# design 1

==> src/rtl/proc_param_pkg.sv <==
// Shared encodings for the parametrised multicycle processor.
package proc_param_pkg;

   // Instruction opcodes, IR[IW-1:IW-3]
   localparam logic [2:0] OP_MV   = 3'b000;
   localparam logic [2:0] OP_MVI  = 3'b001;
   localparam logic [2:0] OP_ADD  = 3'b010;
   localparam logic [2:0] OP_SUB  = 3'b011;
   localparam logic [2:0] OP_AND  = 3'b100;
   localparam logic [2:0] OP_OR   = 3'b101;
   localparam logic [2:0] OP_SLT  = 3'b110;
   localparam logic [2:0] OP_MVNZ = 3'b111;

   // Instruction step counter
   typedef enum logic [1:0] {
      T0 = 2'd0,
      T1 = 2'd1,
      T2 = 2'd2,
      T3 = 2'd3
   } step_t;

   // Shared bus source select
   typedef enum logic [2:0] {
      BUS_NONE = 3'd0,
      BUS_DIN  = 3'd1,
      BUS_RY   = 3'd2,
      BUS_RX   = 3'd3,
      BUS_G    = 3'd4
   } bus_sel_t;

endpackage

==> src/rtl/proc_param_regn.sv <==
// DATA_W-wide register with load enable and asynchronous active-high clear.
module regn #(
   parameter int unsigned DATA_W = 16
) (
   input  logic              i_clk,
   input  logic              i_clr,
   input  logic              i_en,
   input  logic [DATA_W-1:0] i_d,
   output logic [DATA_W-1:0] o_q
);

   // Load on enable, clear asynchronously
   always_ff @(posedge i_clk or posedge i_clr) begin
      if (i_clr) begin
         o_q <= '0;
      end else if (i_en) begin
         o_q <= i_d;
      end
   end

endmodule

==> src/rtl/proc_param.sv <==
// Parametrised multicycle processor: shared bus, register file, A/G ALU path,
// Run/Done handshake with a four-step instruction sequencer.
module proc_param
   import proc_param_pkg::*;
#(
   parameter int unsigned DATA_W = 16,
   parameter int unsigned NREGS  = 8
) (
   input  logic              Clock,
   input  logic              Reset,
   input  logic [DATA_W-1:0] DIN,
   input  logic              Run,
   output logic              Done,
   output logic [DATA_W-1:0] BusWires
);

   localparam int unsigned RADDR_W = $clog2(NREGS);
   localparam int unsigned IW      = 3 + 2*RADDR_W;

   step_t               r_step;
   logic [IW-1:0]       r_ir;
   logic                r_z;

   logic [2:0]          w_op;
   logic [RADDR_W-1:0]  w_rx;
   logic [RADDR_W-1:0]  w_ry;
   bus_sel_t            w_sel;
   logic [NREGS-1:0]    w_rin;
   logic                w_ain;
   logic                w_gin;
   logic                w_done;
   logic [DATA_W-1:0]   w_r [NREGS];
   logic [DATA_W-1:0]   w_a;
   logic [DATA_W-1:0]   w_g;
   logic [DATA_W-1:0]   w_bus;
   logic [DATA_W-1:0]   w_alu;
   logic                w_lt;

   assign w_op = r_ir[IW-1:IW-3];
   assign w_rx = r_ir[IW-4:RADDR_W];
   assign w_ry = r_ir[RADDR_W-1:0];

   // Per-step control decode: bus source, register enables and Done
   always_comb begin
      w_sel  = BUS_NONE;
      w_rin  = '0;
      w_ain  = 1'b0;
      w_gin  = 1'b0;
      w_done = 1'b0;
      case (r_step)
         T1: begin
            case (w_op)
               OP_MV: begin
                  w_sel       = BUS_RY;
                  w_rin[w_rx] = 1'b1;
                  w_done      = 1'b1;
               end
               OP_MVI: begin
                  w_sel       = BUS_DIN;
                  w_rin[w_rx] = 1'b1;
                  w_done      = 1'b1;
               end
               OP_MVNZ: begin
                  w_sel       = BUS_RY;
                  w_rin[w_rx] = ~r_z;
                  w_done      = 1'b1;
               end
               default: begin
                  w_sel = BUS_RX;
                  w_ain = 1'b1;
               end
            endcase
         end
         T2: begin
            w_sel = BUS_RY;
            w_gin = 1'b1;
         end
         T3: begin
            w_sel       = BUS_G;
            w_rin[w_rx] = 1'b1;
            w_done      = 1'b1;
         end
         default: begin
            w_sel = BUS_NONE;
         end
      endcase
   end

   // Single shared bus multiplexer, zero when idle
   always_comb begin
      w_bus = '0;
      case (w_sel)
         BUS_DIN: w_bus = DIN;
         BUS_RY:  w_bus = w_r[w_ry];
         BUS_RX:  w_bus = w_r[w_rx];
         BUS_G:   w_bus = w_g;
         default: w_bus = '0;
      endcase
   end

   assign w_lt = $signed(w_a) < $signed(w_bus);

   // ALU: A op bus
   always_comb begin
      w_alu = '0;
      case (w_op)
         OP_ADD:  w_alu = w_a + w_bus;
         OP_SUB:  w_alu = w_a - w_bus;
         OP_AND:  w_alu = w_a & w_bus;
         OP_OR:   w_alu = w_a | w_bus;
         OP_SLT:  w_alu = {{(DATA_W-1){1'b0}}, w_lt};
         default: w_alu = '0;
      endcase
   end

   // Step sequencer, instruction register and zero flag
   always_ff @(posedge Clock or posedge Reset) begin
      if (Reset) begin
         r_step <= T0;
         r_ir   <= '0;
         r_z    <= 1'b1;
      end else begin
         case (r_step)
            T0: begin
               if (Run) begin
                  r_ir   <= DIN[IW-1:0];
                  r_step <= T1;
               end
            end
            T1:      r_step <= w_done ? T0 : T2;
            T2:      r_step <= T3;
            T3:      r_step <= T0;
            default: r_step <= T0;
         endcase
         if (w_gin) begin
            r_z <= (w_alu == '0);
         end
      end
   end

   // General registers R0..R(NREGS-1)
   for (genvar i = 0; i < NREGS; i++) begin : g_reg
      regn #(.DATA_W(DATA_W)) u_r (
         .i_clk (Clock),
         .i_clr (Reset),
         .i_en  (w_rin[i]),
         .i_d   (w_bus),
         .o_q   (w_r[i])
      );
   end

   // ALU operand latch
   regn #(.DATA_W(DATA_W)) u_a (
      .i_clk (Clock),
      .i_clr (Reset),
      .i_en  (w_ain),
      .i_d   (w_bus),
      .o_q   (w_a)
   );

   // ALU result latch
   regn #(.DATA_W(DATA_W)) u_g (
      .i_clk (Clock),
      .i_clr (Reset),
      .i_en  (w_gin),
      .i_d   (w_alu),
      .o_q   (w_g)
   );

   assign Done     = w_done;
   assign BusWires = w_bus;

endmodule

==> config.mk <==
export PLATFORM = sky130hd
export DESIGN_NAME = proc_param
export DESIGN_NICKNAME = d
export VERILOG_FILES = /design/src/rtl/proc_param_pkg.sv /design/src/rtl/proc_param_regn.sv /design/src/rtl/proc_param.sv
export SDC_FILE = /design/constraint.sdc
export NUM_CORES = 1
export LEC_CHECK = 0
export ABC_AREA = 1
export CAP_MARGIN = 20
export CORE_ASPECT_RATIO = 1.75
export CORE_MARGIN = 2
export CORE_UTILIZATION = 40
export DETAILED_ROUTE_END_ITERATION = 12
export PLACE_DENSITY = 0.59
export SLEW_MARGIN = 30
export SYNTH_ARGS = -nofsm -noshare
export SYNTH_HDL_FRONTEND = slang
export SYNTH_SLANG_ARGS = --single-unit
==> constraint.sdc <==
create_clock -name Clock -period 5.21 [get_ports Clock]
set_input_delay 0.7815 -clock Clock [delete_from_list [all_inputs] [get_ports Clock]]
set_output_delay 0.7815 -clock Clock [all_outputs]
set_load 0.01 [all_outputs]
# design 2

`config.mk`:
```
export PLATFORM = sky130hd
export DESIGN_NAME = ysyx_22040759_wraxi
export DESIGN_NICKNAME = d
export VERILOG_FILES = /design/src/rtl/ysyx_22040759_wraxi_pkg.sv /design/src/rtl/ysyx_22040759_wr_align.sv /design/src/rtl/ysyx_22040759_wraxi.sv
export SDC_FILE = /design/constraint.sdc
export NUM_CORES = 1
export LEC_CHECK = 0
export CORE_ASPECT_RATIO = 0.6
export CORE_MARGIN = 2
export CORE_UTILIZATION = 45
export DETAILED_ROUTE_END_ITERATION = 8
export PLACE_DENSITY = 0.79
export SETUP_SLACK_MARGIN = 0.05
export SYNTH_ARGS = -nofsm -noshare
export SYNTH_HDL_FRONTEND = slang
export SYNTH_SLANG_ARGS = --single-unit
```
`constraint.sdc`:
```
create_clock -name clk -period 3.5 [get_ports clk]
set_input_delay 0.7 -clock clk [delete_from_list [all_inputs] [get_ports clk]]
set_output_delay 0.7 -clock clk [all_outputs]
set_load 0.005 [all_outputs]
```
`src/rtl/ysyx_22040759_wraxi_pkg.sv`:
```
// rtl/ysyx_22040759_wraxi_pkg.sv - shared size/AXI constants and write-master state type
`timescale 1ns/1ps
package ysyx_22040759_wraxi_pkg;

    localparam logic [1:0] SIZE_B = 2'b00;
    localparam logic [1:0] SIZE_H = 2'b01;
    localparam logic [1:0] SIZE_W = 2'b10;
    localparam logic [1:0] SIZE_D = 2'b11;

    localparam logic [1:0] AXI_BURST_TYPE_INCR = 2'b01;
    localparam logic [2:0] AXI_SIZE_BYTES_8    = 3'b011;

    localparam logic [2:0] AXI_PROT_UNPRIVILEGED_ACCESS = 3'b000;
    localparam logic [2:0] AXI_PROT_SECURE_ACCESS       = 3'b000;
    localparam logic [2:0] AXI_PROT_DATA_ACCESS         = 3'b000;

    localparam logic [3:0] AXI_ARCACHE_NORMAL_NON_CACHEABLE_NON_BUFFERABLE = 4'b0010;
    localparam logic [3:0] AXI_AWCACHE_NORMAL_NON_CACHEABLE_NON_BUFFERABLE =
        AXI_ARCACHE_NORMAL_NON_CACHEABLE_NON_BUFFERABLE;

    localparam logic [1:0] AXI_RESP_OKAY = 2'b00;

    typedef enum logic [2:0] {
        WR_IDLE,
        WR_AW,
        WR_W,
        WR_RESP,
        WR_DONE
    } wr_state_e;

endpackage

```
`src/rtl/ysyx_22040759_wr_align.sv`:
```
// rtl/ysyx_22040759_wr_align.sv - beat data/strobe/len generator for an unaligned store
`timescale 1ns/1ps
module ysyx_22040759_wr_align
    import ysyx_22040759_wraxi_pkg::*;
(
    input  logic [2:0]  off_i,
    input  logic [1:0]  size_i,
    input  logic [63:0] data_i,
    input  logic        beat_i,
    output logic [63:0] beat_data_o,
    output logic [7:0]  beat_strb_o,
    output logic [7:0]  awlen_o,
    output logic        overstep_o
);

    logic [3:0]  nbytes;
    logic [15:0] mask16;
    logic [6:0]  shamt;

    always_comb begin
        nbytes     = 4'd1 << size_i;
        overstep_o = ({1'b0, off_i} + nbytes - 4'd1) > 4'd7;
        mask16     = ((16'd1 << nbytes) - 16'd1) << off_i;
        shamt      = {1'b0, off_i, 3'b000};
        awlen_o    = {7'd0, overstep_o};
        // Second beat carries the bytes that spilled past lane 7 of the first.
        if (beat_i) begin
            beat_data_o = data_i >> (7'd64 - shamt);
            beat_strb_o = mask16[15:8];
        end else begin
            beat_data_o = data_i << shamt;
            beat_strb_o = mask16[7:0];
        end
    end

endmodule

```
`src/rtl/ysyx_22040759_wraxi.sv`:
```
// rtl/ysyx_22040759_wraxi.sv - AXI4 write master; YSYX_22040759_WR_AW_W_PARALLEL_EN overlaps AW and W
`timescale 1ns/1ps
module ysyx_22040759_wraxi
    import ysyx_22040759_wraxi_pkg::*;
#(
    parameter int AXI_DATA_WIDTH = 64,
    parameter int AXI_ADDR_WIDTH = 64,
    parameter int AXI_ID_WIDTH   = 4,
    parameter int AXI_USER_WIDTH = 1
) (
    input  logic                        clk,
    input  logic                        rst,

    input  logic                        wr_req_valid_i,
    input  logic [63:0]                 wr_addr_i,
    input  logic [1:0]                  wr_size_i,
    input  logic [63:0]                 wr_data_i,
    output logic                        wr_req_ready_o,
    output logic                        wr_done_o,
    output logic                        wr_err_o,

    input  logic                        axi_aw_ready_i,
    output logic                        axi_aw_valid_o,
    output logic [AXI_ADDR_WIDTH-1:0]   axi_aw_addr_o,
    output logic [2:0]                  axi_aw_prot_o,
    output logic [AXI_ID_WIDTH-1:0]     axi_aw_id_o,
    output logic [AXI_USER_WIDTH-1:0]   axi_aw_user_o,
    output logic [7:0]                  axi_aw_len_o,
    output logic [2:0]                  axi_aw_size_o,
    output logic [1:0]                  axi_aw_burst_o,
    output logic                        axi_aw_lock_o,
    output logic [3:0]                  axi_aw_cache_o,
    output logic [3:0]                  axi_aw_qos_o,

    input  logic                        axi_w_ready_i,
    output logic                        axi_w_valid_o,
    output logic [AXI_DATA_WIDTH-1:0]   axi_w_data_o,
    output logic [AXI_DATA_WIDTH/8-1:0] axi_w_strb_o,
    output logic                        axi_w_last_o,

    output logic                        axi_b_ready_o,
    input  logic                        axi_b_valid_i,
    input  logic [1:0]                  axi_b_resp_i,
    input  logic [AXI_ID_WIDTH-1:0]     axi_b_id_i,
    input  logic [AXI_USER_WIDTH-1:0]   axi_b_user_i
);

    wr_state_e   state_q, state_d;
    logic        beat_q, beat_d;
    logic        err_q, err_d;
    logic [63:0] addr_q;
    logic [1:0]  size_q;
    logic [63:0] data_q;

    logic        req_ready, aw_valid, w_valid, b_ready, done;
    logic        accept;
    logic [63:0] beat_data;
    logic [7:0]  beat_strb;
    logic [7:0]  awlen;
    logic        overstep;
    logic        w_last;

`ifdef YSYX_22040759_WR_AW_W_PARALLEL_EN
    logic aw_done_q, aw_done_d;
    logic w_done_q, w_done_d;
`endif

    logic unused_ok;
    assign unused_ok = ^{axi_b_id_i, axi_b_user_i};

    ysyx_22040759_wr_align u_align (
        .off_i       (addr_q[2:0]),
        .size_i      (size_q),
        .data_i      (data_q),
        .beat_i      (beat_q),
        .beat_data_o (beat_data),
        .beat_strb_o (beat_strb),
        .awlen_o     (awlen),
        .overstep_o  (overstep)
    );

    assign w_last = (beat_q == overstep);
    assign accept = wr_req_valid_i && req_ready;

    always_comb begin
        state_d   = state_q;
        beat_d    = beat_q;
        err_d     = err_q;
        req_ready = 1'b0;
        aw_valid  = 1'b0;
        w_valid   = 1'b0;
        b_ready   = 1'b0;
        done      = 1'b0;
`ifdef YSYX_22040759_WR_AW_W_PARALLEL_EN
        aw_done_d = aw_done_q;
        w_done_d  = w_done_q;
`endif
        unique case (state_q)
            WR_IDLE: begin
                req_ready = 1'b1;
                beat_d    = 1'b0;
                if (wr_req_valid_i) state_d = WR_AW;
            end
            WR_AW: begin
`ifdef YSYX_22040759_WR_AW_W_PARALLEL_EN
                // Each channel drops its valid once its own handshake is done.
                aw_valid = !aw_done_q;
                w_valid  = !w_done_q;
                if (aw_valid && axi_aw_ready_i) aw_done_d = 1'b1;
                if (w_valid && axi_w_ready_i) begin
                    beat_d = beat_q + 1'b1;
                    if (w_last) w_done_d = 1'b1;
                end
                if (aw_done_d && w_done_d) state_d = WR_RESP;
`else
                aw_valid = 1'b1;
                if (axi_aw_ready_i) state_d = WR_W;
`endif
            end
            WR_W: begin
                w_valid = 1'b1;
                if (axi_w_ready_i) begin
                    beat_d = beat_q + 1'b1;
                    if (w_last) state_d = WR_RESP;
                end
            end
            WR_RESP: begin
                b_ready = 1'b1;
                if (axi_b_valid_i) begin
                    err_d   = (axi_b_resp_i != AXI_RESP_OKAY);
                    state_d = WR_DONE;
                end
            end
            WR_DONE: begin
                done    = 1'b1;
                beat_d  = 1'b0;
                state_d = WR_IDLE;
`ifdef YSYX_22040759_WR_AW_W_PARALLEL_EN
                aw_done_d = 1'b0;
                w_done_d  = 1'b0;
`endif
            end
            default: state_d = WR_IDLE;
        endcase
    end

    always_ff @(posedge clk) begin
        if (rst) begin
            state_q <= WR_IDLE;
            beat_q  <= 1'b0;
            err_q   <= 1'b0;
            addr_q  <= 64'd0;
            size_q  <= 2'd0;
            data_q  <= 64'd0;
        end else begin
            state_q <= state_d;
            beat_q  <= beat_d;
            err_q   <= err_d;
            if (accept) begin
                addr_q <= wr_addr_i;
                size_q <= wr_size_i;
                data_q <= wr_data_i;
            end
        end
    end

`ifdef YSYX_22040759_WR_AW_W_PARALLEL_EN
    always_ff @(posedge clk) begin
        if (rst) begin
            aw_done_q <= 1'b0;
            w_done_q  <= 1'b0;
        end else begin
            aw_done_q <= aw_done_d;
            w_done_q  <= w_done_d;
        end
    end
`endif

    // Ready is masked while rst is high so the arbiter never sees a phantom accept.
    assign wr_req_ready_o = req_ready && !rst;
    assign wr_done_o      = done;
    assign wr_err_o       = done && err_q;

    assign axi_aw_valid_o = aw_valid;
    assign axi_aw_addr_o  = {addr_q[63:3], 3'b000};
    assign axi_aw_prot_o  = AXI_PROT_UNPRIVILEGED_ACCESS | AXI_PROT_SECURE_ACCESS | AXI_PROT_DATA_ACCESS;
    assign axi_aw_id_o    = '0;
    assign axi_aw_user_o  = '0;
    assign axi_aw_len_o   = awlen;
    assign axi_aw_size_o  = AXI_SIZE_BYTES_8;
    assign axi_aw_burst_o = AXI_BURST_TYPE_INCR;
    assign axi_aw_lock_o  = 1'b0;
    assign axi_aw_cache_o = AXI_AWCACHE_NORMAL_NON_CACHEABLE_NON_BUFFERABLE;
    assign axi_aw_qos_o   = 4'd0;

    assign axi_w_valid_o  = w_valid;
    assign axi_w_data_o   = beat_data;
    assign axi_w_strb_o   = beat_strb;
    assign axi_w_last_o   = w_last;

    assign axi_b_ready_o  = b_ready;

endmodule
```
# design 3

File: config.mk
export PLATFORM = sky130hd
export DESIGN_NAME = data_bus_arbiter
export DESIGN_NICKNAME = d
export VERILOG_FILES = /design/src/rtl/data_bus_arbiter.sv
export SDC_FILE = /design/constraint.sdc
export NUM_CORES = 1
export LEC_CHECK = 0
export CORE_AREA = 2 2 123 125
export DETAILED_ROUTE_END_ITERATION = 6
export DIE_AREA = 0 0 125 127
export GPL_TIMING_DRIVEN = 0
export SLEW_MARGIN = 15
export SYNTH_ARGS = -nofsm -noshare
export SYNTH_HDL_FRONTEND = slang
export SYNTH_SLANG_ARGS = --single-unit
File: constraint.sdc
create_clock -name clk -period 3.03 [get_ports clk]
set_input_delay 0.606 -clock clk [delete_from_list [all_inputs] [get_ports clk]]
set_output_delay 0.606 -clock clk [all_outputs]
set_load 0.005 [all_outputs]
File: src/rtl/data_bus_arbiter.sv
// -----------------------------------------------------------------------------
// data_bus_arbiter
//
// Shares one req/gnt/rvalid data-memory port between two masters:
//   M0 = processor data port, M1 = secondary master (DMA / loader).
// The address phase is a combinational pass-through of the selected master
// (round-robin when both request; a stalled request is locked until granted).
// An in-order ID FIFO records the issuer of each granted transaction so that
// every slave response is routed back to the master that issued it.
//
// Handshake: a master holds mN_req (and its address-phase signals) until it
// sees mN_gnt in the same cycle; mN_rvalid qualifies mN_rdata for one cycle.
// The slave side follows the same rules: s_req is held until s_gnt, responses
// come back in order, at least one cycle after their grant.
//
// Ports
//   clk, res                         clock, synchronous active-high reset
//   m0_* / m1_*                      master ports (req/addr/we/be/wdata in,
//                                    gnt/rvalid/rdata out)
//   s_*                              slave port (req/addr/we/be/wdata out,
//                                    gnt/rvalid/rdata in)
//   dbg_state_o                      FSM state (0 = IDLE, 1 = LOCKED)
//   dbg_count_o                      number of outstanding transactions
// -----------------------------------------------------------------------------
module data_bus_arbiter #(
   parameter int ADDR_W  = 32,
   parameter int DATA_W  = 32,
   parameter int MAX_OUT = 2
) (
   input  logic                           clk,
   input  logic                           res,
   // master 0
   input  logic                           m0_req,
   output logic                           m0_gnt,
   output logic                           m0_rvalid,
   input  logic [ADDR_W-1:0]              m0_addr,
   input  logic                           m0_we,
   input  logic [DATA_W/8-1:0]            m0_be,
   input  logic [DATA_W-1:0]              m0_wdata,
   output logic [DATA_W-1:0]              m0_rdata,
   // master 1
   input  logic                           m1_req,
   output logic                           m1_gnt,
   output logic                           m1_rvalid,
   input  logic [ADDR_W-1:0]              m1_addr,
   input  logic                           m1_we,
   input  logic [DATA_W/8-1:0]            m1_be,
   input  logic [DATA_W-1:0]              m1_wdata,
   output logic [DATA_W-1:0]              m1_rdata,
   // slave
   output logic                           s_req,
   input  logic                           s_gnt,
   input  logic                           s_rvalid,
   output logic [ADDR_W-1:0]              s_addr,
   output logic                           s_we,
   output logic [DATA_W/8-1:0]            s_be,
   output logic [DATA_W-1:0]              s_wdata,
   input  logic [DATA_W-1:0]              s_rdata,
   // debug
   output logic                           dbg_state_o,
   output logic [$clog2(MAX_OUT+1)-1:0]   dbg_count_o
);

   localparam int CNT_W = $clog2(MAX_OUT + 1);
   localparam int PTR_W = (MAX_OUT > 1) ? $clog2(MAX_OUT) : 1;
   localparam logic [CNT_W-1:0] CNT_FULL = CNT_W'(MAX_OUT);
   localparam logic [PTR_W-1:0] PTR_LAST = PTR_W'(MAX_OUT - 1);

   typedef enum logic {
      ST_IDLE   = 1'b0,
      ST_LOCKED = 1'b1
   } state_e;

   state_e               state_q;
   logic                 last_gnt_q;
   logic                 lock_id_q;
   logic                 res_q;          // high in the cycle right after reset
   logic                 fifo_q [MAX_OUT];
   logic [PTR_W-1:0]     rd_ptr_q, rd_ptr_d;
   logic [PTR_W-1:0]     wr_ptr_q, wr_ptr_d;
   logic [CNT_W-1:0]     count_q,  count_d;

   logic                 blk;
   logic                 full;
   logic                 empty;
   logic                 sel;
   logic                 grant;
   logic                 pop;
   logic                 head;

   // Selection and slave request. Outputs are held quiet during reset and
   // for the cycle after it (blk), even if masters are already requesting.
   always_comb begin
      blk   = res | res_q;
      full  = (count_q == CNT_FULL);
      empty = (count_q == '0);
      sel   = 1'b0;
      s_req = 1'b0;
      if (!blk) begin
         if (state_q == ST_LOCKED) begin
            // A stalled request keeps the bus until granted; full cannot be
            // reached here since no push happened since the lock was taken.
            sel   = lock_id_q;
            s_req = lock_id_q ? m1_req : m0_req;
         end else begin
            sel   = (m0_req & m1_req) ? ~last_gnt_q : m1_req;
            s_req = (m0_req | m1_req) & ~full;
         end
      end
      grant = s_req & s_gnt;
      head  = fifo_q[rd_ptr_q];
      // A response with nothing outstanding is dropped without underflow.
      pop   = s_rvalid & ~empty & ~blk;
   end

   // FIFO pointer / occupancy next-state
   always_comb begin
      wr_ptr_d = wr_ptr_q;
      rd_ptr_d = rd_ptr_q;
      count_d  = count_q;
      if (grant) wr_ptr_d = (wr_ptr_q == PTR_LAST) ? '0 : wr_ptr_q + 1'b1;
      if (pop)   rd_ptr_d = (rd_ptr_q == PTR_LAST) ? '0 : rd_ptr_q + 1'b1;
      case ({grant, pop})
         2'b10:   count_d = count_q + 1'b1;
         2'b01:   count_d = count_q - 1'b1;
         default: count_d = count_q;
      endcase
   end

   always_ff @(posedge clk) begin
      if (res) begin
         state_q    <= ST_IDLE;
         last_gnt_q <= 1'b1;   // M0 wins the first contention
         lock_id_q  <= 1'b0;
         res_q      <= 1'b1;
         rd_ptr_q   <= '0;
         wr_ptr_q   <= '0;
         count_q    <= '0;
         for (int i = 0; i < MAX_OUT; i++) fifo_q[i] <= 1'b0;
      end else begin
         res_q    <= 1'b0;
         rd_ptr_q <= rd_ptr_d;
         wr_ptr_q <= wr_ptr_d;
         count_q  <= count_d;
         if (grant) fifo_q[wr_ptr_q] <= sel;
         case (state_q)
            ST_IDLE: begin
               if (grant) begin
                  last_gnt_q <= sel;
               end else if (s_req) begin
                  lock_id_q <= sel;
                  state_q   <= ST_LOCKED;
               end
            end
            ST_LOCKED: begin
               if (grant) begin
                  last_gnt_q <= lock_id_q;
                  state_q    <= ST_IDLE;
               end else if (!s_req) begin
                  // requester withdrew without a grant: release the lock
                  state_q <= ST_IDLE;
               end
            end
            default: state_q <= ST_IDLE;
         endcase
      end
   end

   assign m0_gnt    = grant & ~sel;
   assign m1_gnt    = grant &  sel;
   assign m0_rvalid = pop & ~head;
   assign m1_rvalid = pop &  head;
   assign m0_rdata  = s_rdata;
   assign m1_rdata  = s_rdata;

   assign s_addr    = sel ? m1_addr  : m0_addr;
   assign s_we      = sel ? m1_we    : m0_we;
   assign s_be      = sel ? m1_be    : m0_be;
   assign s_wdata   = sel ? m1_wdata : m0_wdata;

   assign dbg_state_o = state_q;
   assign dbg_count_o = count_q;

endmodule

# design 4

$ cat src/rtl/instr_feeder_pkg.sv
// instr_feeder_pkg
//   Shared types and constants for the serial instruction feeder.
//   WORD_W       : width of one CPU instruction word {opcode, selA, selB}
//   issueState_t : encoding of the issue FSM (IDLE, ISSUE, GAP)
//   word_t       : one instruction word
package instr_feeder_pkg;

  localparam int WORD_W    = 6;
  localparam int BIT_CNT_W = 3;

  typedef logic [WORD_W-1:0] word_t;

  typedef enum logic [1:0] {
    IDLE  = 2'd0,
    ISSUE = 2'd1,
    GAP   = 2'd2
  } issueState_t;

  // Width of an occupancy counter able to hold 0..depth inclusive.
  function automatic int cntWidth(input int depth);
    return $clog2(depth) + 1;
  endfunction

endpackage

$ cat src/rtl/instr_feeder_if.sv
// instr_feeder_if
//   Bundles the serial input, issue control and CPU-facing outputs of
//   instr_feeder.
//   ser_data/ser_valid : serial instruction bits, MSB first
//   run                : issue enable
//   instr/instr_valid  : issued word and one-cycle step strobe
//   fifo_count/full/empty/overflow : queue status
//   Modports: slave (the feeder itself), master (whoever drives it).
interface instr_feeder_if import instr_feeder_pkg::*; #(
  parameter int DEPTH = 4
) ();

  logic                   ser_data;
  logic                   ser_valid;
  logic                   run;
  word_t                  instr;
  logic                   instr_valid;
  logic [$clog2(DEPTH):0] fifo_count;
  logic                   full;
  logic                   empty;
  logic                   overflow;

  modport slave (
    input  ser_data, ser_valid, run,
    output instr, instr_valid, fifo_count, full, empty, overflow
  );

  modport master (
    output ser_data, ser_valid, run,
    input  instr, instr_valid, fifo_count, full, empty, overflow
  );

endinterface

$ cat src/rtl/instr_feeder_fifo.sv
// instr_fifo
//   Instruction word queue, DEPTH entries (power of two, >= 2).
//   clk, rst  : clock, asynchronous active-high reset
//   push      : write pushData (accepted when not full, or when popping)
//   pop       : drop the head word (ignored when empty)
//   popData   : current head word (combinational read)
//   count     : words held, 0..DEPTH
//   full/empty: occupancy flags
module instr_fifo import instr_feeder_pkg::*; #(
  parameter int DEPTH = 4
) (
  input  logic                   clk,
  input  logic                   rst,
  input  logic                   push,
  input  word_t                  pushData,
  input  logic                   pop,
  output word_t                  popData,
  output logic [$clog2(DEPTH):0] count,
  output logic                   full,
  output logic                   empty
);

  localparam int AW = $clog2(DEPTH);
  localparam int CW = cntWidth(DEPTH);

  word_t         mem [DEPTH];
  logic [AW-1:0] wrPtr;
  logic [AW-1:0] rdPtr;
  logic          pushOk;
  logic          popOk;

  assign full    = (count == CW'(DEPTH));
  assign empty   = (count == '0);
  assign popOk   = pop && !empty;
  // A simultaneous pop frees the slot the push lands in, so a full queue
  // can still accept the word.
  assign pushOk  = push && (!full || popOk);
  assign popData = mem[rdPtr];

  // Pointers wrap naturally because DEPTH is a power of two.
  always_ff @(posedge clk or posedge rst) begin
    if (rst) begin
      wrPtr <= '0;
      rdPtr <= '0;
      count <= '0;
    end else begin
      if (pushOk) wrPtr <= wrPtr + AW'(1);
      if (popOk)  rdPtr <= rdPtr + AW'(1);
      case ({pushOk, popOk})
        2'b10:   count <= count + CW'(1);
        2'b01:   count <= count - CW'(1);
        default: ;
      endcase
    end
  end

  // Storage is not reset; only words behind valid pointers are ever read.
  always_ff @(posedge clk) begin
    if (pushOk) mem[wrPtr] <= pushData;
  end

endmodule

$ cat src/rtl/instr_feeder.sv
// instr_feeder
//   Deserializes a 1-bit instruction stream into 6-bit words, queues them
//   and issues one word every third cycle at most while run is high.
//   clk, rst : clock, asynchronous active-high reset
//   bus      : instr_feeder_if.slave (serial input, run, instr/instr_valid,
//              fifo_count/full/empty/overflow)
module instr_feeder import instr_feeder_pkg::*; #(
  parameter int DEPTH = 4
) (
  input  logic               clk,
  input  logic               rst,
  instr_feeder_if.slave      bus
);

  logic [WORD_W-1:0]    shiftReg;
  logic [BIT_CNT_W-1:0] bitCnt;
  logic                 wordDone;
  word_t                newWord;
  word_t                headWord;
  issueState_t          state;
  issueState_t          stateNxt;
  logic                 pop;
  logic                 overflowFlag;

  // ---- deserializer ----
  assign wordDone = bus.ser_valid && (bitCnt == BIT_CNT_W'(WORD_W - 1));
  // The completing bit is taken straight from the input so the word is
  // pushed on the same edge that samples it.
  assign newWord  = {shiftReg[WORD_W-2:0], bus.ser_data};

  always_ff @(posedge clk or posedge rst) begin
    if (rst) begin
      shiftReg <= '0;
      bitCnt   <= '0;
    end else if (bus.ser_valid) begin
      shiftReg <= newWord;
      bitCnt   <= wordDone ? '0 : bitCnt + BIT_CNT_W'(1);
    end
  end

  // ---- queue ----
  instr_fifo #(.DEPTH(DEPTH)) uFifo (
    .clk      (clk),
    .rst      (rst),
    .push     (wordDone),
    .pushData (newWord),
    .pop      (pop),
    .popData  (headWord),
    .count    (bus.fifo_count),
    .full     (bus.full),
    .empty    (bus.empty)
  );

  // A word is lost only when the queue is full and nothing leaves on the
  // same edge; the flag then holds until reset.
  always_ff @(posedge clk or posedge rst) begin
    if (rst) begin
      overflowFlag <= 1'b0;
    end else if (wordDone && bus.full && !pop) begin
      overflowFlag <= 1'b1;
    end
  end

  assign bus.overflow = overflowFlag;

  // ---- issue FSM ----
  always_ff @(posedge clk or posedge rst) begin
    if (rst) state <= IDLE;
    else     state <= stateNxt;
  end

  // Once ISSUE is entered the ISSUE->GAP->IDLE walk always completes, so
  // the CPU always sees a quiet cycle after each step regardless of run.
  always_comb begin
    stateNxt        = state;
    pop             = 1'b0;
    bus.instr_valid = 1'b0;
    bus.instr       = '0;
    case (state)
      IDLE: begin
        if (bus.run && !bus.empty) stateNxt = ISSUE;
      end
      ISSUE: begin
        stateNxt        = GAP;
        pop             = 1'b1;
        bus.instr_valid = 1'b1;
        bus.instr       = headWord;
      end
      GAP: begin
        stateNxt = IDLE;
      end
      default: begin
        stateNxt = IDLE;
      end
    endcase
  end

endmodule

$ cat src/flat_wrapper.sv
// flat-port wrapper written by rule: the top's interface ports become plain ports
module instr_feeder_flat import instr_feeder_pkg::*;
#(
  parameter int DEPTH = 4
)
  (clk, rst, bus_ser_data, bus_ser_valid, bus_run, bus_instr, bus_instr_valid, bus_fifo_count, bus_full, bus_empty, bus_overflow);
  instr_feeder_if #(.DEPTH(DEPTH)) bus_i ();
  input  logic clk;
  input  logic rst;
  input wire logic [$bits(bus_i.ser_data)-1:0] bus_ser_data;
  input wire logic [$bits(bus_i.ser_valid)-1:0] bus_ser_valid;
  input wire logic [$bits(bus_i.run)-1:0] bus_run;
  output wire logic [$bits(bus_i.instr)-1:0] bus_instr;
  output wire logic [$bits(bus_i.instr_valid)-1:0] bus_instr_valid;
  output wire logic [$bits(bus_i.fifo_count)-1:0] bus_fifo_count;
  output wire logic [$bits(bus_i.full)-1:0] bus_full;
  output wire logic [$bits(bus_i.empty)-1:0] bus_empty;
  output wire logic [$bits(bus_i.overflow)-1:0] bus_overflow;
  assign bus_i.ser_data = bus_ser_data;
  assign bus_i.ser_valid = bus_ser_valid;
  assign bus_i.run = bus_run;
  assign bus_instr = bus_i.instr;
  assign bus_instr_valid = bus_i.instr_valid;
  assign bus_fifo_count = bus_i.fifo_count;
  assign bus_full = bus_i.full;
  assign bus_empty = bus_i.empty;
  assign bus_overflow = bus_i.overflow;
  instr_feeder #(.DEPTH(DEPTH)) u_core (.clk(clk), .rst(rst), .bus(bus_i));
endmodule
$ cat config.mk
export PLATFORM = sky130hd
export DESIGN_NAME = instr_feeder_flat
export DESIGN_NICKNAME = d
export VERILOG_FILES = /design/src/rtl/instr_feeder_pkg.sv /design/src/rtl/instr_feeder_if.sv /design/src/rtl/instr_feeder_fifo.sv /design/src/rtl/instr_feeder.sv /design/src/flat_wrapper.sv
export SDC_FILE = /design/constraint.sdc
export NUM_CORES = 1
export LEC_CHECK = 0
export CAP_MARGIN = 20
export CORE_ASPECT_RATIO = 1.1
export CORE_UTILIZATION = 45
export DETAILED_ROUTE_END_ITERATION = 8
export GPL_TIMING_DRIVEN = 0
export PLACE_DENSITY = 0.74
export SYNTH_ARGS = -nofsm -noshare
export SYNTH_HDL_FRONTEND = slang
export SYNTH_SLANG_ARGS = --single-unit
$ cat constraint.sdc
create_clock -name clk -period 2.2 [get_ports clk]
set_input_delay 0.55 -clock clk [delete_from_list [all_inputs] [get_ports clk]]
set_output_delay 0.55 -clock clk [all_outputs]
set_load 0.01 [all_outputs]
==> design_1/clocks.png <==
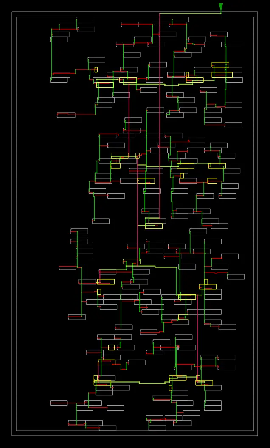
Clock Latency Late Sink: 0.45 ns
flip-flops: 172
worst clock skew: 0.00758 ns

==> metrics.yaml, design 1 <==
critical-path-top-cell-by-count: "nand2_1"
largestClassByArea: "combinational gates"
cp_max_fo: 9
simple_gate_area_frac: 0.246
synth_nets: 1728
mappedNetlistArea_mm2: 0.0115
worst_r2r_path_depth: 27
worstReg2RegEnd: "r_z$_DFFE_PP1P_"
comb_share: 0.470
yosys.area_share.aoi: 0.216
globalplace.congestion: 0.915
report.final.hold_viol_count: 0
worst_hold_path.endpoint: "r_step[0]$_DFFE_PP0P_"
critPathLaunch: "r_ir[4]$_DFFE_PP0P_"
fp_density: 0.404
critical_path.reg2reg.startpoint: "r_ir[4]$_DFFE_PP0P_"
fin_nets: 1731
fmax_mhz: 219
run_status: "finished clean"
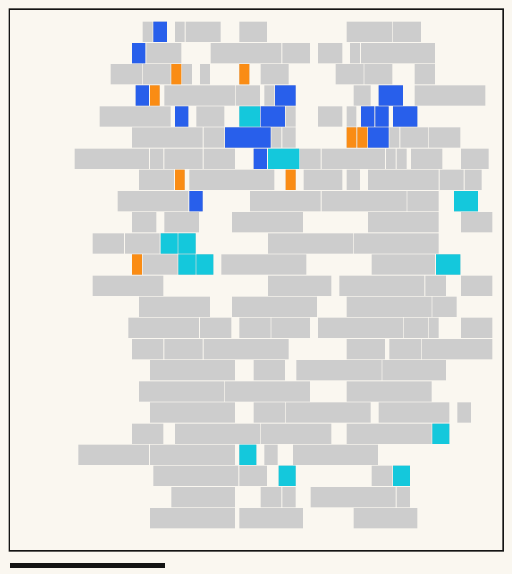
(design_4/logic_types.png)
Bar = 20 um.
orange -> inv cells  # cells 8
cyan -> and/or cells  # cells 12
blue -> aoi and oai cells  # cells 14
fraction of area in multi-input gates: 0.293
final standard cell count with taps included and fillers excluded: 210
most frequent standard cell in the layout excluding fill and tap cells: edfxtp_1

==> metrics.yaml, design 4 <==
ioPinCount: 18
run_status: "finished clean"
cts_resized: 33
hold_class: "reg2reg"
hold-worst-slack_ns: 0.426
synth-xor-area-share: 0.0235
mappedNetlistArea_mm2: 0.00186
postRouteWirelength_mm: 3.23
num-nonclk-inverters: 8
cp_max_fo: 7
stdcell_area_mm2: 0.00229
critPathArrivalTime_ns: 1.64
worst_r2r_path_depth: 8
met1Wirelength_mm: 1.37
most-common-layout-cells: "edfxtp_1 (24), dfrtp_1 (16), nand2_1 (10)"
yosys_cells: 127
fin_nets: 170
finalSetupTns_ns: 0
post_synth_inst_count: 127
met3_wirelength_um: 65
layout_min_cycle_time_ns: 2.19
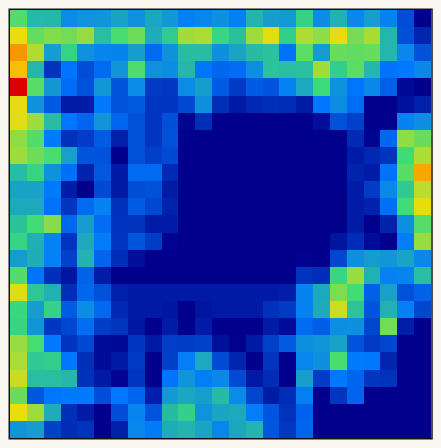
(design_3/metal_density.png)
25 x 25 tiles, from dark blue (low) to red (high), scaled to the fullest tile. Values are wire area over tile area, all layers added.
mean over tiles = 0.11
emptiest ninth of the die = middle
tiles over half the peak = 10%
fullest tile = 0.51
nearly empty tiles = 25%
densest ninth of the die = top left
Wirelength per Cell: 15.5 um
Overall Global Routing Usage: 0.119

==> metrics.yaml, design 3 <==
cpLargestDelayFamily: "buffers and inverters"
worst_r2r_path_depth: 7
cp_num_cells: 8
met1Wirelength_mm: 3.84
enable_flop_cells: 2
run_status: "finished clean"
worstReg2RegEnd: "dbg_count_o[1]$_SDFFE_PP0P_"
timing.critical_path.slowest_cell_delay_ns: 0.44
area_growth_syn_to_layout_pct: 177
hold_class: "reg2reg"
floorplan_die_area_mm2: 0.0159
post_synth_inst_count: 194
yosys.area.top_type_share: 0.377
ctsLongestPathBuffers: 2
postSynth.topFlopCell: "dfxtp_1"
reg2reg_slack_ns: 0.75
combGateArea_mm2: 0.00108
simple_gate_area_frac: 0.0705
finalClockSkew_ns: 0.00125
antenna_found_initial: 0
port_buffers: 284
post_synthesis_mean_instance_area_um2: 9.70
final-setup-viol-count: 0
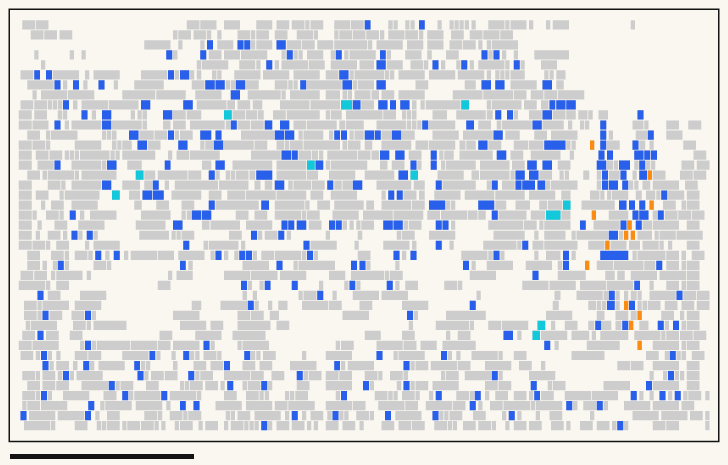
(design_2/logic_types.png)
Bar = 50 um.
cyan -> and/or cells  # cells 11
blue -> aoi and oai cells  # cells 265, where all over the die
orange -> inv cells  # cells 13, where right middle
final standard cell count with taps included and fillers excluded: 1665
most frequent standard cell in the layout excluding fill and tap cells: nand2_1
fraction of area in multi-input gates: 0.445

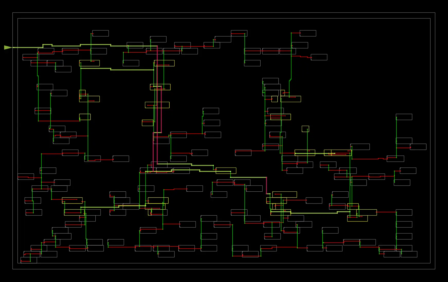
(design_2/clocks.png)
clock sinks: 135
Clock Latency Late Sink: 0.42 ns

==> metrics.yaml, design 2 <==
run_status: "finished clean"
synth-seq-area-share: 0.283
fin_nets: 1524
stdcell_area_mm2: 0.0131
reg2reg_slack_ns: 1.39
dpl.hpwl_mm: 22.3
area.sequential_mm2: 0.00271
grt-ovfl-total: 0
critical-path-slowest-cell: "clkdlybuf4s50_1"
num_antenna_cells: 0
grt_first_pass_wirelength_mm: 48.9
report.final.hold_viol_count: 0
setup_slack_ns: 0.0472
cp_max_fo: 33
layout_top_registers: "addr_q (64), data_q (64), state_q (3)"
slew_headroom: 0.398
post_synthesis_mean_instance_area_um2: 7.99

==> layout pictures side by side <==
Pin placement.
Pins as bars across the die edge, other pins in grey.
panel A
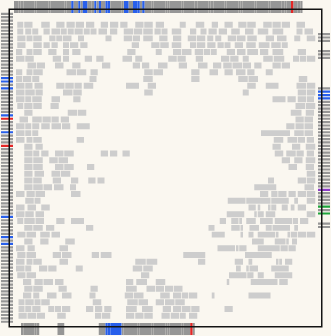
panel B
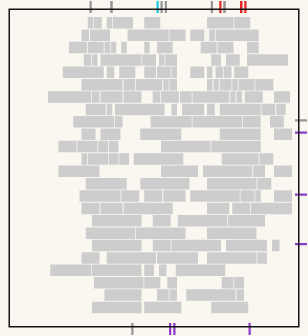
panel C
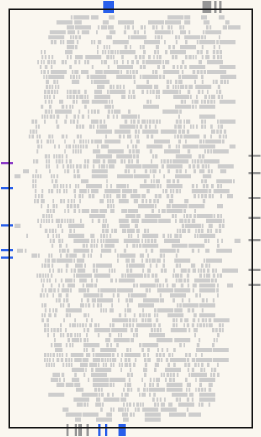
panel D
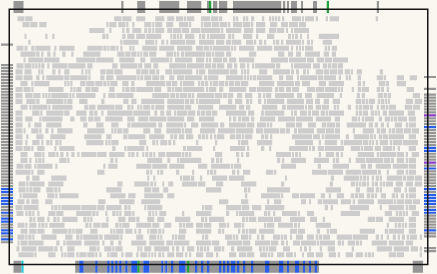
For design 1, see panel C.
For design 3, see panel A.
For design 4, see panel B.
For design 2, see panel D.

Key to panel D:
blue -> wr_addr_i  # pins 64, direction input, edge 41 bottom, 12 right, 11 left
green -> axi_aw_qos_o  # pins 4, direction output, edge 2 bottom, 2 top
purple -> wr_size_i  # pins 2, direction input, edge right
cyan -> axi_b_user_i  # pins 1, direction input, edge bottom
all pins by edge = 132 bottom, 69 top, 62 left, 53 right


# design 5

==> design_5/wires.png <==
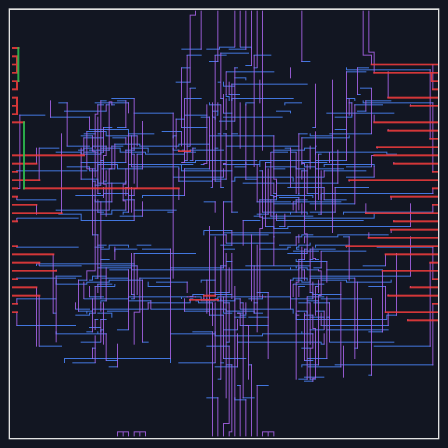

[src/rtl/mem_arb2.sv]
// Two-port round-robin arbiter in front of a single-port synchronous-read memory.
// Grants one request per cycle, registers the memory pins and routes read data back.
module mem_arb2 #(
  parameter int DW = 8,
  parameter int AW = 10
) (
  input  logic          clk,
  input  logic          rst_n,
  input  logic          req0_valid,
  output logic          req0_ready,
  input  logic          req0_wr,
  input  logic [AW-1:0] req0_addr,
  input  logic [DW-1:0] req0_wdata,
  input  logic          req1_valid,
  output logic          req1_ready,
  input  logic          req1_wr,
  input  logic [AW-1:0] req1_addr,
  input  logic [DW-1:0] req1_wdata,
  output logic          rsp0_valid,
  output logic [DW-1:0] rsp0_rdata,
  output logic          rsp1_valid,
  output logic [DW-1:0] rsp1_rdata,
  output logic          mem_wr,
  output logic [AW-1:0] mem_addr,
  output logic [DW-1:0] mem_d_i,
  input  logic [DW-1:0] mem_d_o
);

  logic [1:0]    valid;
  logic [1:0]    gnt;
  logic [1:0]    rsp_hit;
  logic          prio_reg;
  logic          prio_next;
  logic          any_gnt;
  logic          gnt_id;
  logic          sel_wr;
  logic [AW-1:0] sel_addr;
  logic [DW-1:0] sel_wdata;
  logic          s1_rd_reg;
  logic          s1_id_reg;
  logic          s2_rd_reg;
  logic          s2_id_reg;

  assign valid = {req1_valid, req0_valid};

  genvar gi;
  generate
    for (gi = 0; gi < 2; gi++) begin : g_port
      localparam logic ME = 1'(gi);
      // A port wins when it is alone or when the pointer favours it.
      assign gnt[gi]     = valid[gi] && (!valid[1-gi] || (prio_reg == ME));
      assign rsp_hit[gi] = s2_rd_reg && (s2_id_reg == ME);
    end
  endgenerate

  assign any_gnt    = |gnt;
  assign gnt_id     = gnt[1];
  assign req0_ready = gnt[0];
  assign req1_ready = gnt[1];

  assign sel_wr    = gnt_id ? req1_wr    : req0_wr;
  assign sel_addr  = gnt_id ? req1_addr  : req0_addr;
  assign sel_wdata = gnt_id ? req1_wdata : req0_wdata;

  always_comb begin
    prio_next = prio_reg;
    if (any_gnt) begin
      prio_next = ~gnt_id;
    end
  end

  always_ff @(posedge clk or negedge rst_n) begin
    if (!rst_n) begin
      prio_reg <= 1'b0;
    end else begin
      prio_reg <= prio_next;
    end
  end

  // Address and data hold when idle so the memory sees stable pins.
  always_ff @(posedge clk or negedge rst_n) begin
    if (!rst_n) begin
      mem_wr   <= 1'b0;
      mem_addr <= '0;
      mem_d_i  <= '0;
    end else if (any_gnt) begin
      mem_wr   <= sel_wr;
      mem_addr <= sel_addr;
      mem_d_i  <= sel_wdata;
    end else begin
      mem_wr   <= 1'b0;
    end
  end

  // Stage 2 lines up with the cycle the memory presents read data.
  always_ff @(posedge clk or negedge rst_n) begin
    if (!rst_n) begin
      s1_rd_reg <= 1'b0;
      s1_id_reg <= 1'b0;
      s2_rd_reg <= 1'b0;
      s2_id_reg <= 1'b0;
    end else begin
      s1_rd_reg <= any_gnt && !sel_wr;
      s1_id_reg <= gnt_id;
      s2_rd_reg <= s1_rd_reg;
      s2_id_reg <= s1_id_reg;
    end
  end

  assign rsp0_valid = rsp_hit[0];
  assign rsp1_valid = rsp_hit[1];
  assign rsp0_rdata = mem_d_o;
  assign rsp1_rdata = mem_d_o;

endmodule
[config.mk]
export PLATFORM = sky130hd
export DESIGN_NAME = mem_arb2
export DESIGN_NICKNAME = d
export VERILOG_FILES = /design/src/rtl/mem_arb2.sv
export SDC_FILE = /design/constraint.sdc
export NUM_CORES = 1
export LEC_CHECK = 0
export CAP_MARGIN = 20
export CORE_MARGIN = 4
export CORE_UTILIZATION = 35
export CTS_CLUSTER_DIAMETER = 30
export CTS_CLUSTER_SIZE = 12
export DETAILED_ROUTE_END_ITERATION = 8
export PLACE_DENSITY = 0.75
export SYNTH_ARGS = -nofsm -noshare
export SYNTH_HDL_FRONTEND = slang
export SYNTH_SLANG_ARGS = --single-unit
[constraint.sdc]
create_clock -name clk -period 3.3 [get_ports clk]
set_input_delay 0.495 -clock clk [delete_from_list [all_inputs] [get_ports clk]]
set_output_delay 0.495 -clock clk [all_outputs]
set_load 0.05 [all_outputs]
# design 6

**src/rtl/rgb_fade_sequencer.sv**
```systemverilog
// rtl/rgb_fade_sequencer.sv - four-slot RGB colour fade/hold sequencer driving three PWM duties
//
// Ports:
//   clk, reset                 clock and synchronous active-high reset
//   wr_en, wr_addr, wr_data    colour slot write ({red, green, blue}, red in MSBs)
//   num_slots, loop            last slot index of the sequence, restart-at-slot-0 enable
//   start, stop                begin-sequence and abort pulses
//   busy, done                 sequence active, one-cycle end-of-sequence pulse
//   red_duty, green_duty, blue_duty   registered PWM duties, 0..2^R
module rgb_fade_sequencer #(
    parameter int R          = 8,
    parameter int TICK_DIV   = 50000,
    parameter int HOLD_TICKS = 256
) (
    input  logic                 clk,
    input  logic                 reset,
    input  logic                 wr_en,
    input  logic [1:0]           wr_addr,
    input  logic [3*(R+1)-1:0]   wr_data,
    input  logic [1:0]           num_slots,
    input  logic                 loop,
    input  logic                 start,
    input  logic                 stop,
    output logic                 busy,
    output logic                 done,
    output logic [R:0]           red_duty,
    output logic [R:0]           green_duty,
    output logic [R:0]           blue_duty
);

    localparam int DW = R + 1;
    localparam int TW = (TICK_DIV > 1) ? $clog2(TICK_DIV) : 1;
    localparam int HW = (HOLD_TICKS > 1) ? $clog2(HOLD_TICKS) : 1;

    localparam logic [DW-1:0] DUTY_MAX  = {1'b1, {R{1'b0}}};
    localparam logic [TW-1:0] TICK_LAST = TW'(TICK_DIV - 1);
    localparam logic [HW-1:0] HOLD_LAST = HW'(HOLD_TICKS - 1);

    typedef enum logic [1:0] {
        IDLE = 2'd0,
        FADE = 2'd1,
        HOLD = 2'd2
    } state_t;

    state_t          state, state_n;
    logic [1:0]      idx, idx_n;
    logic [TW-1:0]   tick_cnt;
    logic [HW-1:0]   hold_cnt, hold_n;
    logic            done_n;
    logic            step_en;
    logic            tick;
    logic            at_target;

    logic [DW-1:0]   slot_r [4];
    logic [DW-1:0]   slot_g [4];
    logic [DW-1:0]   slot_b [4];

    logic [DW-1:0]   tgt_r, tgt_g, tgt_b;

    function automatic logic [DW-1:0] clamp_duty(input logic [DW-1:0] v);
        return (v > DUTY_MAX) ? DUTY_MAX : v;
    endfunction

    function automatic logic [DW-1:0] step_toward(input logic [DW-1:0] cur,
                                                  input logic [DW-1:0] tgt);
        if (cur < tgt)
            return cur + 1'b1;
        else if (cur > tgt)
            return cur - 1'b1;
        else
            return cur;
    endfunction

    // Target is read live so a write to the active slot retargets the fade immediately.
    assign tgt_r     = slot_r[idx];
    assign tgt_g     = slot_g[idx];
    assign tgt_b     = slot_b[idx];
    assign at_target = (red_duty == tgt_r) && (green_duty == tgt_g) && (blue_duty == tgt_b);
    assign tick      = (state != IDLE) && (tick_cnt == TICK_LAST);
    assign busy      = (state != IDLE);

    always_ff @(posedge clk) begin
        if (reset)
            state <= IDLE;
        else
            state <= state_n;
    end

    always_comb begin
        state_n = state;
        idx_n   = idx;
        hold_n  = hold_cnt;
        done_n  = 1'b0;
        step_en = 1'b0;
        if (stop) begin
            // Abort freezes duties where they are and never pulses done.
            state_n = IDLE;
        end else begin
            case (state)
                IDLE: begin
                    if (start) begin
                        state_n = FADE;
                        idx_n   = 2'd0;
                    end
                end
                FADE: begin
                    if (tick) begin
                        if (at_target) begin
                            state_n = HOLD;
                            hold_n  = '0;
                        end else begin
                            step_en = 1'b1;
                        end
                    end
                end
                HOLD: begin
                    if (tick) begin
                        if (hold_cnt != HOLD_LAST) begin
                            hold_n = hold_cnt + 1'b1;
                        end else if (idx < num_slots) begin
                            idx_n   = idx + 2'd1;
                            state_n = FADE;
                        end else if (loop) begin
                            idx_n   = 2'd0;
                            state_n = FADE;
                        end else begin
                            state_n = IDLE;
                            done_n  = 1'b1;
                        end
                    end
                end
                default: state_n = IDLE;
            endcase
        end
    end

    always_ff @(posedge clk) begin
        if (reset) begin
            idx        <= 2'd0;
            tick_cnt   <= '0;
            hold_cnt   <= '0;
            done       <= 1'b0;
            red_duty   <= '0;
            green_duty <= '0;
            blue_duty  <= '0;
            for (int i = 0; i < 4; i++) begin
                slot_r[i] <= '0;
                slot_g[i] <= '0;
                slot_b[i] <= '0;
            end
        end else begin
            idx      <= idx_n;
            hold_cnt <= hold_n;
            done     <= done_n;

            // Counter sits at 0 whenever IDLE is current or next, so a fresh start
            // always sees its first tick TICK_DIV cycles after entering FADE.
            if ((state == IDLE) || (state_n == IDLE))
                tick_cnt <= '0;
            else if (tick_cnt == TICK_LAST)
                tick_cnt <= '0;
            else
                tick_cnt <= tick_cnt + 1'b1;

            if (step_en) begin
                red_duty   <= step_toward(red_duty,   tgt_r);
                green_duty <= step_toward(green_duty, tgt_g);
                blue_duty  <= step_toward(blue_duty,  tgt_b);
            end

            if (wr_en) begin
                slot_r[wr_addr] <= clamp_duty(wr_data[3*DW-1:2*DW]);
                slot_g[wr_addr] <= clamp_duty(wr_data[2*DW-1:DW]);
                slot_b[wr_addr] <= clamp_duty(wr_data[DW-1:0]);
            end
        end
    end

endmodule
```
**config.mk**
```make
export PLATFORM = sky130hd
export DESIGN_NAME = rgb_fade_sequencer
export DESIGN_NICKNAME = d
export VERILOG_FILES = /design/src/rtl/rgb_fade_sequencer.sv
export SDC_FILE = /design/constraint.sdc
export NUM_CORES = 1
export LEC_CHECK = 0
export ABC_AREA = 1
export CORE_UTILIZATION = 44
export DETAILED_ROUTE_END_ITERATION = 6
export PLACE_DENSITY = 0.75
export SLEW_MARGIN = 15
export SYNTH_ARGS = -nofsm -noshare
export SYNTH_HDL_FRONTEND = slang
export SYNTH_SLANG_ARGS = --single-unit
```
**constraint.sdc**
```tcl
create_clock -name clk -period 4.1 [get_ports clk]
set_input_delay 0.82 -clock clk [delete_from_list [all_inputs] [get_ports clk]]
set_output_delay 0.82 -clock clk [all_outputs]
set_load 0.01 [all_outputs]
```
# design 7

File: config.mk
export PLATFORM = sky130hd
export DESIGN_NAME = vec_mem_sequencer
export DESIGN_NICKNAME = d
export VERILOG_FILES = /design/src/rtl/vec_mem_sequencer.sv
export SDC_FILE = /design/constraint.sdc
export NUM_CORES = 1
export LEC_CHECK = 0
export CAP_MARGIN = 10
export CORE_ASPECT_RATIO = 1.75
export CORE_MARGIN = 5
export CORE_UTILIZATION = 40
export CTS_CLUSTER_SIZE = 40
export DETAILED_ROUTE_END_ITERATION = 10
export GPL_TIMING_DRIVEN = 0
export PLACE_DENSITY_LB_ADDON = 0.25
export SLEW_MARGIN = 40
export SYNTH_ARGS = -nofsm -noshare
export SYNTH_HDL_FRONTEND = slang
export SYNTH_SLANG_ARGS = --single-unit
export TNS_END_PERCENT = 5
File: constraint.sdc
create_clock -name clk -period 6.76 [get_ports clk]
set_clock_uncertainty 0.15 [all_clocks]
set_input_delay 1.352 -clock clk [delete_from_list [all_inputs] [get_ports clk]]
set_output_delay 1.352 -clock clk [all_outputs]
set_load 0.005 [all_outputs]
File: src/rtl/vec_mem_sequencer.sv
// Vector load/store sequencer: walks LANES element accesses over a req/ack
// memory port, assembling loads into a vector and serialising stores.
//   state | meaning
//   IDLE  | no access in progress
//   ISSUE | one element access outstanding for lane idx
//   FIN   | completion cycle, done (and vec_we for loads)
module vec_mem_sequencer #(
  parameter int LANES  = 4,
  parameter int ELEM_W = 16,
  parameter int ADDR_W = 32,
  parameter int STRIDE = 1
) (
  input  logic                    clk,
  input  logic                    rst,
  input  logic                    start,
  input  logic                    is_store,
  input  logic [ADDR_W-1:0]       base_addr,
  input  logic [LANES*ELEM_W-1:0] vec_wdata,
  input  logic                    abort,
  output logic                    busy,
  output logic                    mem_req,
  output logic                    mem_we,
  output logic [ADDR_W-1:0]       mem_addr,
  output logic [ELEM_W-1:0]       mem_wdata,
  input  logic                    mem_ack,
  input  logic [ELEM_W-1:0]       mem_rdata,
  output logic [LANES*ELEM_W-1:0] vec_rdata,
  output logic                    vec_we,
  output logic                    done
);

  localparam int IDX_W = (LANES > 1) ? $clog2(LANES) : 1;

  typedef enum logic [1:0] {IDLE, ISSUE, FIN} state_t;

  state_t                  state_q, state_d;
  logic [IDX_W-1:0]        idx_q;
  logic                    store_q;
  logic [ADDR_W-1:0]       base_q;
  logic [LANES*ELEM_W-1:0] wdata_q;
  logic [LANES*ELEM_W-1:0] buf_q;
  logic                    accept;
  logic                    xfer;
  logic                    last;

  assign accept = (state_q == IDLE) && start && !abort;
  assign xfer   = (state_q == ISSUE) && mem_ack;
  assign last   = (idx_q == IDX_W'(LANES - 1));

  always_comb begin
    state_d = state_q;
    case (state_q)
      IDLE:    if (accept) state_d = ISSUE;
      ISSUE:   if (xfer && last) state_d = FIN;
      FIN:     state_d = IDLE;
      default: state_d = IDLE;
    endcase
    if (abort) state_d = IDLE;
  end

  always_ff @(posedge clk or negedge rst) begin
    if (!rst) begin
      state_q <= IDLE;
      idx_q   <= '0;
      store_q <= 1'b0;
      base_q  <= '0;
      wdata_q <= '0;
      buf_q   <= '0;
    end else begin
      state_q <= state_d;
      if (abort) begin
        idx_q <= '0;
      end else if (accept) begin
        idx_q   <= '0;
        store_q <= is_store;
        base_q  <= base_addr;
        wdata_q <= vec_wdata;
        if (!is_store) buf_q <= '0;
      end else if (xfer) begin
        if (!store_q) buf_q[idx_q*ELEM_W +: ELEM_W] <= mem_rdata;
        if (!last) idx_q <= idx_q + IDX_W'(1);
      end
    end
  end

  // Memory-side outputs decode registered state only; they read 0 outside ISSUE.
  always_comb begin
    mem_req   = (state_q == ISSUE);
    mem_we    = 1'b0;
    mem_addr  = '0;
    mem_wdata = '0;
    if (mem_req) begin
      mem_we    = store_q;
      mem_addr  = base_q + ADDR_W'(idx_q) * ADDR_W'(STRIDE);
      mem_wdata = wdata_q[idx_q*ELEM_W +: ELEM_W];
    end
  end

  assign busy      = rst && (start || (state_q != IDLE));
  assign done      = (state_q == FIN);
  assign vec_we    = (state_q == FIN) && !store_q;
  assign vec_rdata = buf_q;

endmodule
# design 8

## src/rtl/muldiv_unit.sv

```systemverilog
`default_nettype none
// +----------------------------------------------------------------------------+
// | muldiv_unit: iterative MULT/MULTU/DIV/DIVU engine owning the HI/LO regs.    |
// | Optional macro MULDIV_FAST_MUL_EN selects a single-cycle multiplier.        |
// | Revision: 1.0                                                               |
// +----------------------------------------------------------------------------+
module muldiv_unit #(
  parameter int WIDTH = 32
) (
  input  logic             clk,
  input  logic             rst,
  input  logic             start,
  input  logic [2:0]       mdop,
  input  logic [WIDTH-1:0] rs_val,
  input  logic [WIDTH-1:0] rt_val,
  output logic [WIDTH-1:0] hi,
  output logic [WIDTH-1:0] lo,
  output logic             busy,
  output logic             done
);

  localparam int CW = $clog2(WIDTH);
  localparam logic [CW-1:0] c_LAST = CW'(WIDTH - 1);
  localparam logic [2:0] c_OP_MULT  = 3'b001;
  localparam logic [2:0] c_OP_MULTU = 3'b010;
  localparam logic [2:0] c_OP_DIV   = 3'b011;
  localparam logic [2:0] c_OP_DIVU  = 3'b100;
  localparam logic [2:0] c_OP_MTHI  = 3'b101;
  localparam logic [2:0] c_OP_MTLO  = 3'b110;

  typedef enum logic [1:0] {
    S_IDLE = 2'd0,
    S_MUL  = 2'd1,
    S_DIV  = 2'd2,
    S_FIX  = 2'd3
  } state_t;

  state_t r_state;
  state_t w_next;

  logic [WIDTH-1:0]   r_hi;
  logic [WIDTH-1:0]   r_lo;
  logic [2*WIDTH-1:0] r_prod;
  logic [WIDTH-1:0]   r_b;
  logic [CW-1:0]      r_cnt;
  logic               r_neg_q;
  logic               r_neg_r;
  logic               r_is_div;
  logic               r_done;

  logic             w_is_mul;
  logic             w_is_div;
  logic             w_signed;
  logic             w_rs_neg;
  logic             w_rt_neg;
  logic [WIDTH-1:0] w_rs_abs;
  logic [WIDTH-1:0] w_rt_abs;
  logic             w_div_zero;
  logic [WIDTH:0]   w_sum;
  logic [WIDTH:0]   w_shift;
  logic [WIDTH:0]   w_diff;
  logic             w_qbit;
  logic [WIDTH-1:0] w_rem_next;

  assign w_is_mul   = (mdop == c_OP_MULT) || (mdop == c_OP_MULTU);
  assign w_is_div   = (mdop == c_OP_DIV)  || (mdop == c_OP_DIVU);
  assign w_signed   = (mdop == c_OP_MULT) || (mdop == c_OP_DIV);
  assign w_rs_neg   = w_signed & rs_val[WIDTH-1];
  assign w_rt_neg   = w_signed & rt_val[WIDTH-1];
  assign w_rs_abs   = w_rs_neg ? -rs_val : rs_val;
  assign w_rt_abs   = w_rt_neg ? -rt_val : rt_val;
  assign w_div_zero = (rt_val == '0);

  // Shift-add step: upper half accumulates the multiplicand, multiplier shifts out the bottom.
  assign w_sum = {1'b0, r_prod[2*WIDTH-1:WIDTH]} + {1'b0, (r_prod[0] ? r_b : {WIDTH{1'b0}})};

  // Restoring step: upper half is the partial remainder, lower half the dividend/quotient.
  assign w_shift    = r_prod[2*WIDTH-1:WIDTH-1];
  assign w_diff     = w_shift - {1'b0, r_b};
  assign w_qbit     = ~w_diff[WIDTH];
  assign w_rem_next = w_qbit ? w_diff[WIDTH-1:0] : w_shift[WIDTH-1:0];

  always_ff @(posedge clk) begin
    if (rst) r_state <= S_IDLE;
    else     r_state <= w_next;
  end

  always_comb begin
    w_next = r_state;
    case (r_state)
      S_IDLE: begin
        if (start && w_is_mul) begin
`ifdef MULDIV_FAST_MUL_EN
          w_next = S_FIX;
`else
          w_next = S_MUL;
`endif
        end else if (start && w_is_div) begin
          w_next = S_DIV;
        end
      end
      S_MUL:   if (r_cnt == c_LAST) w_next = S_FIX;
      S_DIV:   if (r_cnt == c_LAST) w_next = S_FIX;
      S_FIX:   w_next = S_IDLE;
      default: w_next = S_IDLE;
    endcase
  end

  always_ff @(posedge clk) begin
    if (rst) begin
      r_hi     <= '0;
      r_lo     <= '0;
      r_prod   <= '0;
      r_b      <= '0;
      r_cnt    <= '0;
      r_neg_q  <= 1'b0;
      r_neg_r  <= 1'b0;
      r_is_div <= 1'b0;
      r_done   <= 1'b0;
    end else begin
      r_done <= 1'b0;
      case (r_state)
        S_IDLE: begin
          if (start) begin
            r_cnt <= '0;
            if (mdop == c_OP_MTHI) r_hi <= rs_val;
            if (mdop == c_OP_MTLO) r_lo <= rs_val;
            if (w_is_mul) begin
              r_is_div <= 1'b0;
              r_neg_q  <= w_rs_neg ^ w_rt_neg;
              r_b      <= w_rs_abs;
`ifdef MULDIV_FAST_MUL_EN
              r_prod   <= {{WIDTH{1'b0}}, w_rs_abs} * {{WIDTH{1'b0}}, w_rt_abs};
`else
              r_prod   <= {{WIDTH{1'b0}}, w_rt_abs};
`endif
            end
            if (w_is_div) begin
              r_is_div <= 1'b1;
              // Dividing the raw dividend by zero yields all-ones quotient and the dividend as remainder.
              if (w_div_zero) begin
                r_neg_q <= 1'b0;
                r_neg_r <= 1'b0;
                r_b     <= '0;
                r_prod  <= {{WIDTH{1'b0}}, rs_val};
              end else begin
                r_neg_q <= w_rs_neg ^ w_rt_neg;
                r_neg_r <= w_rs_neg;
                r_b     <= w_rt_abs;
                r_prod  <= {{WIDTH{1'b0}}, w_rs_abs};
              end
            end
          end
        end
        S_MUL: begin
          r_prod <= {w_sum, r_prod[WIDTH-1:1]};
          r_cnt  <= r_cnt + 1'b1;
        end
        S_DIV: begin
          r_prod <= {w_rem_next, r_prod[WIDTH-2:0], w_qbit};
          r_cnt  <= r_cnt + 1'b1;
        end
        S_FIX: begin
          if (r_is_div) begin
            r_lo <= r_neg_q ? -r_prod[WIDTH-1:0] : r_prod[WIDTH-1:0];
            r_hi <= r_neg_r ? -r_prod[2*WIDTH-1:WIDTH] : r_prod[2*WIDTH-1:WIDTH];
          end else begin
            {r_hi, r_lo} <= r_neg_q ? -r_prod : r_prod;
          end
          r_done <= 1'b1;
        end
        default: ;
      endcase
    end
  end

  assign hi   = r_hi;
  assign lo   = r_lo;
  assign busy = (r_state != S_IDLE);
  assign done = r_done;

endmodule
`default_nettype wire

```

## config.mk

```make
export PLATFORM = sky130hd
export DESIGN_NAME = muldiv_unit
export DESIGN_NICKNAME = d
export VERILOG_FILES = /design/src/rtl/muldiv_unit.sv
export SDC_FILE = /design/constraint.sdc
export NUM_CORES = 1
export LEC_CHECK = 0
export CORE_UTILIZATION = 45
export DETAILED_ROUTE_END_ITERATION = 16
export PLACE_DENSITY = 0.75
export REMOVE_ABC_BUFFERS = 1
export SLEW_MARGIN = 20
export SYNTH_ARGS = -nofsm -noshare
export SYNTH_HDL_FRONTEND = slang
export SYNTH_SLANG_ARGS = --single-unit
export TNS_END_PERCENT = 30
```

## constraint.sdc

```tcl
create_clock -name clk -period 6.15 [get_ports clk]
set_input_delay 0.9225 -clock clk [delete_from_list [all_inputs] [get_ports clk]]
set_output_delay 0.9225 -clock clk [all_outputs]
set_load 0.05 [all_outputs]
```

# design 9

==> src/rtl/lowp_mc.sv <==
// lowp_mc: multichannel cascaded shift-only exponential low-pass filter.
// CH interleaved channels share one ORDER-stage read-modify-write pipeline.
module lowp_mc #(
  parameter int W     = 28,
  parameter int F     = 24,
  parameter int CH    = 4,
  parameter int ORDER = 2,
  parameter int SW    = 5,
  localparam int A    = W + F,
  localparam int CW   = (CH > 1) ? $clog2(CH) : 1
) (
  input  logic                 clock_in,
  input  logic                 reset,
  input  logic                 in_valid,
  input  logic [CW-1:0]        in_chan,
  input  logic signed [W-1:0]  in_data,
  input  logic                 cfg_we,
  input  logic                 cfg_seed,
  input  logic [CW-1:0]        cfg_chan,
  input  logic [SW-1:0]        cfg_shift,
  output logic                 out_valid,
  output logic [CW-1:0]        out_chan,
  output logic signed [W-1:0]  out_data
);

  logic          accept;
  logic [SW-1:0] shift_clamp;

  logic [SW-1:0] shift_reg [CH];
  logic          seed_reg  [CH];

  // Per-stage sample context; index s is the input of stage s.
  logic                valid_pipe_reg [ORDER];
  logic [CW-1:0]       chan_pipe_reg  [ORDER];
  logic [SW-1:0]       shift_pipe_reg [ORDER];
  logic                seed_pipe_reg  [ORDER];
  logic signed [A-1:0] data_pipe_reg  [ORDER];

  logic                out_valid_reg;
  logic [CW-1:0]       out_chan_reg;
  logic signed [W-1:0] out_data_reg;

  assign accept      = in_valid && (32'(in_chan) < CH);
  assign shift_clamp = (32'(cfg_shift) > F) ? SW'(F) : cfg_shift;

  // An arm request beats the clear caused by a sample entering on the same channel.
  for (genvar gi = 0; gi < CH; gi++) begin : g_chan
    always_ff @(posedge clock_in) begin
      if (reset) begin
        shift_reg[gi] <= '0;
        seed_reg[gi]  <= 1'b1;
      end else begin
        if (cfg_we && cfg_chan == CW'(gi)) begin
          shift_reg[gi] <= shift_clamp;
        end
        if (cfg_seed && cfg_chan == CW'(gi)) begin
          seed_reg[gi] <= 1'b1;
        end else if (accept && in_chan == CW'(gi)) begin
          seed_reg[gi] <= 1'b0;
        end
      end
    end
  end

  always_ff @(posedge clock_in) begin
    if (reset) begin
      valid_pipe_reg[0] <= 1'b0;
      chan_pipe_reg[0]  <= '0;
      shift_pipe_reg[0] <= '0;
      seed_pipe_reg[0]  <= 1'b0;
      data_pipe_reg[0]  <= '0;
    end else begin
      valid_pipe_reg[0] <= accept;
      if (accept) begin
        chan_pipe_reg[0]  <= in_chan;
        shift_pipe_reg[0] <= shift_reg[in_chan];
        seed_pipe_reg[0]  <= seed_reg[in_chan];
        data_pipe_reg[0]  <= {in_data, {F{1'b0}}};
      end
    end
  end

  for (genvar gi = 0; gi < ORDER; gi++) begin : g_stage
    logic signed [A-1:0] acc_reg [CH];
    logic signed [A-1:0] cur_w;
    logic signed [A-1:0] new_w;
    logic signed [A:0]   diff_w;
    logic signed [A:0]   step_w;

    // The step lies between acc and u, so the A-bit truncation of the sum is exact.
    always_comb begin
      cur_w  = acc_reg[chan_pipe_reg[gi]];
      diff_w = $signed({data_pipe_reg[gi][A-1], data_pipe_reg[gi]}) - $signed({cur_w[A-1], cur_w});
      step_w = diff_w >>> shift_pipe_reg[gi];
      new_w  = seed_pipe_reg[gi] ? data_pipe_reg[gi]
                                 : A'($signed({cur_w[A-1], cur_w}) + step_w);
    end

    always_ff @(posedge clock_in) begin
      if (reset) begin
        for (int c = 0; c < CH; c++) begin
          acc_reg[c] <= '0;
        end
      end else if (valid_pipe_reg[gi]) begin
        acc_reg[chan_pipe_reg[gi]] <= new_w;
      end
    end

    if (gi < ORDER - 1) begin : g_fwd
      always_ff @(posedge clock_in) begin
        if (reset) begin
          valid_pipe_reg[gi+1] <= 1'b0;
          chan_pipe_reg[gi+1]  <= '0;
          shift_pipe_reg[gi+1] <= '0;
          seed_pipe_reg[gi+1]  <= 1'b0;
          data_pipe_reg[gi+1]  <= '0;
        end else begin
          valid_pipe_reg[gi+1] <= valid_pipe_reg[gi];
          if (valid_pipe_reg[gi]) begin
            chan_pipe_reg[gi+1]  <= chan_pipe_reg[gi];
            shift_pipe_reg[gi+1] <= shift_pipe_reg[gi];
            seed_pipe_reg[gi+1]  <= seed_pipe_reg[gi];
            data_pipe_reg[gi+1]  <= new_w;
          end
        end
      end
    end else begin : g_out
      always_ff @(posedge clock_in) begin
        if (reset) begin
          out_valid_reg <= 1'b0;
          out_chan_reg  <= '0;
          out_data_reg  <= '0;
        end else begin
          out_valid_reg <= valid_pipe_reg[gi];
          if (valid_pipe_reg[gi]) begin
            out_chan_reg <= chan_pipe_reg[gi];
            out_data_reg <= new_w[A-1:F];
          end
        end
      end
    end
  end

  assign out_valid = out_valid_reg;
  assign out_chan  = out_chan_reg;
  assign out_data  = out_data_reg;

endmodule

==> config.mk <==
export PLATFORM = sky130hd
export DESIGN_NAME = lowp_mc
export DESIGN_NICKNAME = d
export VERILOG_FILES = /design/src/rtl/lowp_mc.sv
export SDC_FILE = /design/constraint.sdc
export NUM_CORES = 2
export LEC_CHECK = 0
export ABC_AREA = 0
export ABC_CLOCK_PERIOD_IN_PS = 11300
export CAP_MARGIN = 20
export CORE_AREA = 2 2 309 311
export CTS_BUF_LIST = sky130_fd_sc_hd__clkbuf_4 sky130_fd_sc_hd__clkbuf_8
export CTS_CLUSTER_SIZE = 12
export DETAILED_ROUTE_END_ITERATION = 10
export DIE_AREA = 0 0 311 313
export SETUP_SLACK_MARGIN = 0.5
export SLEW_MARGIN = 20
export SYNTH_ARGS = -nofsm -noshare
export SYNTH_HDL_FRONTEND = slang
export SYNTH_SLANG_ARGS = --single-unit
export TNS_END_PERCENT = 10
==> constraint.sdc <==
create_clock -name clock_in -period 11.3 [get_ports clock_in]
set_input_delay 2.26 -clock clock_in [delete_from_list [all_inputs] [get_ports clock_in]]
set_output_delay 2.26 -clock clock_in [all_outputs]
set_load 0.05 [all_outputs]

## Gallery

Where the registers sit.
Other sequential cells in the stronger grey, the rest of the logic in the fainter grey.
Plate I
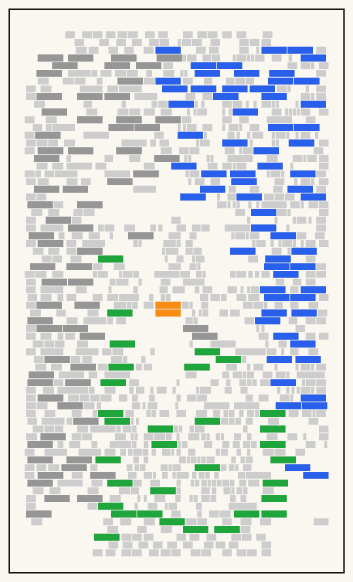
Plate II
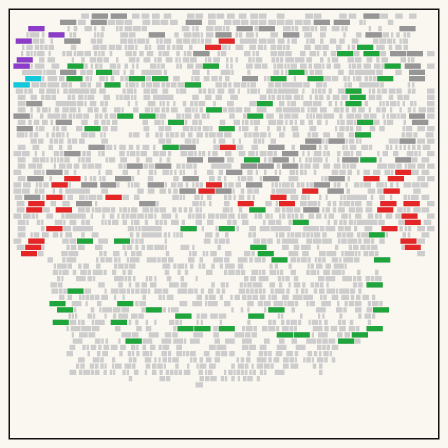
Plate III
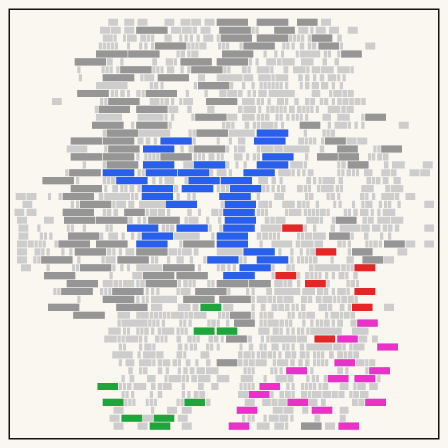
Plate IV
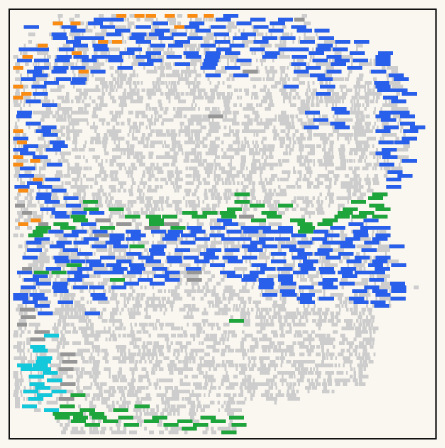
Plate V
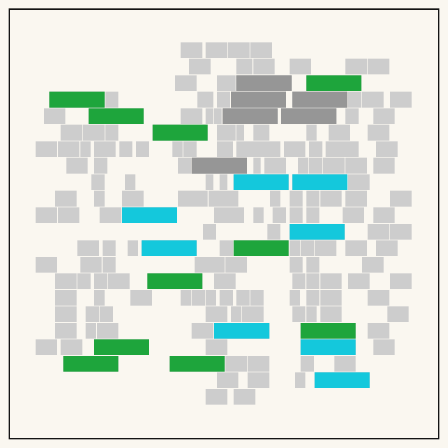
design 6: Plate III
design 8: Plate II
design 5: Plate V
design 9: Plate IV
design 7: Plate I
Of these, most cells: Plate IV

==> design_5/logic_types.png <==
Bar = 20 um.
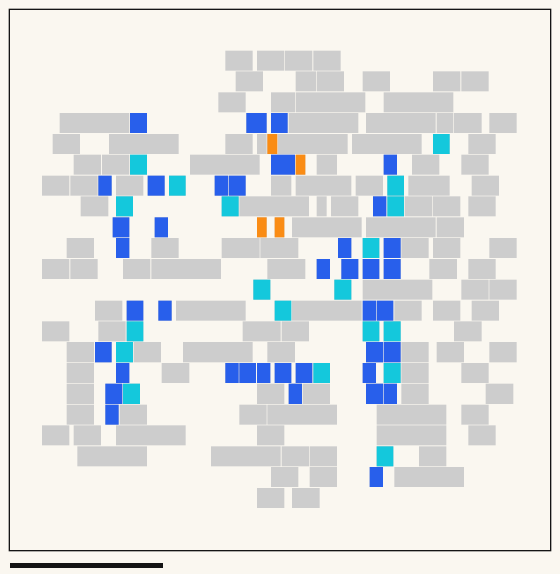
orange -> inv cells  # cells 4
blue -> aoi and oai cells  # cells 39
cyan -> and/or cells  # cells 19
most frequent standard cell in the layout excluding fill and tap cells: clkdlybuf4s50_1
fraction of area in multi-input gates: 0.280
final standard cell count with taps included and fillers excluded: 227

About design_5/wires.png:
green -> metal 4  # wire length 16.3 um
red -> metal 3  # wire length 319 um
blue -> metal 1  # wire length 1660 um
purple -> metal 2  # wire length 1780 um

==> metrics.yaml, design 5 <==
run_status: "finished clean"
clock_power_share: 0.216
layout_min_cycle_time_ns: 2.58
antenna_left: 0
reg2reg_slack_ns: 1.39
insertion_delay_ns: 0.26
cts.repair_timing.setup_buffer_count: 0
buf_share: 0.347
power.combinational.total_mw: 0.360
final-setup-viol-count: 0
critPathCapture: "req0_ready"
synth-seq-area-share: 0.439
groute.layer.met2.usage: 0.246
clk_transition_reported_paths_ns: 0.09
setup_slack_ns: 0.722
largest_reg_flops: 10
setup.worst_path.class: "reg2out"
powerSeq_mw: 0.361
yosysChipArea_mm2: 0.00137
num-nonclk-inverters: 4
grt_busiest_layer: "met2"
ys_sh_mux: 0.132
firstDrtPassIters: 4
yosys.area_share.adder: 0
hold_path_startpoint: "s1_id_reg$_DFF_PN0_"
path_cells: "nand2_1 > nand2_1 > inv_1 > buf_4"
grt_util_met3: 0.0412
synth.top_cells.by_count: "dfrtp_1 (24), a31oi_1 (18), and3_1 (18), mux2i_1 (18), buf_4 (17)"
clk_share: 0.0282
enable_flop_cells: 0
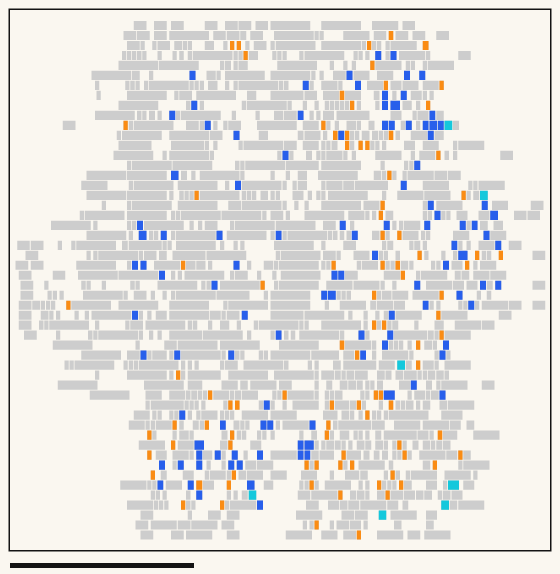
(design_6/logic_types.png)
Bar = 50 um.
orange -> inv cells  # cells 93
cyan -> and/or cells  # cells 7
blue -> aoi and oai cells  # cells 108
fraction of area in multi-input gates: 0.401
most frequent standard cell in the layout excluding fill and tap cells: nand2_1
final standard cell count with taps included and fillers excluded: 1466

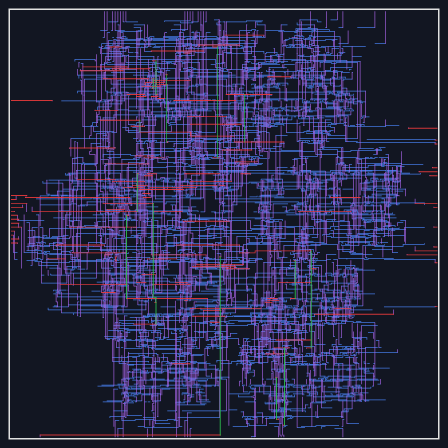
(design_6/wires.png)
green -> metal 4  # wire length 329 um
red -> metal 3  # wire length 1220 um
purple -> metal 2  # wire length 10200 um
blue -> metal 1  # wire length 10000 um
Wirelength per Cell: 14.9 um
number of vias after detailed routing: 7748

==> metrics.yaml, design 6 <==
hold_class: "reg2reg"
grt_busiest_layer: "met2"
fillCellCount: 1843
die-height_um: 147
dpl_cell_area_mm2: 0.0103
drive_above_1_share: 0.0836
run_status: "finished clean"
critPathLaunchType: "flop"
min_period_over_period: 0.888
hold_path_startpoint: "tick_cnt[0]$_SDFF_PP0_"
worst_hold_path.endpoint: "tick_cnt[0]$_SDFF_PP0_"
area.sequential_mm2: 0.00441
num_antenna_cells: 0
required_ns: 4.46
num-nonclk-inverters: 93
ctsHoldBuffers: 0
synth.comb.largest_family: "simple AND/OR/NAND/NOR gates"
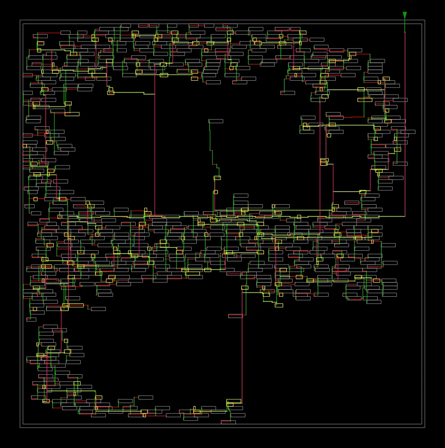
(design_9/clocks.png)
clock buffers: 135
flip-flops: 569
clock network power: 2.00 mW

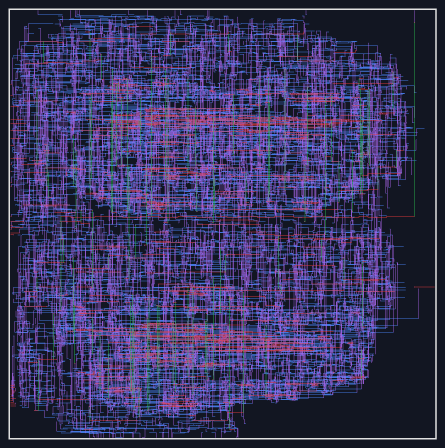
(design_9/wires.png)
red -> metal 3  # wire length 9140 um
blue -> metal 1  # wire length 58.0 mm
purple -> metal 2  # wire length 58.3 mm
green -> metal 4  # wire length 4550 um
number of vias after detailed routing: 34452
Overall Global Routing Usage: 0.262
routed wire length: 130 mm

==> metrics.yaml, design 9 <==
run_status: "finished clean"
critical-path-top-cell-by-count: "o21ai_0"
numCtsBuffers: 99
worstReg2RegEnd: "g_stage[0].acc_reg[3][50]$_DFFE_PP_"
critical-path-slowest-cell: "edfxtp_1"
switching_power_mw: 3.55
dr.max_layer_used: "met4"
grt_first_pass_wirelength_mm: 198
tapCellCount: 1265
layout.non_clock_buffers: 137
finalClockSkew_ns: 0.0618
comb_power_share: 0.475
worst_hold_path.endpoint: "out_data[3]$_SDFFE_PP0P_"
critPathLaunch: "chan_pipe_reg[0][1]$_SDFFCE_PN0P_"
via_cell_ratio: 6.03
fmax_mhz: 103
post_synthesis_mean_instance_area_um2: 9.55
critPathLaunchType: "flop"
cts_resized: 0
postSynth.topFlopCell: "edfxtp_1"
power.combinational.total_mw: 4.10
grt_pass1_vias: 32786
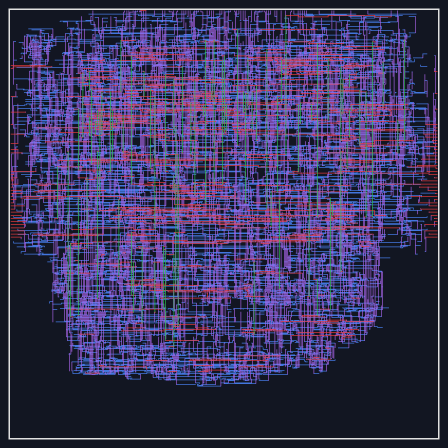
(design_8/wires.png)
purple -> metal 2  # wire length 23.9 mm
blue -> metal 1  # wire length 23.5 mm
red -> metal 3  # wire length 5710 um
green -> metal 4  # wire length 2570 um
Wirelength per Cell: 21.7 um
Overall Global Routing Usage: 0.315
number of vias after detailed routing: 16814

==> metrics.yaml, design 8 <==
run_status: "finished clean"
clock_power_share: 0.221
finalSetupTns_ns: 0
critical_path.endpoint_type: "flop"
area.sequential_mm2: 0.00342
synth-xor-area-share: 0.111
finalClockSkew_ns: 0.0114
area_growth_syn_to_layout_pct: 13.0
grt_busiest_layer: "met2"
hold-worst-slack_ns: 0.459
stdcell_area_mm2: 0.0173
synth_flops: 171
fillCellCount: 3248
antenna_found_initial: 0
ys.warnings.count: 0
dpl_cell_area_mm2: 0.0167
powerSeq_mw: 1.44
num-nonclk-inverters: 66
layout_min_cycle_time_ns: 4.23
critPathCapture: "r_prod[56]$_SDFFE_PP0P_"
ctsHoldBuffers: 0
postRouteWirelength_mm: 55.7
postSynth.topFlopCell: "dfxtp_1"
tritoncts: "built"
report.power.total_mw: 4.92
pwr.group.clock_mw: 1.09
cts_resized: 0
switching_power_mw: 2.33
setup_slack_ns: 1.92
mappedNetlistArea_mm2: 0.0153
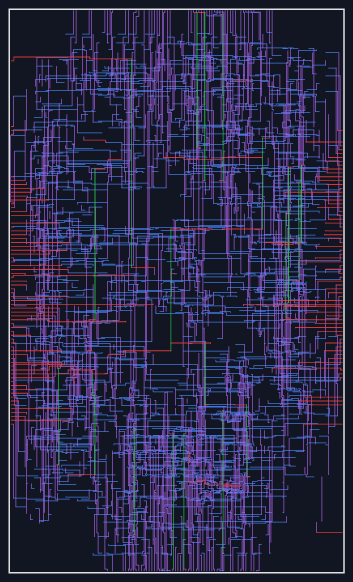
(design_7/wires.png)
purple -> metal 2  # wire length 12700 um
blue -> metal 1  # wire length 8330 um
green -> metal 4  # wire length 813 um
red -> metal 3  # wire length 1430 um

==> metrics.yaml, design 7 <==
ys.warnings.count: 0
mappedNetlistArea_mm2: 0.00806
post_synthesis_mean_instance_area_um2: 11.9
std_cell_rows: 68
number_of_design_rule_violations_left_by_the_first_detailed_router_iteration: 240
power_top_consumer: "sequential cells"
synth-seq-area-share: 0.513
ctsHoldBuffers: 0
clk_transition_reported_paths_ns: 0.06
critPathArrivalTime_ns: 3.47
power.static_leakage_nw: 4.87
clock_power_share: 0.302
detailedPlace.worstSlack_ns: 2.23
largestClassByArea: "sequential cells"
critical_path_buf_inv_count: 1
area_growth_syn_to_layout_pct: 41.1
antenna_found_initial: 2
largest_area_cell: "dfrtp_1"
run_status: "finished clean"
hold_class: "reg2reg"
remaining_design_rule_violation_count: 0
tightestPinTransition_ns: 0.753
antenna_left: 0

# design 10

<file path="config.mk">
export PLATFORM = sky130hd
export DESIGN_NAME = alu_instr_encoder_flat
export DESIGN_NICKNAME = d
export VERILOG_FILES = /design/src/rtl/alu_instr_encoder_if.sv /design/src/rtl/alu_instr_encoder.sv /design/src/flat_wrapper.sv
export SDC_FILE = /design/constraint.sdc
export NUM_CORES = 1
export LEC_CHECK = 0
export ABC_CLOCK_PERIOD_IN_PS = 2500
export CAP_MARGIN = 0
export CELL_PAD_IN_SITES_DETAIL_PLACEMENT = 1
export CELL_PAD_IN_SITES_GLOBAL_PLACEMENT = 2
export CORE_ASPECT_RATIO = 0.5
export CORE_UTILIZATION = 30
export CTS_CLUSTER_DIAMETER = 40
export DETAILED_ROUTE_END_ITERATION = 6
export PLACE_DENSITY_LB_ADDON = 0.1
export REMOVE_ABC_BUFFERS = 1
export SLEW_MARGIN = 20
export SYNTH_ARGS = -nofsm -noshare
export SYNTH_HDL_FRONTEND = slang
export SYNTH_SLANG_ARGS = --single-unit
</file>
<file path="constraint.sdc">
create_clock -name clk -period 2.5 [get_ports clk]
set_input_delay 0.5 -clock clk [delete_from_list [all_inputs] [get_ports clk]]
set_output_delay 0.5 -clock clk [all_outputs]
set_load 0.005 [all_outputs]
</file>
<file path="src/rtl/alu_instr_encoder_if.sv">
// Request/response bus of the ALU instruction encoder.
//   Request side : in_valid/in_ready handshake carrying ctrl code and operands.
//   Response side: out_valid/out_ready handshake carrying the encoded word.
// master = producer of requests and consumer of words; slave = the encoder.
interface alu_instr_encoder_if;
  logic        in_valid;
  logic        in_ready;
  logic [4:0]  in_ctrl;
  logic [3:0]  in_rdest;
  logic [3:0]  in_rsrc;
  logic [7:0]  in_imm;
  logic        out_valid;
  logic        out_ready;
  logic [15:0] out_instr;

  modport master (
    output in_valid, in_ctrl, in_rdest, in_rsrc, in_imm, out_ready,
    input  in_ready, out_valid, out_instr
  );

  modport slave (
    input  in_valid, in_ctrl, in_rdest, in_rsrc, in_imm, out_ready,
    output in_ready, out_valid, out_instr
  );
endinterface

</file>
<file path="src/rtl/alu_instr_encoder.sv">
// ALU instruction encoder: maps a 5-bit ALU control code plus operands to a
// 16-bit instruction word and buffers the words in a DEPTH-entry FIFO.
// Ports:
//   clk         rising-edge clock
//   reset       synchronous active-high reset
//   bus         slave side of alu_instr_encoder_if (request + output handshakes)
//   illegal     one-cycle pulse after an illegal control code was consumed
//   accept_cnt  legal words pushed since reset (wraps)
//   illegal_cnt illegal requests consumed since reset (wraps)
module alu_instr_encoder #(
  parameter int DEPTH = 4,
  parameter int CNT_W = 16
) (
  input  logic               clk,
  input  logic               reset,
  alu_instr_encoder_if.slave bus,
  output logic               illegal,
  output logic [CNT_W-1:0]   accept_cnt,
  output logic [CNT_W-1:0]   illegal_cnt
);

  localparam int AW = $clog2(DEPTH);
  localparam logic [AW-1:0]  PTR_ONE = AW'(1);
  localparam logic [AW:0]    CNT_ONE = (AW + 1)'(1);
  localparam logic [AW:0]    DEPTH_C = (AW + 1)'(DEPTH);
  localparam logic [CNT_W-1:0] STAT_ONE = CNT_W'(1);

  // Returns {legal, word}. R-type words carry opcode 0000 and an extension
  // field; I-type words carry the immediate in the low byte.
  function automatic logic [16:0] encode(
    input logic [4:0] ctrl,
    input logic [3:0] rdest,
    input logic [3:0] rsrc,
    input logic [7:0] imm
  );
    logic [16:0] r;
    case (ctrl)
      5'd0:    r = {1'b1, 4'b0000, rdest, 4'b0101, rsrc};
      5'd1:    r = {1'b1, 4'b0101, rdest, imm};
      5'd2:    r = {1'b1, 4'b0000, rdest, 4'b0110, rsrc};
      5'd3:    r = {1'b1, 4'b0110, rdest, imm};
      5'd4:    r = {1'b1, 4'b0000, rdest, 4'b1110, rsrc};
      5'd5:    r = {1'b1, 4'b0000, rdest, 4'b1001, rsrc};
      5'd6:    r = {1'b1, 4'b1001, rdest, imm};
      5'd7:    r = {1'b1, 4'b0000, rdest, 4'b1011, rsrc};
      5'd8:    r = {1'b1, 4'b1011, rdest, imm};
      5'd9:    r = {1'b1, 4'b0000, rdest, 4'b0001, rsrc};
      5'd10:   r = {1'b1, 4'b0001, rdest, imm};
      5'd11:   r = {1'b1, 4'b0000, rdest, 4'b0010, rsrc};
      5'd12:   r = {1'b1, 4'b0010, rdest, imm};
      5'd13:   r = {1'b1, 4'b0000, rdest, 4'b0011, rsrc};
      5'd14:   r = {1'b1, 4'b0011, rdest, imm};
      default: r = {1'b0, 16'h0000};
    endcase
    return r;
  endfunction

  logic [15:0]      mem_q [DEPTH];
  logic [15:0]      mem_d [DEPTH];
  logic [AW-1:0]    rd_ptr_q, rd_ptr_d;
  logic [AW-1:0]    wr_ptr_q, wr_ptr_d;
  logic [AW:0]      count_q, count_d;
  logic             illegal_q, illegal_d;
  logic [CNT_W-1:0] accept_cnt_q, accept_cnt_d;
  logic [CNT_W-1:0] illegal_cnt_q, illegal_cnt_d;

  logic        full, empty, fire, push, pop, enc_legal;
  logic [15:0] enc_word;

  assign full          = (count_q == DEPTH_C);
  assign empty         = (count_q == '0);
  assign bus.in_ready  = ~full;
  assign bus.out_valid = ~empty;
  assign bus.out_instr = mem_q[rd_ptr_q];
  assign illegal       = illegal_q;
  assign accept_cnt    = accept_cnt_q;
  assign illegal_cnt   = illegal_cnt_q;

  // Next-state for FIFO storage, pointers, occupancy, illegal pulse and counters.
  always_comb begin
    {enc_legal, enc_word} = encode(bus.in_ctrl, bus.in_rdest, bus.in_rsrc, bus.in_imm);
    // A full FIFO refuses requests even when the head is popped this cycle.
    fire          = bus.in_valid & ~full;
    push          = fire & enc_legal;
    pop           = ~empty & bus.out_ready;
    mem_d         = mem_q;
    rd_ptr_d      = rd_ptr_q;
    wr_ptr_d      = wr_ptr_q;
    count_d       = count_q;
    illegal_d     = fire & ~enc_legal;
    accept_cnt_d  = accept_cnt_q;
    illegal_cnt_d = illegal_cnt_q;

    if (push) begin
      mem_d[wr_ptr_q] = enc_word;
      wr_ptr_d        = wr_ptr_q + PTR_ONE;
      accept_cnt_d    = accept_cnt_q + STAT_ONE;
    end else begin
      wr_ptr_d        = wr_ptr_q;
    end

    if (illegal_d) begin
      illegal_cnt_d = illegal_cnt_q + STAT_ONE;
    end else begin
      illegal_cnt_d = illegal_cnt_q;
    end

    if (pop) begin
      rd_ptr_d = rd_ptr_q + PTR_ONE;
    end else begin
      rd_ptr_d = rd_ptr_q;
    end

    case ({push, pop})
      2'b10:   count_d = count_q + CNT_ONE;
      2'b01:   count_d = count_q - CNT_ONE;
      default: count_d = count_q;
    endcase
  end

  // State registers; reset clears storage so out_instr reads zero afterwards.
  always_ff @(posedge clk) begin
    if (reset) begin
      for (int i = 0; i < DEPTH; i++) begin
        mem_q[i] <= 16'h0000;
      end
      rd_ptr_q      <= '0;
      wr_ptr_q      <= '0;
      count_q       <= '0;
      illegal_q     <= 1'b0;
      accept_cnt_q  <= '0;
      illegal_cnt_q <= '0;
    end else begin
      mem_q         <= mem_d;
      rd_ptr_q      <= rd_ptr_d;
      wr_ptr_q      <= wr_ptr_d;
      count_q       <= count_d;
      illegal_q     <= illegal_d;
      accept_cnt_q  <= accept_cnt_d;
      illegal_cnt_q <= illegal_cnt_d;
    end
  end

endmodule
</file>
<file path="src/flat_wrapper.sv">
// flat-port wrapper written by rule: the top's interface ports become plain ports
module alu_instr_encoder_flat 
#(
  parameter int DEPTH = 4,
  parameter int CNT_W = 16
)
  (clk, reset, illegal, accept_cnt, illegal_cnt, bus_in_valid, bus_in_ctrl, bus_in_rdest, bus_in_rsrc, bus_in_imm, bus_out_ready, bus_in_ready, bus_out_valid, bus_out_instr);
  alu_instr_encoder_if bus_i ();
  input  logic clk;
  input  logic reset;
  output logic illegal;
  output logic [CNT_W-1:0] accept_cnt;
  output logic [CNT_W-1:0] illegal_cnt;
  input wire logic [$bits(bus_i.in_valid)-1:0] bus_in_valid;
  input wire logic [$bits(bus_i.in_ctrl)-1:0] bus_in_ctrl;
  input wire logic [$bits(bus_i.in_rdest)-1:0] bus_in_rdest;
  input wire logic [$bits(bus_i.in_rsrc)-1:0] bus_in_rsrc;
  input wire logic [$bits(bus_i.in_imm)-1:0] bus_in_imm;
  input wire logic [$bits(bus_i.out_ready)-1:0] bus_out_ready;
  output wire logic [$bits(bus_i.in_ready)-1:0] bus_in_ready;
  output wire logic [$bits(bus_i.out_valid)-1:0] bus_out_valid;
  output wire logic [$bits(bus_i.out_instr)-1:0] bus_out_instr;
  assign bus_i.in_valid = bus_in_valid;
  assign bus_i.in_ctrl = bus_in_ctrl;
  assign bus_i.in_rdest = bus_in_rdest;
  assign bus_i.in_rsrc = bus_in_rsrc;
  assign bus_i.in_imm = bus_in_imm;
  assign bus_i.out_ready = bus_out_ready;
  assign bus_in_ready = bus_i.in_ready;
  assign bus_out_valid = bus_i.out_valid;
  assign bus_out_instr = bus_i.out_instr;
  alu_instr_encoder #(.DEPTH(DEPTH), .CNT_W(CNT_W)) u_core (.clk(clk), .reset(reset), .bus(bus_i), .illegal(illegal), .accept_cnt(accept_cnt), .illegal_cnt(illegal_cnt));
endmodule
</file>
# design 11

**src/rtl/fetch_pkg.sv**
```systemverilog
// Shared definitions for the prefetching instruction fetch unit:
// redirect mode encodings and small word helpers.
package fetch_pkg;

   localparam logic REDIRECT_REL = 1'b0;
   localparam logic REDIRECT_ABS = 1'b1;

   // Instruction memory stores each 16-bit word with its bytes swapped.
   function automatic logic [15:0] byte_swap16(input logic [15:0] word);
      return {word[7:0], word[15:8]};
   endfunction

   // A head word with bit 15 set opens a 32-bit (two-word) instruction.
   function automatic logic is_long(input logic [15:0] word);
      return word[15];
   endfunction

endpackage

```
**src/rtl/fetch_word_fifo.sv**
```systemverilog
// Circular word queue holding {address, instruction word} entries.
// Exposes the two oldest entries so a long instruction can be presented
// in one cycle, and can retire one or two entries per cycle.
module fetch_word_fifo #(
   parameter int DEPTH = 4,
   parameter int WIDTH = 36
) (
   input  logic                     clock,
   input  logic                     reset,
   input  logic                     push,
   input  logic [WIDTH-1:0]         push_data,
   input  logic                     pop1,
   input  logic                     pop2,
   input  logic                     clear,
   output logic [$clog2(DEPTH):0]   count,
   output logic [WIDTH-1:0]         head0,
   output logic [15:0]              head1
);

   localparam int PW = $clog2(DEPTH);
   localparam int CW = PW + 1;

   logic [WIDTH-1:0] mem_reg [DEPTH];
   logic [PW-1:0]    wr_ptr_reg, wr_ptr_next;
   logic [PW-1:0]    rd_ptr_reg, rd_ptr_next;
   logic [CW-1:0]    count_reg, count_next;
   logic [CW-1:0]    pop_n;

   // Each entry loads only when the write pointer selects it.
   generate
      for (genvar gi = 0; gi < DEPTH; gi++) begin : g_entry
         always_ff @(posedge clock) begin
            if (push && !clear && (wr_ptr_reg == PW'(gi))) begin
               mem_reg[gi] <= push_data;
            end
         end
      end
   endgenerate

   // Pointer and occupancy update; clear wins over push and pop.
   always_comb begin
      pop_n       = pop2 ? CW'(2) : (pop1 ? CW'(1) : CW'(0));
      wr_ptr_next = wr_ptr_reg + PW'(push);
      rd_ptr_next = rd_ptr_reg + pop_n[PW-1:0];
      count_next  = count_reg + CW'(push) - pop_n;
      if (clear) begin
         wr_ptr_next = '0;
         rd_ptr_next = '0;
         count_next  = '0;
      end
   end

   // Pointer and occupancy registers.
   always_ff @(posedge clock) begin
      if (reset) begin
         wr_ptr_reg <= '0;
         rd_ptr_reg <= '0;
         count_reg  <= '0;
      end else begin
         wr_ptr_reg <= wr_ptr_next;
         rd_ptr_reg <= rd_ptr_next;
         count_reg  <= count_next;
      end
   end

   assign count = count_reg;
   assign head0 = mem_reg[rd_ptr_reg];
   assign head1 = mem_reg[rd_ptr_reg + PW'(1)][15:0];

endmodule

```
**src/rtl/fetch_queue.sv**
```systemverilog
// Prefetching instruction fetch unit: keeps up to DEPTH words queued ahead
// of decode, delivers 16/32-bit instructions over valid/ready, and flushes
// all wrong-path state on a relative or absolute redirect.
module fetch_queue
   import fetch_pkg::*;
#(
   parameter int                    PC_WIDTH     = 20,
   parameter int                    DEPTH        = 4,
   parameter int                    OFFSET_WIDTH = 9,
   parameter logic [PC_WIDTH-1:0]   RESET_PC     = '0
) (
   input  logic                     clock,
   input  logic                     reset,
   input  logic                     enable,
   output logic [PC_WIDTH-1:0]      imem_addr,
   output logic                     imem_req,
   input  logic [15:0]              imem_data,
   input  logic                     redirect_valid,
   input  logic                     redirect_mode,
   input  logic [PC_WIDTH-1:0]      redirect_base,
   input  logic [OFFSET_WIDTH-1:0]  redirect_offset,
   input  logic [PC_WIDTH-1:0]      redirect_target,
   output logic                     inst_valid,
   input  logic                     inst_ready,
   output logic [31:0]              inst_data,
   output logic                     inst_long,
   output logic [PC_WIDTH-1:0]      inst_pc
);

   localparam int CW = $clog2(DEPTH) + 1;
   localparam int EW = PC_WIDTH + 16;

   logic [PC_WIDTH-1:0] fetch_pc_reg, fetch_pc_next;
   logic                pending_reg, pending_next;
   logic [PC_WIDTH-1:0] pending_addr_reg, pending_addr_next;

   logic [CW-1:0]       count;
   logic [EW-1:0]       head0;
   logic [15:0]         head1_word;
   logic [15:0]         head0_word;
   logic [PC_WIDTH-1:0] head0_pc;
   logic                head_present;
   logic                head_long;
   logic                head_complete;
   logic                accept;
   logic                push;
   logic [CW:0]         occupancy;
   logic [PC_WIDTH-1:0] offset_ext;
   logic [PC_WIDTH-1:0] redirect_pc;

   // Relative redirects add the sign-extended offset; wrap is implicit.
   assign offset_ext  = PC_WIDTH'($signed(redirect_offset));
   assign redirect_pc = (redirect_mode == REDIRECT_ABS) ? redirect_target
                                                        : redirect_base + offset_ext;

   // The in-flight word counts against capacity so a response always has room.
   assign occupancy = {1'b0, count} + (CW + 1)'(pending_reg);
   assign imem_req  = enable & ~reset & ~redirect_valid & (occupancy < (CW + 1)'(DEPTH));
   assign imem_addr = fetch_pc_reg;

   // A response lands the cycle after its request unless a redirect kills it.
   assign push = pending_reg & ~redirect_valid & ~reset;

   assign head0_word    = head0[15:0];
   assign head0_pc      = head0[EW-1:16];
   assign head_present  = (count != '0);
   assign head_long     = is_long(head0_word);
   assign head_complete = head_present & (~head_long | (count >= CW'(2)));

   assign inst_valid = head_complete;
   assign inst_long  = head_present & head_long;
   assign inst_data  = head_present ? {head0_word, (head_long && head_complete) ? head1_word : 16'h0000}
                                    : 32'h0;
   assign inst_pc    = head_present ? head0_pc : fetch_pc_reg;

   assign accept = head_complete & inst_ready & ~redirect_valid;

   fetch_word_fifo #(
      .DEPTH (DEPTH),
      .WIDTH (EW)
   ) u_fifo (
      .clock     (clock),
      .reset     (reset),
      .push      (push),
      .push_data ({pending_addr_reg, byte_swap16(imem_data)}),
      .pop1      (accept & ~head_long),
      .pop2      (accept & head_long),
      .clear     (redirect_valid),
      .count     (count),
      .head0     (head0),
      .head1     (head1_word)
   );

   // Next fetch address and in-flight tracking; redirect overrides all.
   always_comb begin
      fetch_pc_next     = fetch_pc_reg;
      pending_next      = imem_req;
      pending_addr_next = pending_addr_reg;
      if (redirect_valid) begin
         fetch_pc_next = redirect_pc;
         pending_next  = 1'b0;
      end else if (imem_req) begin
         fetch_pc_next     = fetch_pc_reg + PC_WIDTH'(1);
         pending_addr_next = fetch_pc_reg;
      end
   end

   // Fetch PC and in-flight request registers.
   always_ff @(posedge clock) begin
      if (reset) begin
         fetch_pc_reg     <= RESET_PC;
         pending_reg      <= 1'b0;
         pending_addr_reg <= RESET_PC;
      end else begin
         fetch_pc_reg     <= fetch_pc_next;
         pending_reg      <= pending_next;
         pending_addr_reg <= pending_addr_next;
      end
   end

endmodule
```
**config.mk**
```make
export PLATFORM = sky130hd
export DESIGN_NAME = fetch_queue
export DESIGN_NICKNAME = d
export VERILOG_FILES = /design/src/rtl/fetch_pkg.sv /design/src/rtl/fetch_word_fifo.sv /design/src/rtl/fetch_queue.sv
export SDC_FILE = /design/constraint.sdc
export NUM_CORES = 1
export LEC_CHECK = 0
export CAP_MARGIN = 20
export CORE_UTILIZATION = 39
export DETAILED_ROUTE_END_ITERATION = 8
export HOLD_SLACK_MARGIN = 0.05
export PLACE_DENSITY = 0.66
export SLEW_MARGIN = 0
export SYNTH_ARGS = -nofsm -noshare
export SYNTH_HDL_FRONTEND = slang
export SYNTH_SLANG_ARGS = --single-unit
```
**constraint.sdc**
```tcl
create_clock -name clock -period 5.9 [get_ports clock]
set_clock_uncertainty 0.15 [all_clocks]
set_input_delay 0.885 -clock clock [delete_from_list [all_inputs] [get_ports clock]]
set_output_delay 0.885 -clock clock [all_outputs]
set_load 0.01 [all_outputs]
```
==> design_10/clocks.png <==
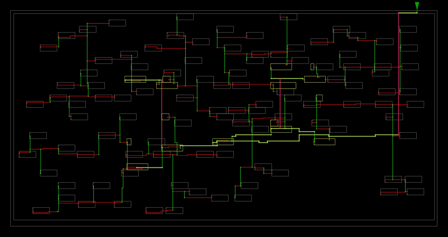
clock buffers: 10
clock sinks: 104
total CTS buffers: 9
Clock Latency Late Sink: 0.35 ns
clock network power: 1.44 mW

==> metrics.yaml, design 10 <==
post_synth_inst_count: 581
number_of_design_rule_violations_left_by_the_first_detailed_router_iteration: 227
worstReg2RegEnd: "u_core.count_q[2]$_SDFFE_PP0P_"
min_period_over_period: 0.965
area.sequential_mm2: 0.00208
power.share.sequential: 0.429
routedWlPerCell_um: 16.3
critical_path.reg2reg.startpoint: "u_core.count_q[2]$_SDFFE_PP0P_"
cts.repair_timing.setup_buffer_count: 0
run_status: "finished clean"
max-cap-violations: 0
power_top_consumer: "sequential cells"
simple_gate_area_frac: 0.234
postLayoutCoreUtil: 0.406
yosysChipArea_mm2: 0.00506
grt_busiest_layer: "met2"
std_cell_rows: 33
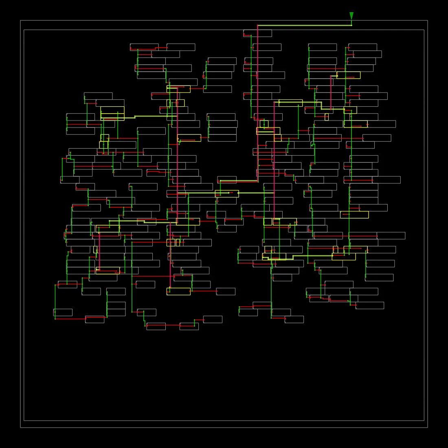
(design_11/clocks.png)
clock sinks: 192
clock buffers: 21
clock network power: 1.08 mW

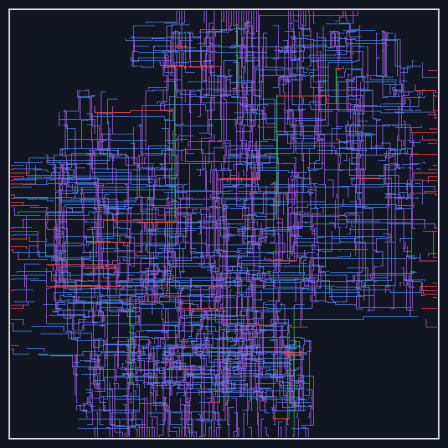
(design_11/wires.png)
blue -> metal 1  # wire length 10100 um
red -> metal 3  # wire length 792 um
green -> metal 4  # wire length 402 um
purple -> metal 2  # wire length 11100 um

==> metrics.yaml, design 11 <==
multi_input_comb_cells: 477
critPathLaunchType: "input port"
routedWlPerCell_um: 18.7
critical-path-slowest-cell: "clkdlybuf4s50_1"
cpLargestDelayFamily: "buffers and inverters"
detailedPlace.worstSlack_ns: 1.73
cts-htree-levels: 4
core-area_mm2: 0.0238
critical_path_buf_inv_count: 3
most-common-layout-cells: "clkdlybuf4s50_1 (145), edfxtp_1 (144), nand2_1 (80)"
largest_net_degree_at_the_start_of_global_routing: 38
ctsHoldBuffers: 0
dpl_cell_area_mm2: 0.0113
final_report_max_slew_violation_count: 0
finalSetupTns_ns: 0
route.met2.wl_mm: 11.1
yosys.area_share.adder: 0.0342
dr.max_layer_used: "met4"
largest_reg_flops: 144
run_status: "finished clean"
grt_setup_unrepaired: "false"

==> screenshots <==
Where the registers sit.
Other sequential cells in the stronger grey, the rest of the logic in the fainter grey.
picture 1
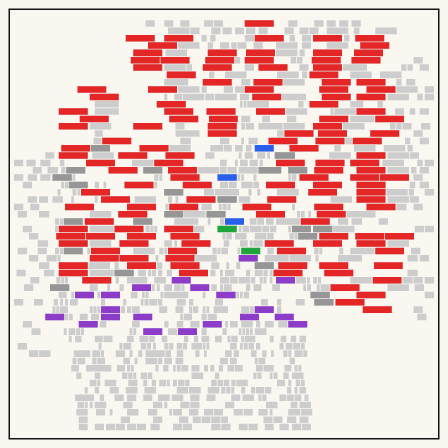
picture 2
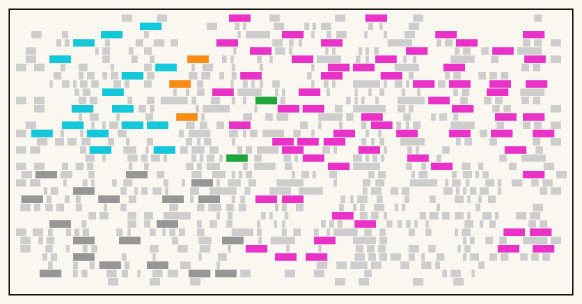
picture 1: design 11
picture 2: design 10


# design 12

## src/rtl/clk_gate_pkg.sv

```systemverilog
// Shared definitions for the gated-domain scheduler and its helpers.
// Latency: n/a (types and constants only).
// Backpressure: n/a.
package clk_gate_pkg;

    // Scheduler states; encoding is fixed so debug taps read consistently.
    typedef enum logic [2:0] {
        ST_OFF    = 3'd0,
        ST_WAKE   = 3'd1,
        ST_ARB    = 3'd2,
        ST_RUN    = 3'd3,
        ST_LINGER = 3'd4,
        ST_SHUT   = 3'd5
    } state_t;

    localparam int DEF_NUM_REQ      = 4;
    localparam int DEF_WAKE_CYC     = 2;
    localparam int DEF_IDLE_TIMEOUT = 16;

    // Width needed to count up to the larger of the two phase lengths.
    function automatic int cnt_width(input int a, input int b);
        return $clog2(((a > b) ? a : b) + 1);
    endfunction

endpackage

```

## src/rtl/rr_pick.sv

```systemverilog
// Round-robin picker: first set request at or above ptr, wrapping to bit 0.
// Latency: purely combinational.
// Backpressure: none; valid is low when no request is set.
module rr_pick #(
    parameter int N     = 4,
    parameter int PTR_W = 2
) (
    input  logic [N-1:0]     req,
    input  logic [PTR_W-1:0] ptr,
    output logic [N-1:0]     pick,
    output logic             valid
);

    // Scan offsets 0..N-1 from ptr; the first requesting position wins.
    always_comb begin
        pick  = '0;
        valid = 1'b0;
        for (int i = 0; i < N; i++) begin
            for (int k = 0; k < N; k++) begin
                if (!valid && req[k] && (k == ((int'(ptr) + i) % N))) begin
                    pick[k] = 1'b1;
                    valid   = 1'b1;
                end
            end
        end
    end

endmodule

```

## src/rtl/clock_gate_ctrl.sv

```systemverilog
// Gated-domain scheduler: wakes the domain, grants requesters round-robin, lingers, shuts down.
// Latency: request to grant WAKE_CYC+2 cycles from OFF; done to next grant 2 cycles.
// Backpressure: a grant is held until the grantee's done pulse; never preempted.
module clock_gate_ctrl
    import clk_gate_pkg::*;
#(
    parameter int NUM_REQ      = DEF_NUM_REQ,
    parameter int WAKE_CYC     = DEF_WAKE_CYC,
    parameter int IDLE_TIMEOUT = DEF_IDLE_TIMEOUT,
    parameter int CNT_W        = cnt_width(WAKE_CYC, IDLE_TIMEOUT)
) (
    input  logic               clk_i,
    input  logic               rst,
    input  logic [NUM_REQ-1:0] req_i,
    input  logic [NUM_REQ-1:0] done_i,
    input  logic               force_off_i,
    output logic [NUM_REQ-1:0] gnt_o,
    output logic               clk_en_o,
    output logic               clk_end_o,
    output logic               domain_on_o,
    output logic               busy_o
);

    localparam int PTR_W = (NUM_REQ > 1) ? $clog2(NUM_REQ) : 1;

    state_t             state, state_nxt;
    logic [PTR_W-1:0]   rr_ptr, rr_ptr_nxt;
    logic [CNT_W-1:0]   cnt, cnt_nxt;
    logic [NUM_REQ-1:0] pick;
    logic               pick_vld;
    logic [PTR_W-1:0]   gnt_idx;
    logic               done_hit;
    logic [NUM_REQ-1:0] gnt_nxt;
    logic               clk_en_nxt;
    logic               clk_end_nxt;
    logic               on_nxt;

    rr_pick #(
        .N     (NUM_REQ),
        .PTR_W (PTR_W)
    ) u_rr_pick (
        .req   (req_i),
        .ptr   (rr_ptr),
        .pick  (pick),
        .valid (pick_vld)
    );

    // Only the current grantee's done bit can end its tenure.
    assign done_hit = |(done_i & gnt_o);

    // Encode the held one-hot grant so the pointer can advance past it.
    always_comb begin
        gnt_idx = '0;
        for (int i = 0; i < NUM_REQ; i++) begin
            if (gnt_o[i]) gnt_idx = PTR_W'(i);
        end
    end

    // State, pointer, counter and registered outputs; reset drops everything without an end pulse.
    always_ff @(posedge clk_i) begin
        if (rst) begin
            state       <= ST_OFF;
            rr_ptr      <= '0;
            cnt         <= '0;
            gnt_o       <= '0;
            clk_en_o    <= 1'b0;
            clk_end_o   <= 1'b0;
            domain_on_o <= 1'b0;
            busy_o      <= 1'b0;
        end else begin
            state       <= state_nxt;
            rr_ptr      <= rr_ptr_nxt;
            cnt         <= cnt_nxt;
            gnt_o       <= gnt_nxt;
            clk_en_o    <= clk_en_nxt;
            clk_end_o   <= clk_end_nxt;
            domain_on_o <= on_nxt;
            busy_o      <= on_nxt;
        end
    end

    // Next-state, phase counter and round-robin pointer update.
    always_comb begin
        state_nxt  = state;
        cnt_nxt    = cnt;
        rr_ptr_nxt = rr_ptr;
        case (state)
            ST_OFF: begin
                if (|req_i && !force_off_i) begin
                    state_nxt = ST_WAKE;
                    cnt_nxt   = '0;
                end
            end
            ST_WAKE: begin
                // Requests and force-off are deliberately ignored while the clock settles.
                if (cnt == CNT_W'(WAKE_CYC - 1)) begin
                    state_nxt = ST_ARB;
                    cnt_nxt   = '0;
                end else begin
                    cnt_nxt = cnt + CNT_W'(1);
                end
            end
            ST_ARB: begin
                if (force_off_i) begin
                    state_nxt = ST_SHUT;
                end else if (pick_vld) begin
                    state_nxt = ST_RUN;
                end else begin
                    state_nxt = ST_LINGER;
                    cnt_nxt   = '0;
                end
            end
            ST_RUN: begin
                if (done_hit) begin
                    state_nxt  = ST_ARB;
                    rr_ptr_nxt = (gnt_idx == PTR_W'(NUM_REQ - 1)) ? '0 : gnt_idx + PTR_W'(1);
                end
            end
            ST_LINGER: begin
                if (force_off_i) begin
                    state_nxt = ST_SHUT;
                end else if (|req_i) begin
                    state_nxt = ST_ARB;
                    cnt_nxt   = '0;
                end else if (cnt == CNT_W'(IDLE_TIMEOUT - 1)) begin
                    state_nxt = ST_SHUT;
                end else begin
                    cnt_nxt = cnt + CNT_W'(1);
                end
            end
            ST_SHUT: begin
                state_nxt = ST_OFF;
            end
            default: begin
                state_nxt = ST_OFF;
            end
        endcase
    end

    // Output values for the coming cycle, derived from the transition being taken.
    always_comb begin
        gnt_nxt     = '0;
        if (state_nxt == ST_RUN) begin
            gnt_nxt = (state == ST_ARB) ? pick : gnt_o;
        end
        clk_en_nxt  = (state == ST_OFF) && (state_nxt == ST_WAKE);
        clk_end_nxt = (state_nxt == ST_SHUT);
        on_nxt      = (state_nxt != ST_OFF);
    end

endmodule

```

## config.mk

```make
export PLATFORM = sky130hd
export DESIGN_NAME = clock_gate_ctrl
export DESIGN_NICKNAME = d
export VERILOG_FILES = /design/src/rtl/clk_gate_pkg.sv /design/src/rtl/rr_pick.sv /design/src/rtl/clock_gate_ctrl.sv
export SDC_FILE = /design/constraint.sdc
export NUM_CORES = 1
export LEC_CHECK = 0
export ABC_AREA = 1
export CAP_MARGIN = 15
export CORE_MARGIN = 3
export CORE_UTILIZATION = 30
export DETAILED_ROUTE_END_ITERATION = 7
export SLEW_MARGIN = 20
export SYNTH_ARGS = -nofsm -noshare
export SYNTH_HDL_FRONTEND = slang
export SYNTH_SLANG_ARGS = --single-unit
```

## constraint.sdc

```tcl
create_clock -name clk_i -period 1.65 [get_ports clk_i]
set_input_delay 0.33 -clock clk_i [delete_from_list [all_inputs] [get_ports clk_i]]
set_output_delay 0.33 -clock clk_i [all_outputs]
set_load 0.05 [all_outputs]
```

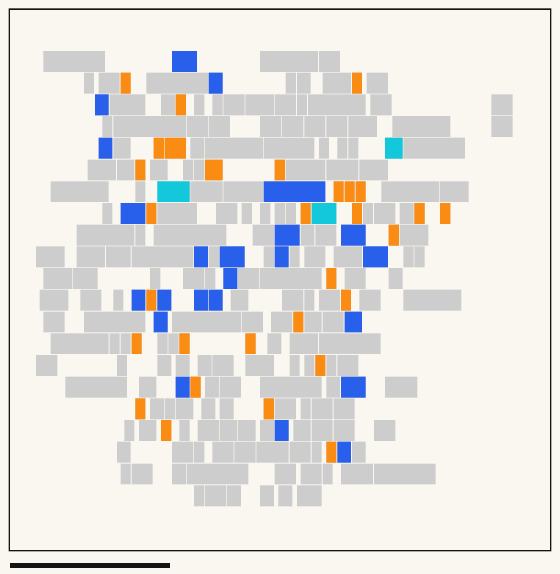
(design_12/logic_types.png)
Bar = 20 um.
blue -> aoi and oai cells  # cells 23
cyan -> and/or cells  # cells 3
orange -> inv cells  # cells 30
final standard cell count with taps included and fillers excluded: 279
fraction of area in multi-input gates: 0.442

==> metrics.yaml <==
insertion_delay_ns: 0.25
hold-worst-slack_ns: 0.506
met3_wirelength_um: 124
yosys_cells: 171
num-nonclk-inverters: 30
critical_path.endpoint_type: "flop"
grt_use_total: 0.147
pwr.group.clock_mw: 0.317
final-setup-viol-count: 6
fp_density: 0.326
synth_nets: 185
yosys.area.top_type_share: 0.299
violations: "negative setup slack"
numCtsBuffers: 3
dpl_cell_area_mm2: 0.00166
post_synthesis_mean_instance_area_um2: 6.67
report.final.hold_viol_count: 0
setup_slack_ns: -0.136
layout_top_cell: "buf_4"
registers.top_by_ff_count: "cnt"
fillCellCount: 322
clock_root_cell: "clkbuf_8"
combGateArea_um2: 822
run_status: "complete, but fails checks"
remaining_design_rule_violation_count: 0
layout_top_registers: "cnt (5), gnt_o (4), state (3)"
met1Wirelength_mm: 1.56
groute.layer.met2.usage: 0.242
power.combinational.total_mw: 0.545
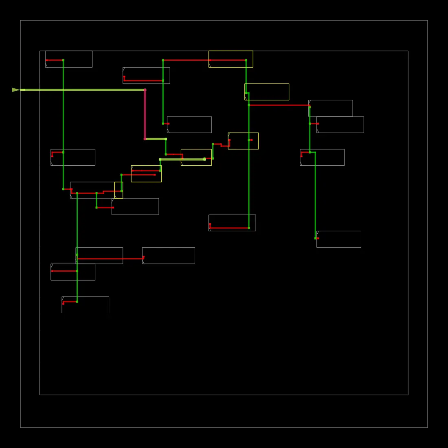
(design_12/clocks.png)
clock sinks: 17
worst clock skew: 0.00519 ns



==> gallery <==
Clock nets.
shot_01.png
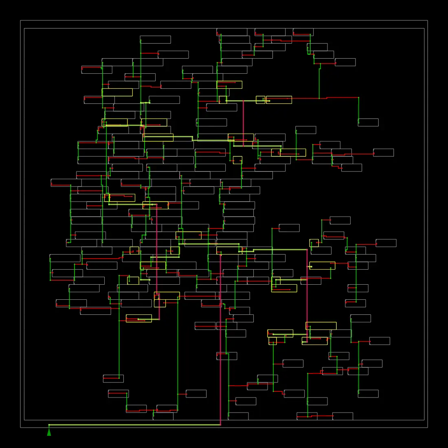
shot_02.png
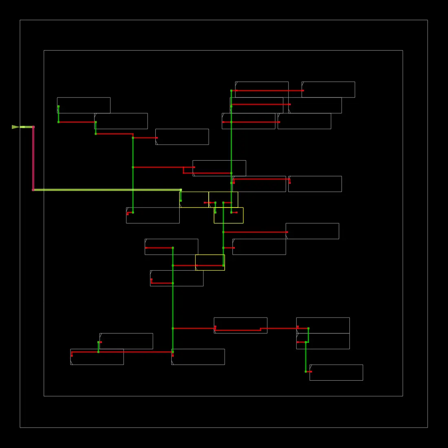
shot_03.png
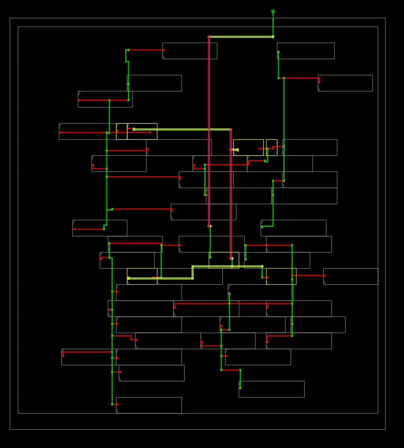
shot_04.png
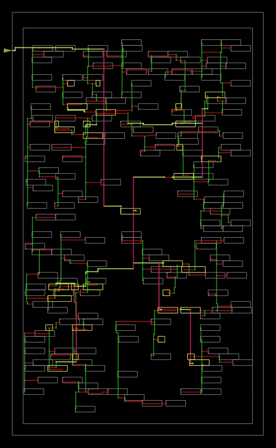
shot_05.png
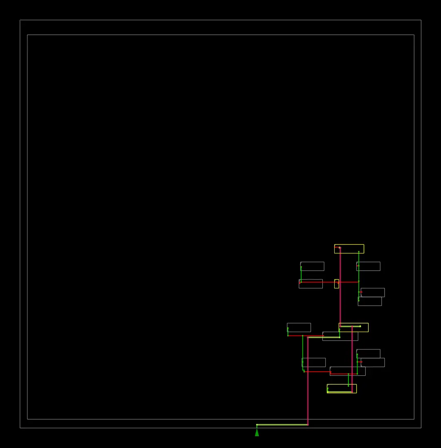
shot_06.png
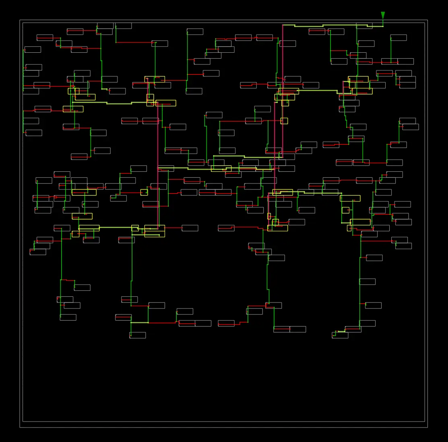
shot_04.png -> design 7
shot_03.png -> design 4
shot_05.png -> design 3
shot_02.png -> design 5
shot_06.png -> design 8
shot_01.png -> design 6
- fewest sequential cells: shot_05.png


## Gallery

Logic cells by family.
(a)
Bar = 50 um.
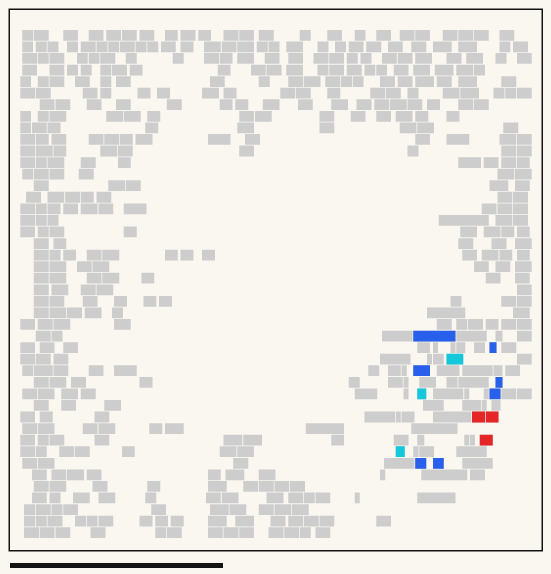
(b)
Bar = 50 um.
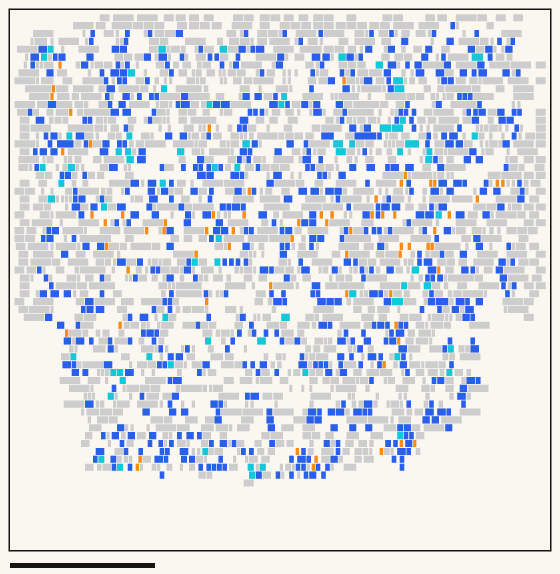
(c)
Bar = 20 um.
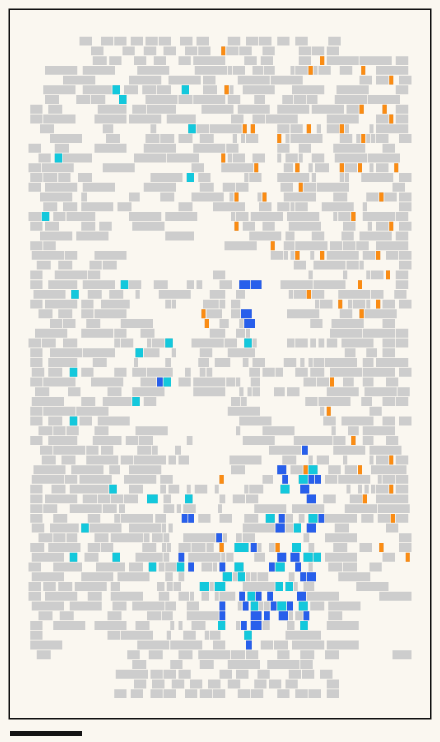
(d)
Bar = 100 um.
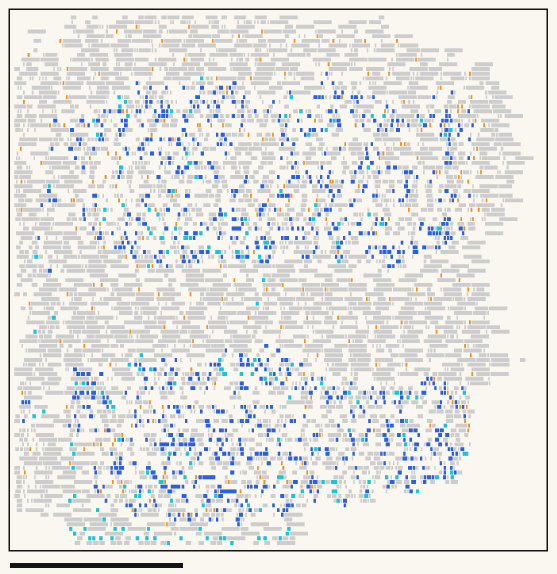
(e)
Bar = 50 um.
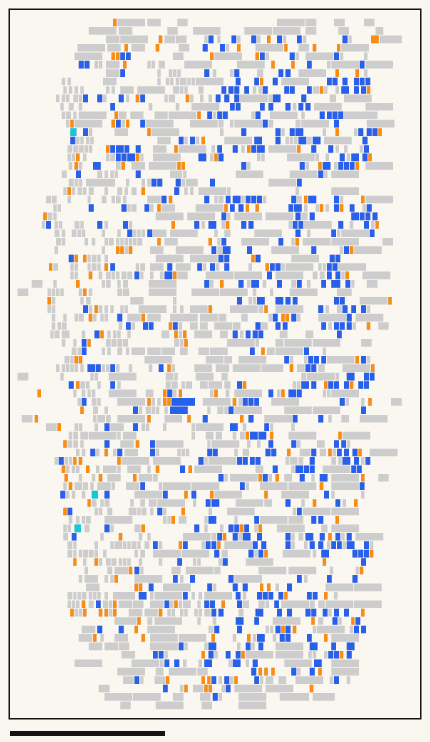
(f)
Bar = 50 um.
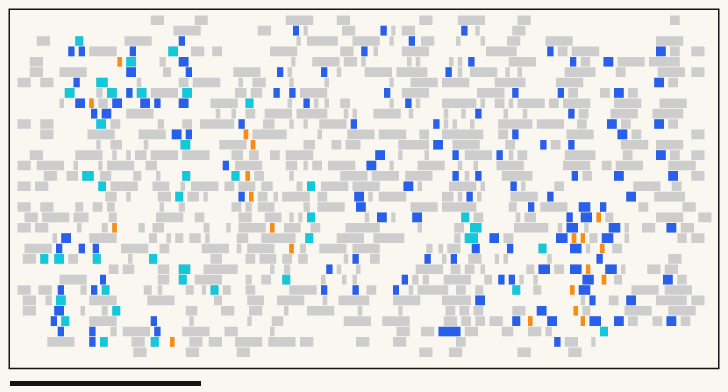
For design 7, see (c).
For design 9, see (d).
For design 1, see (e).
For design 3, see (a).
For design 8, see (b).
For design 10, see (f).
Of these, fewest cells: (a)
Of these, largest die: (d)

Key to (e):
cyan -> and/or cells  # cells 3
orange -> inv cells  # cells 217, where all over the die
blue -> aoi and oai cells  # cells 465

Power figures rest on the tool's default switching activity, not on a simulated workload.
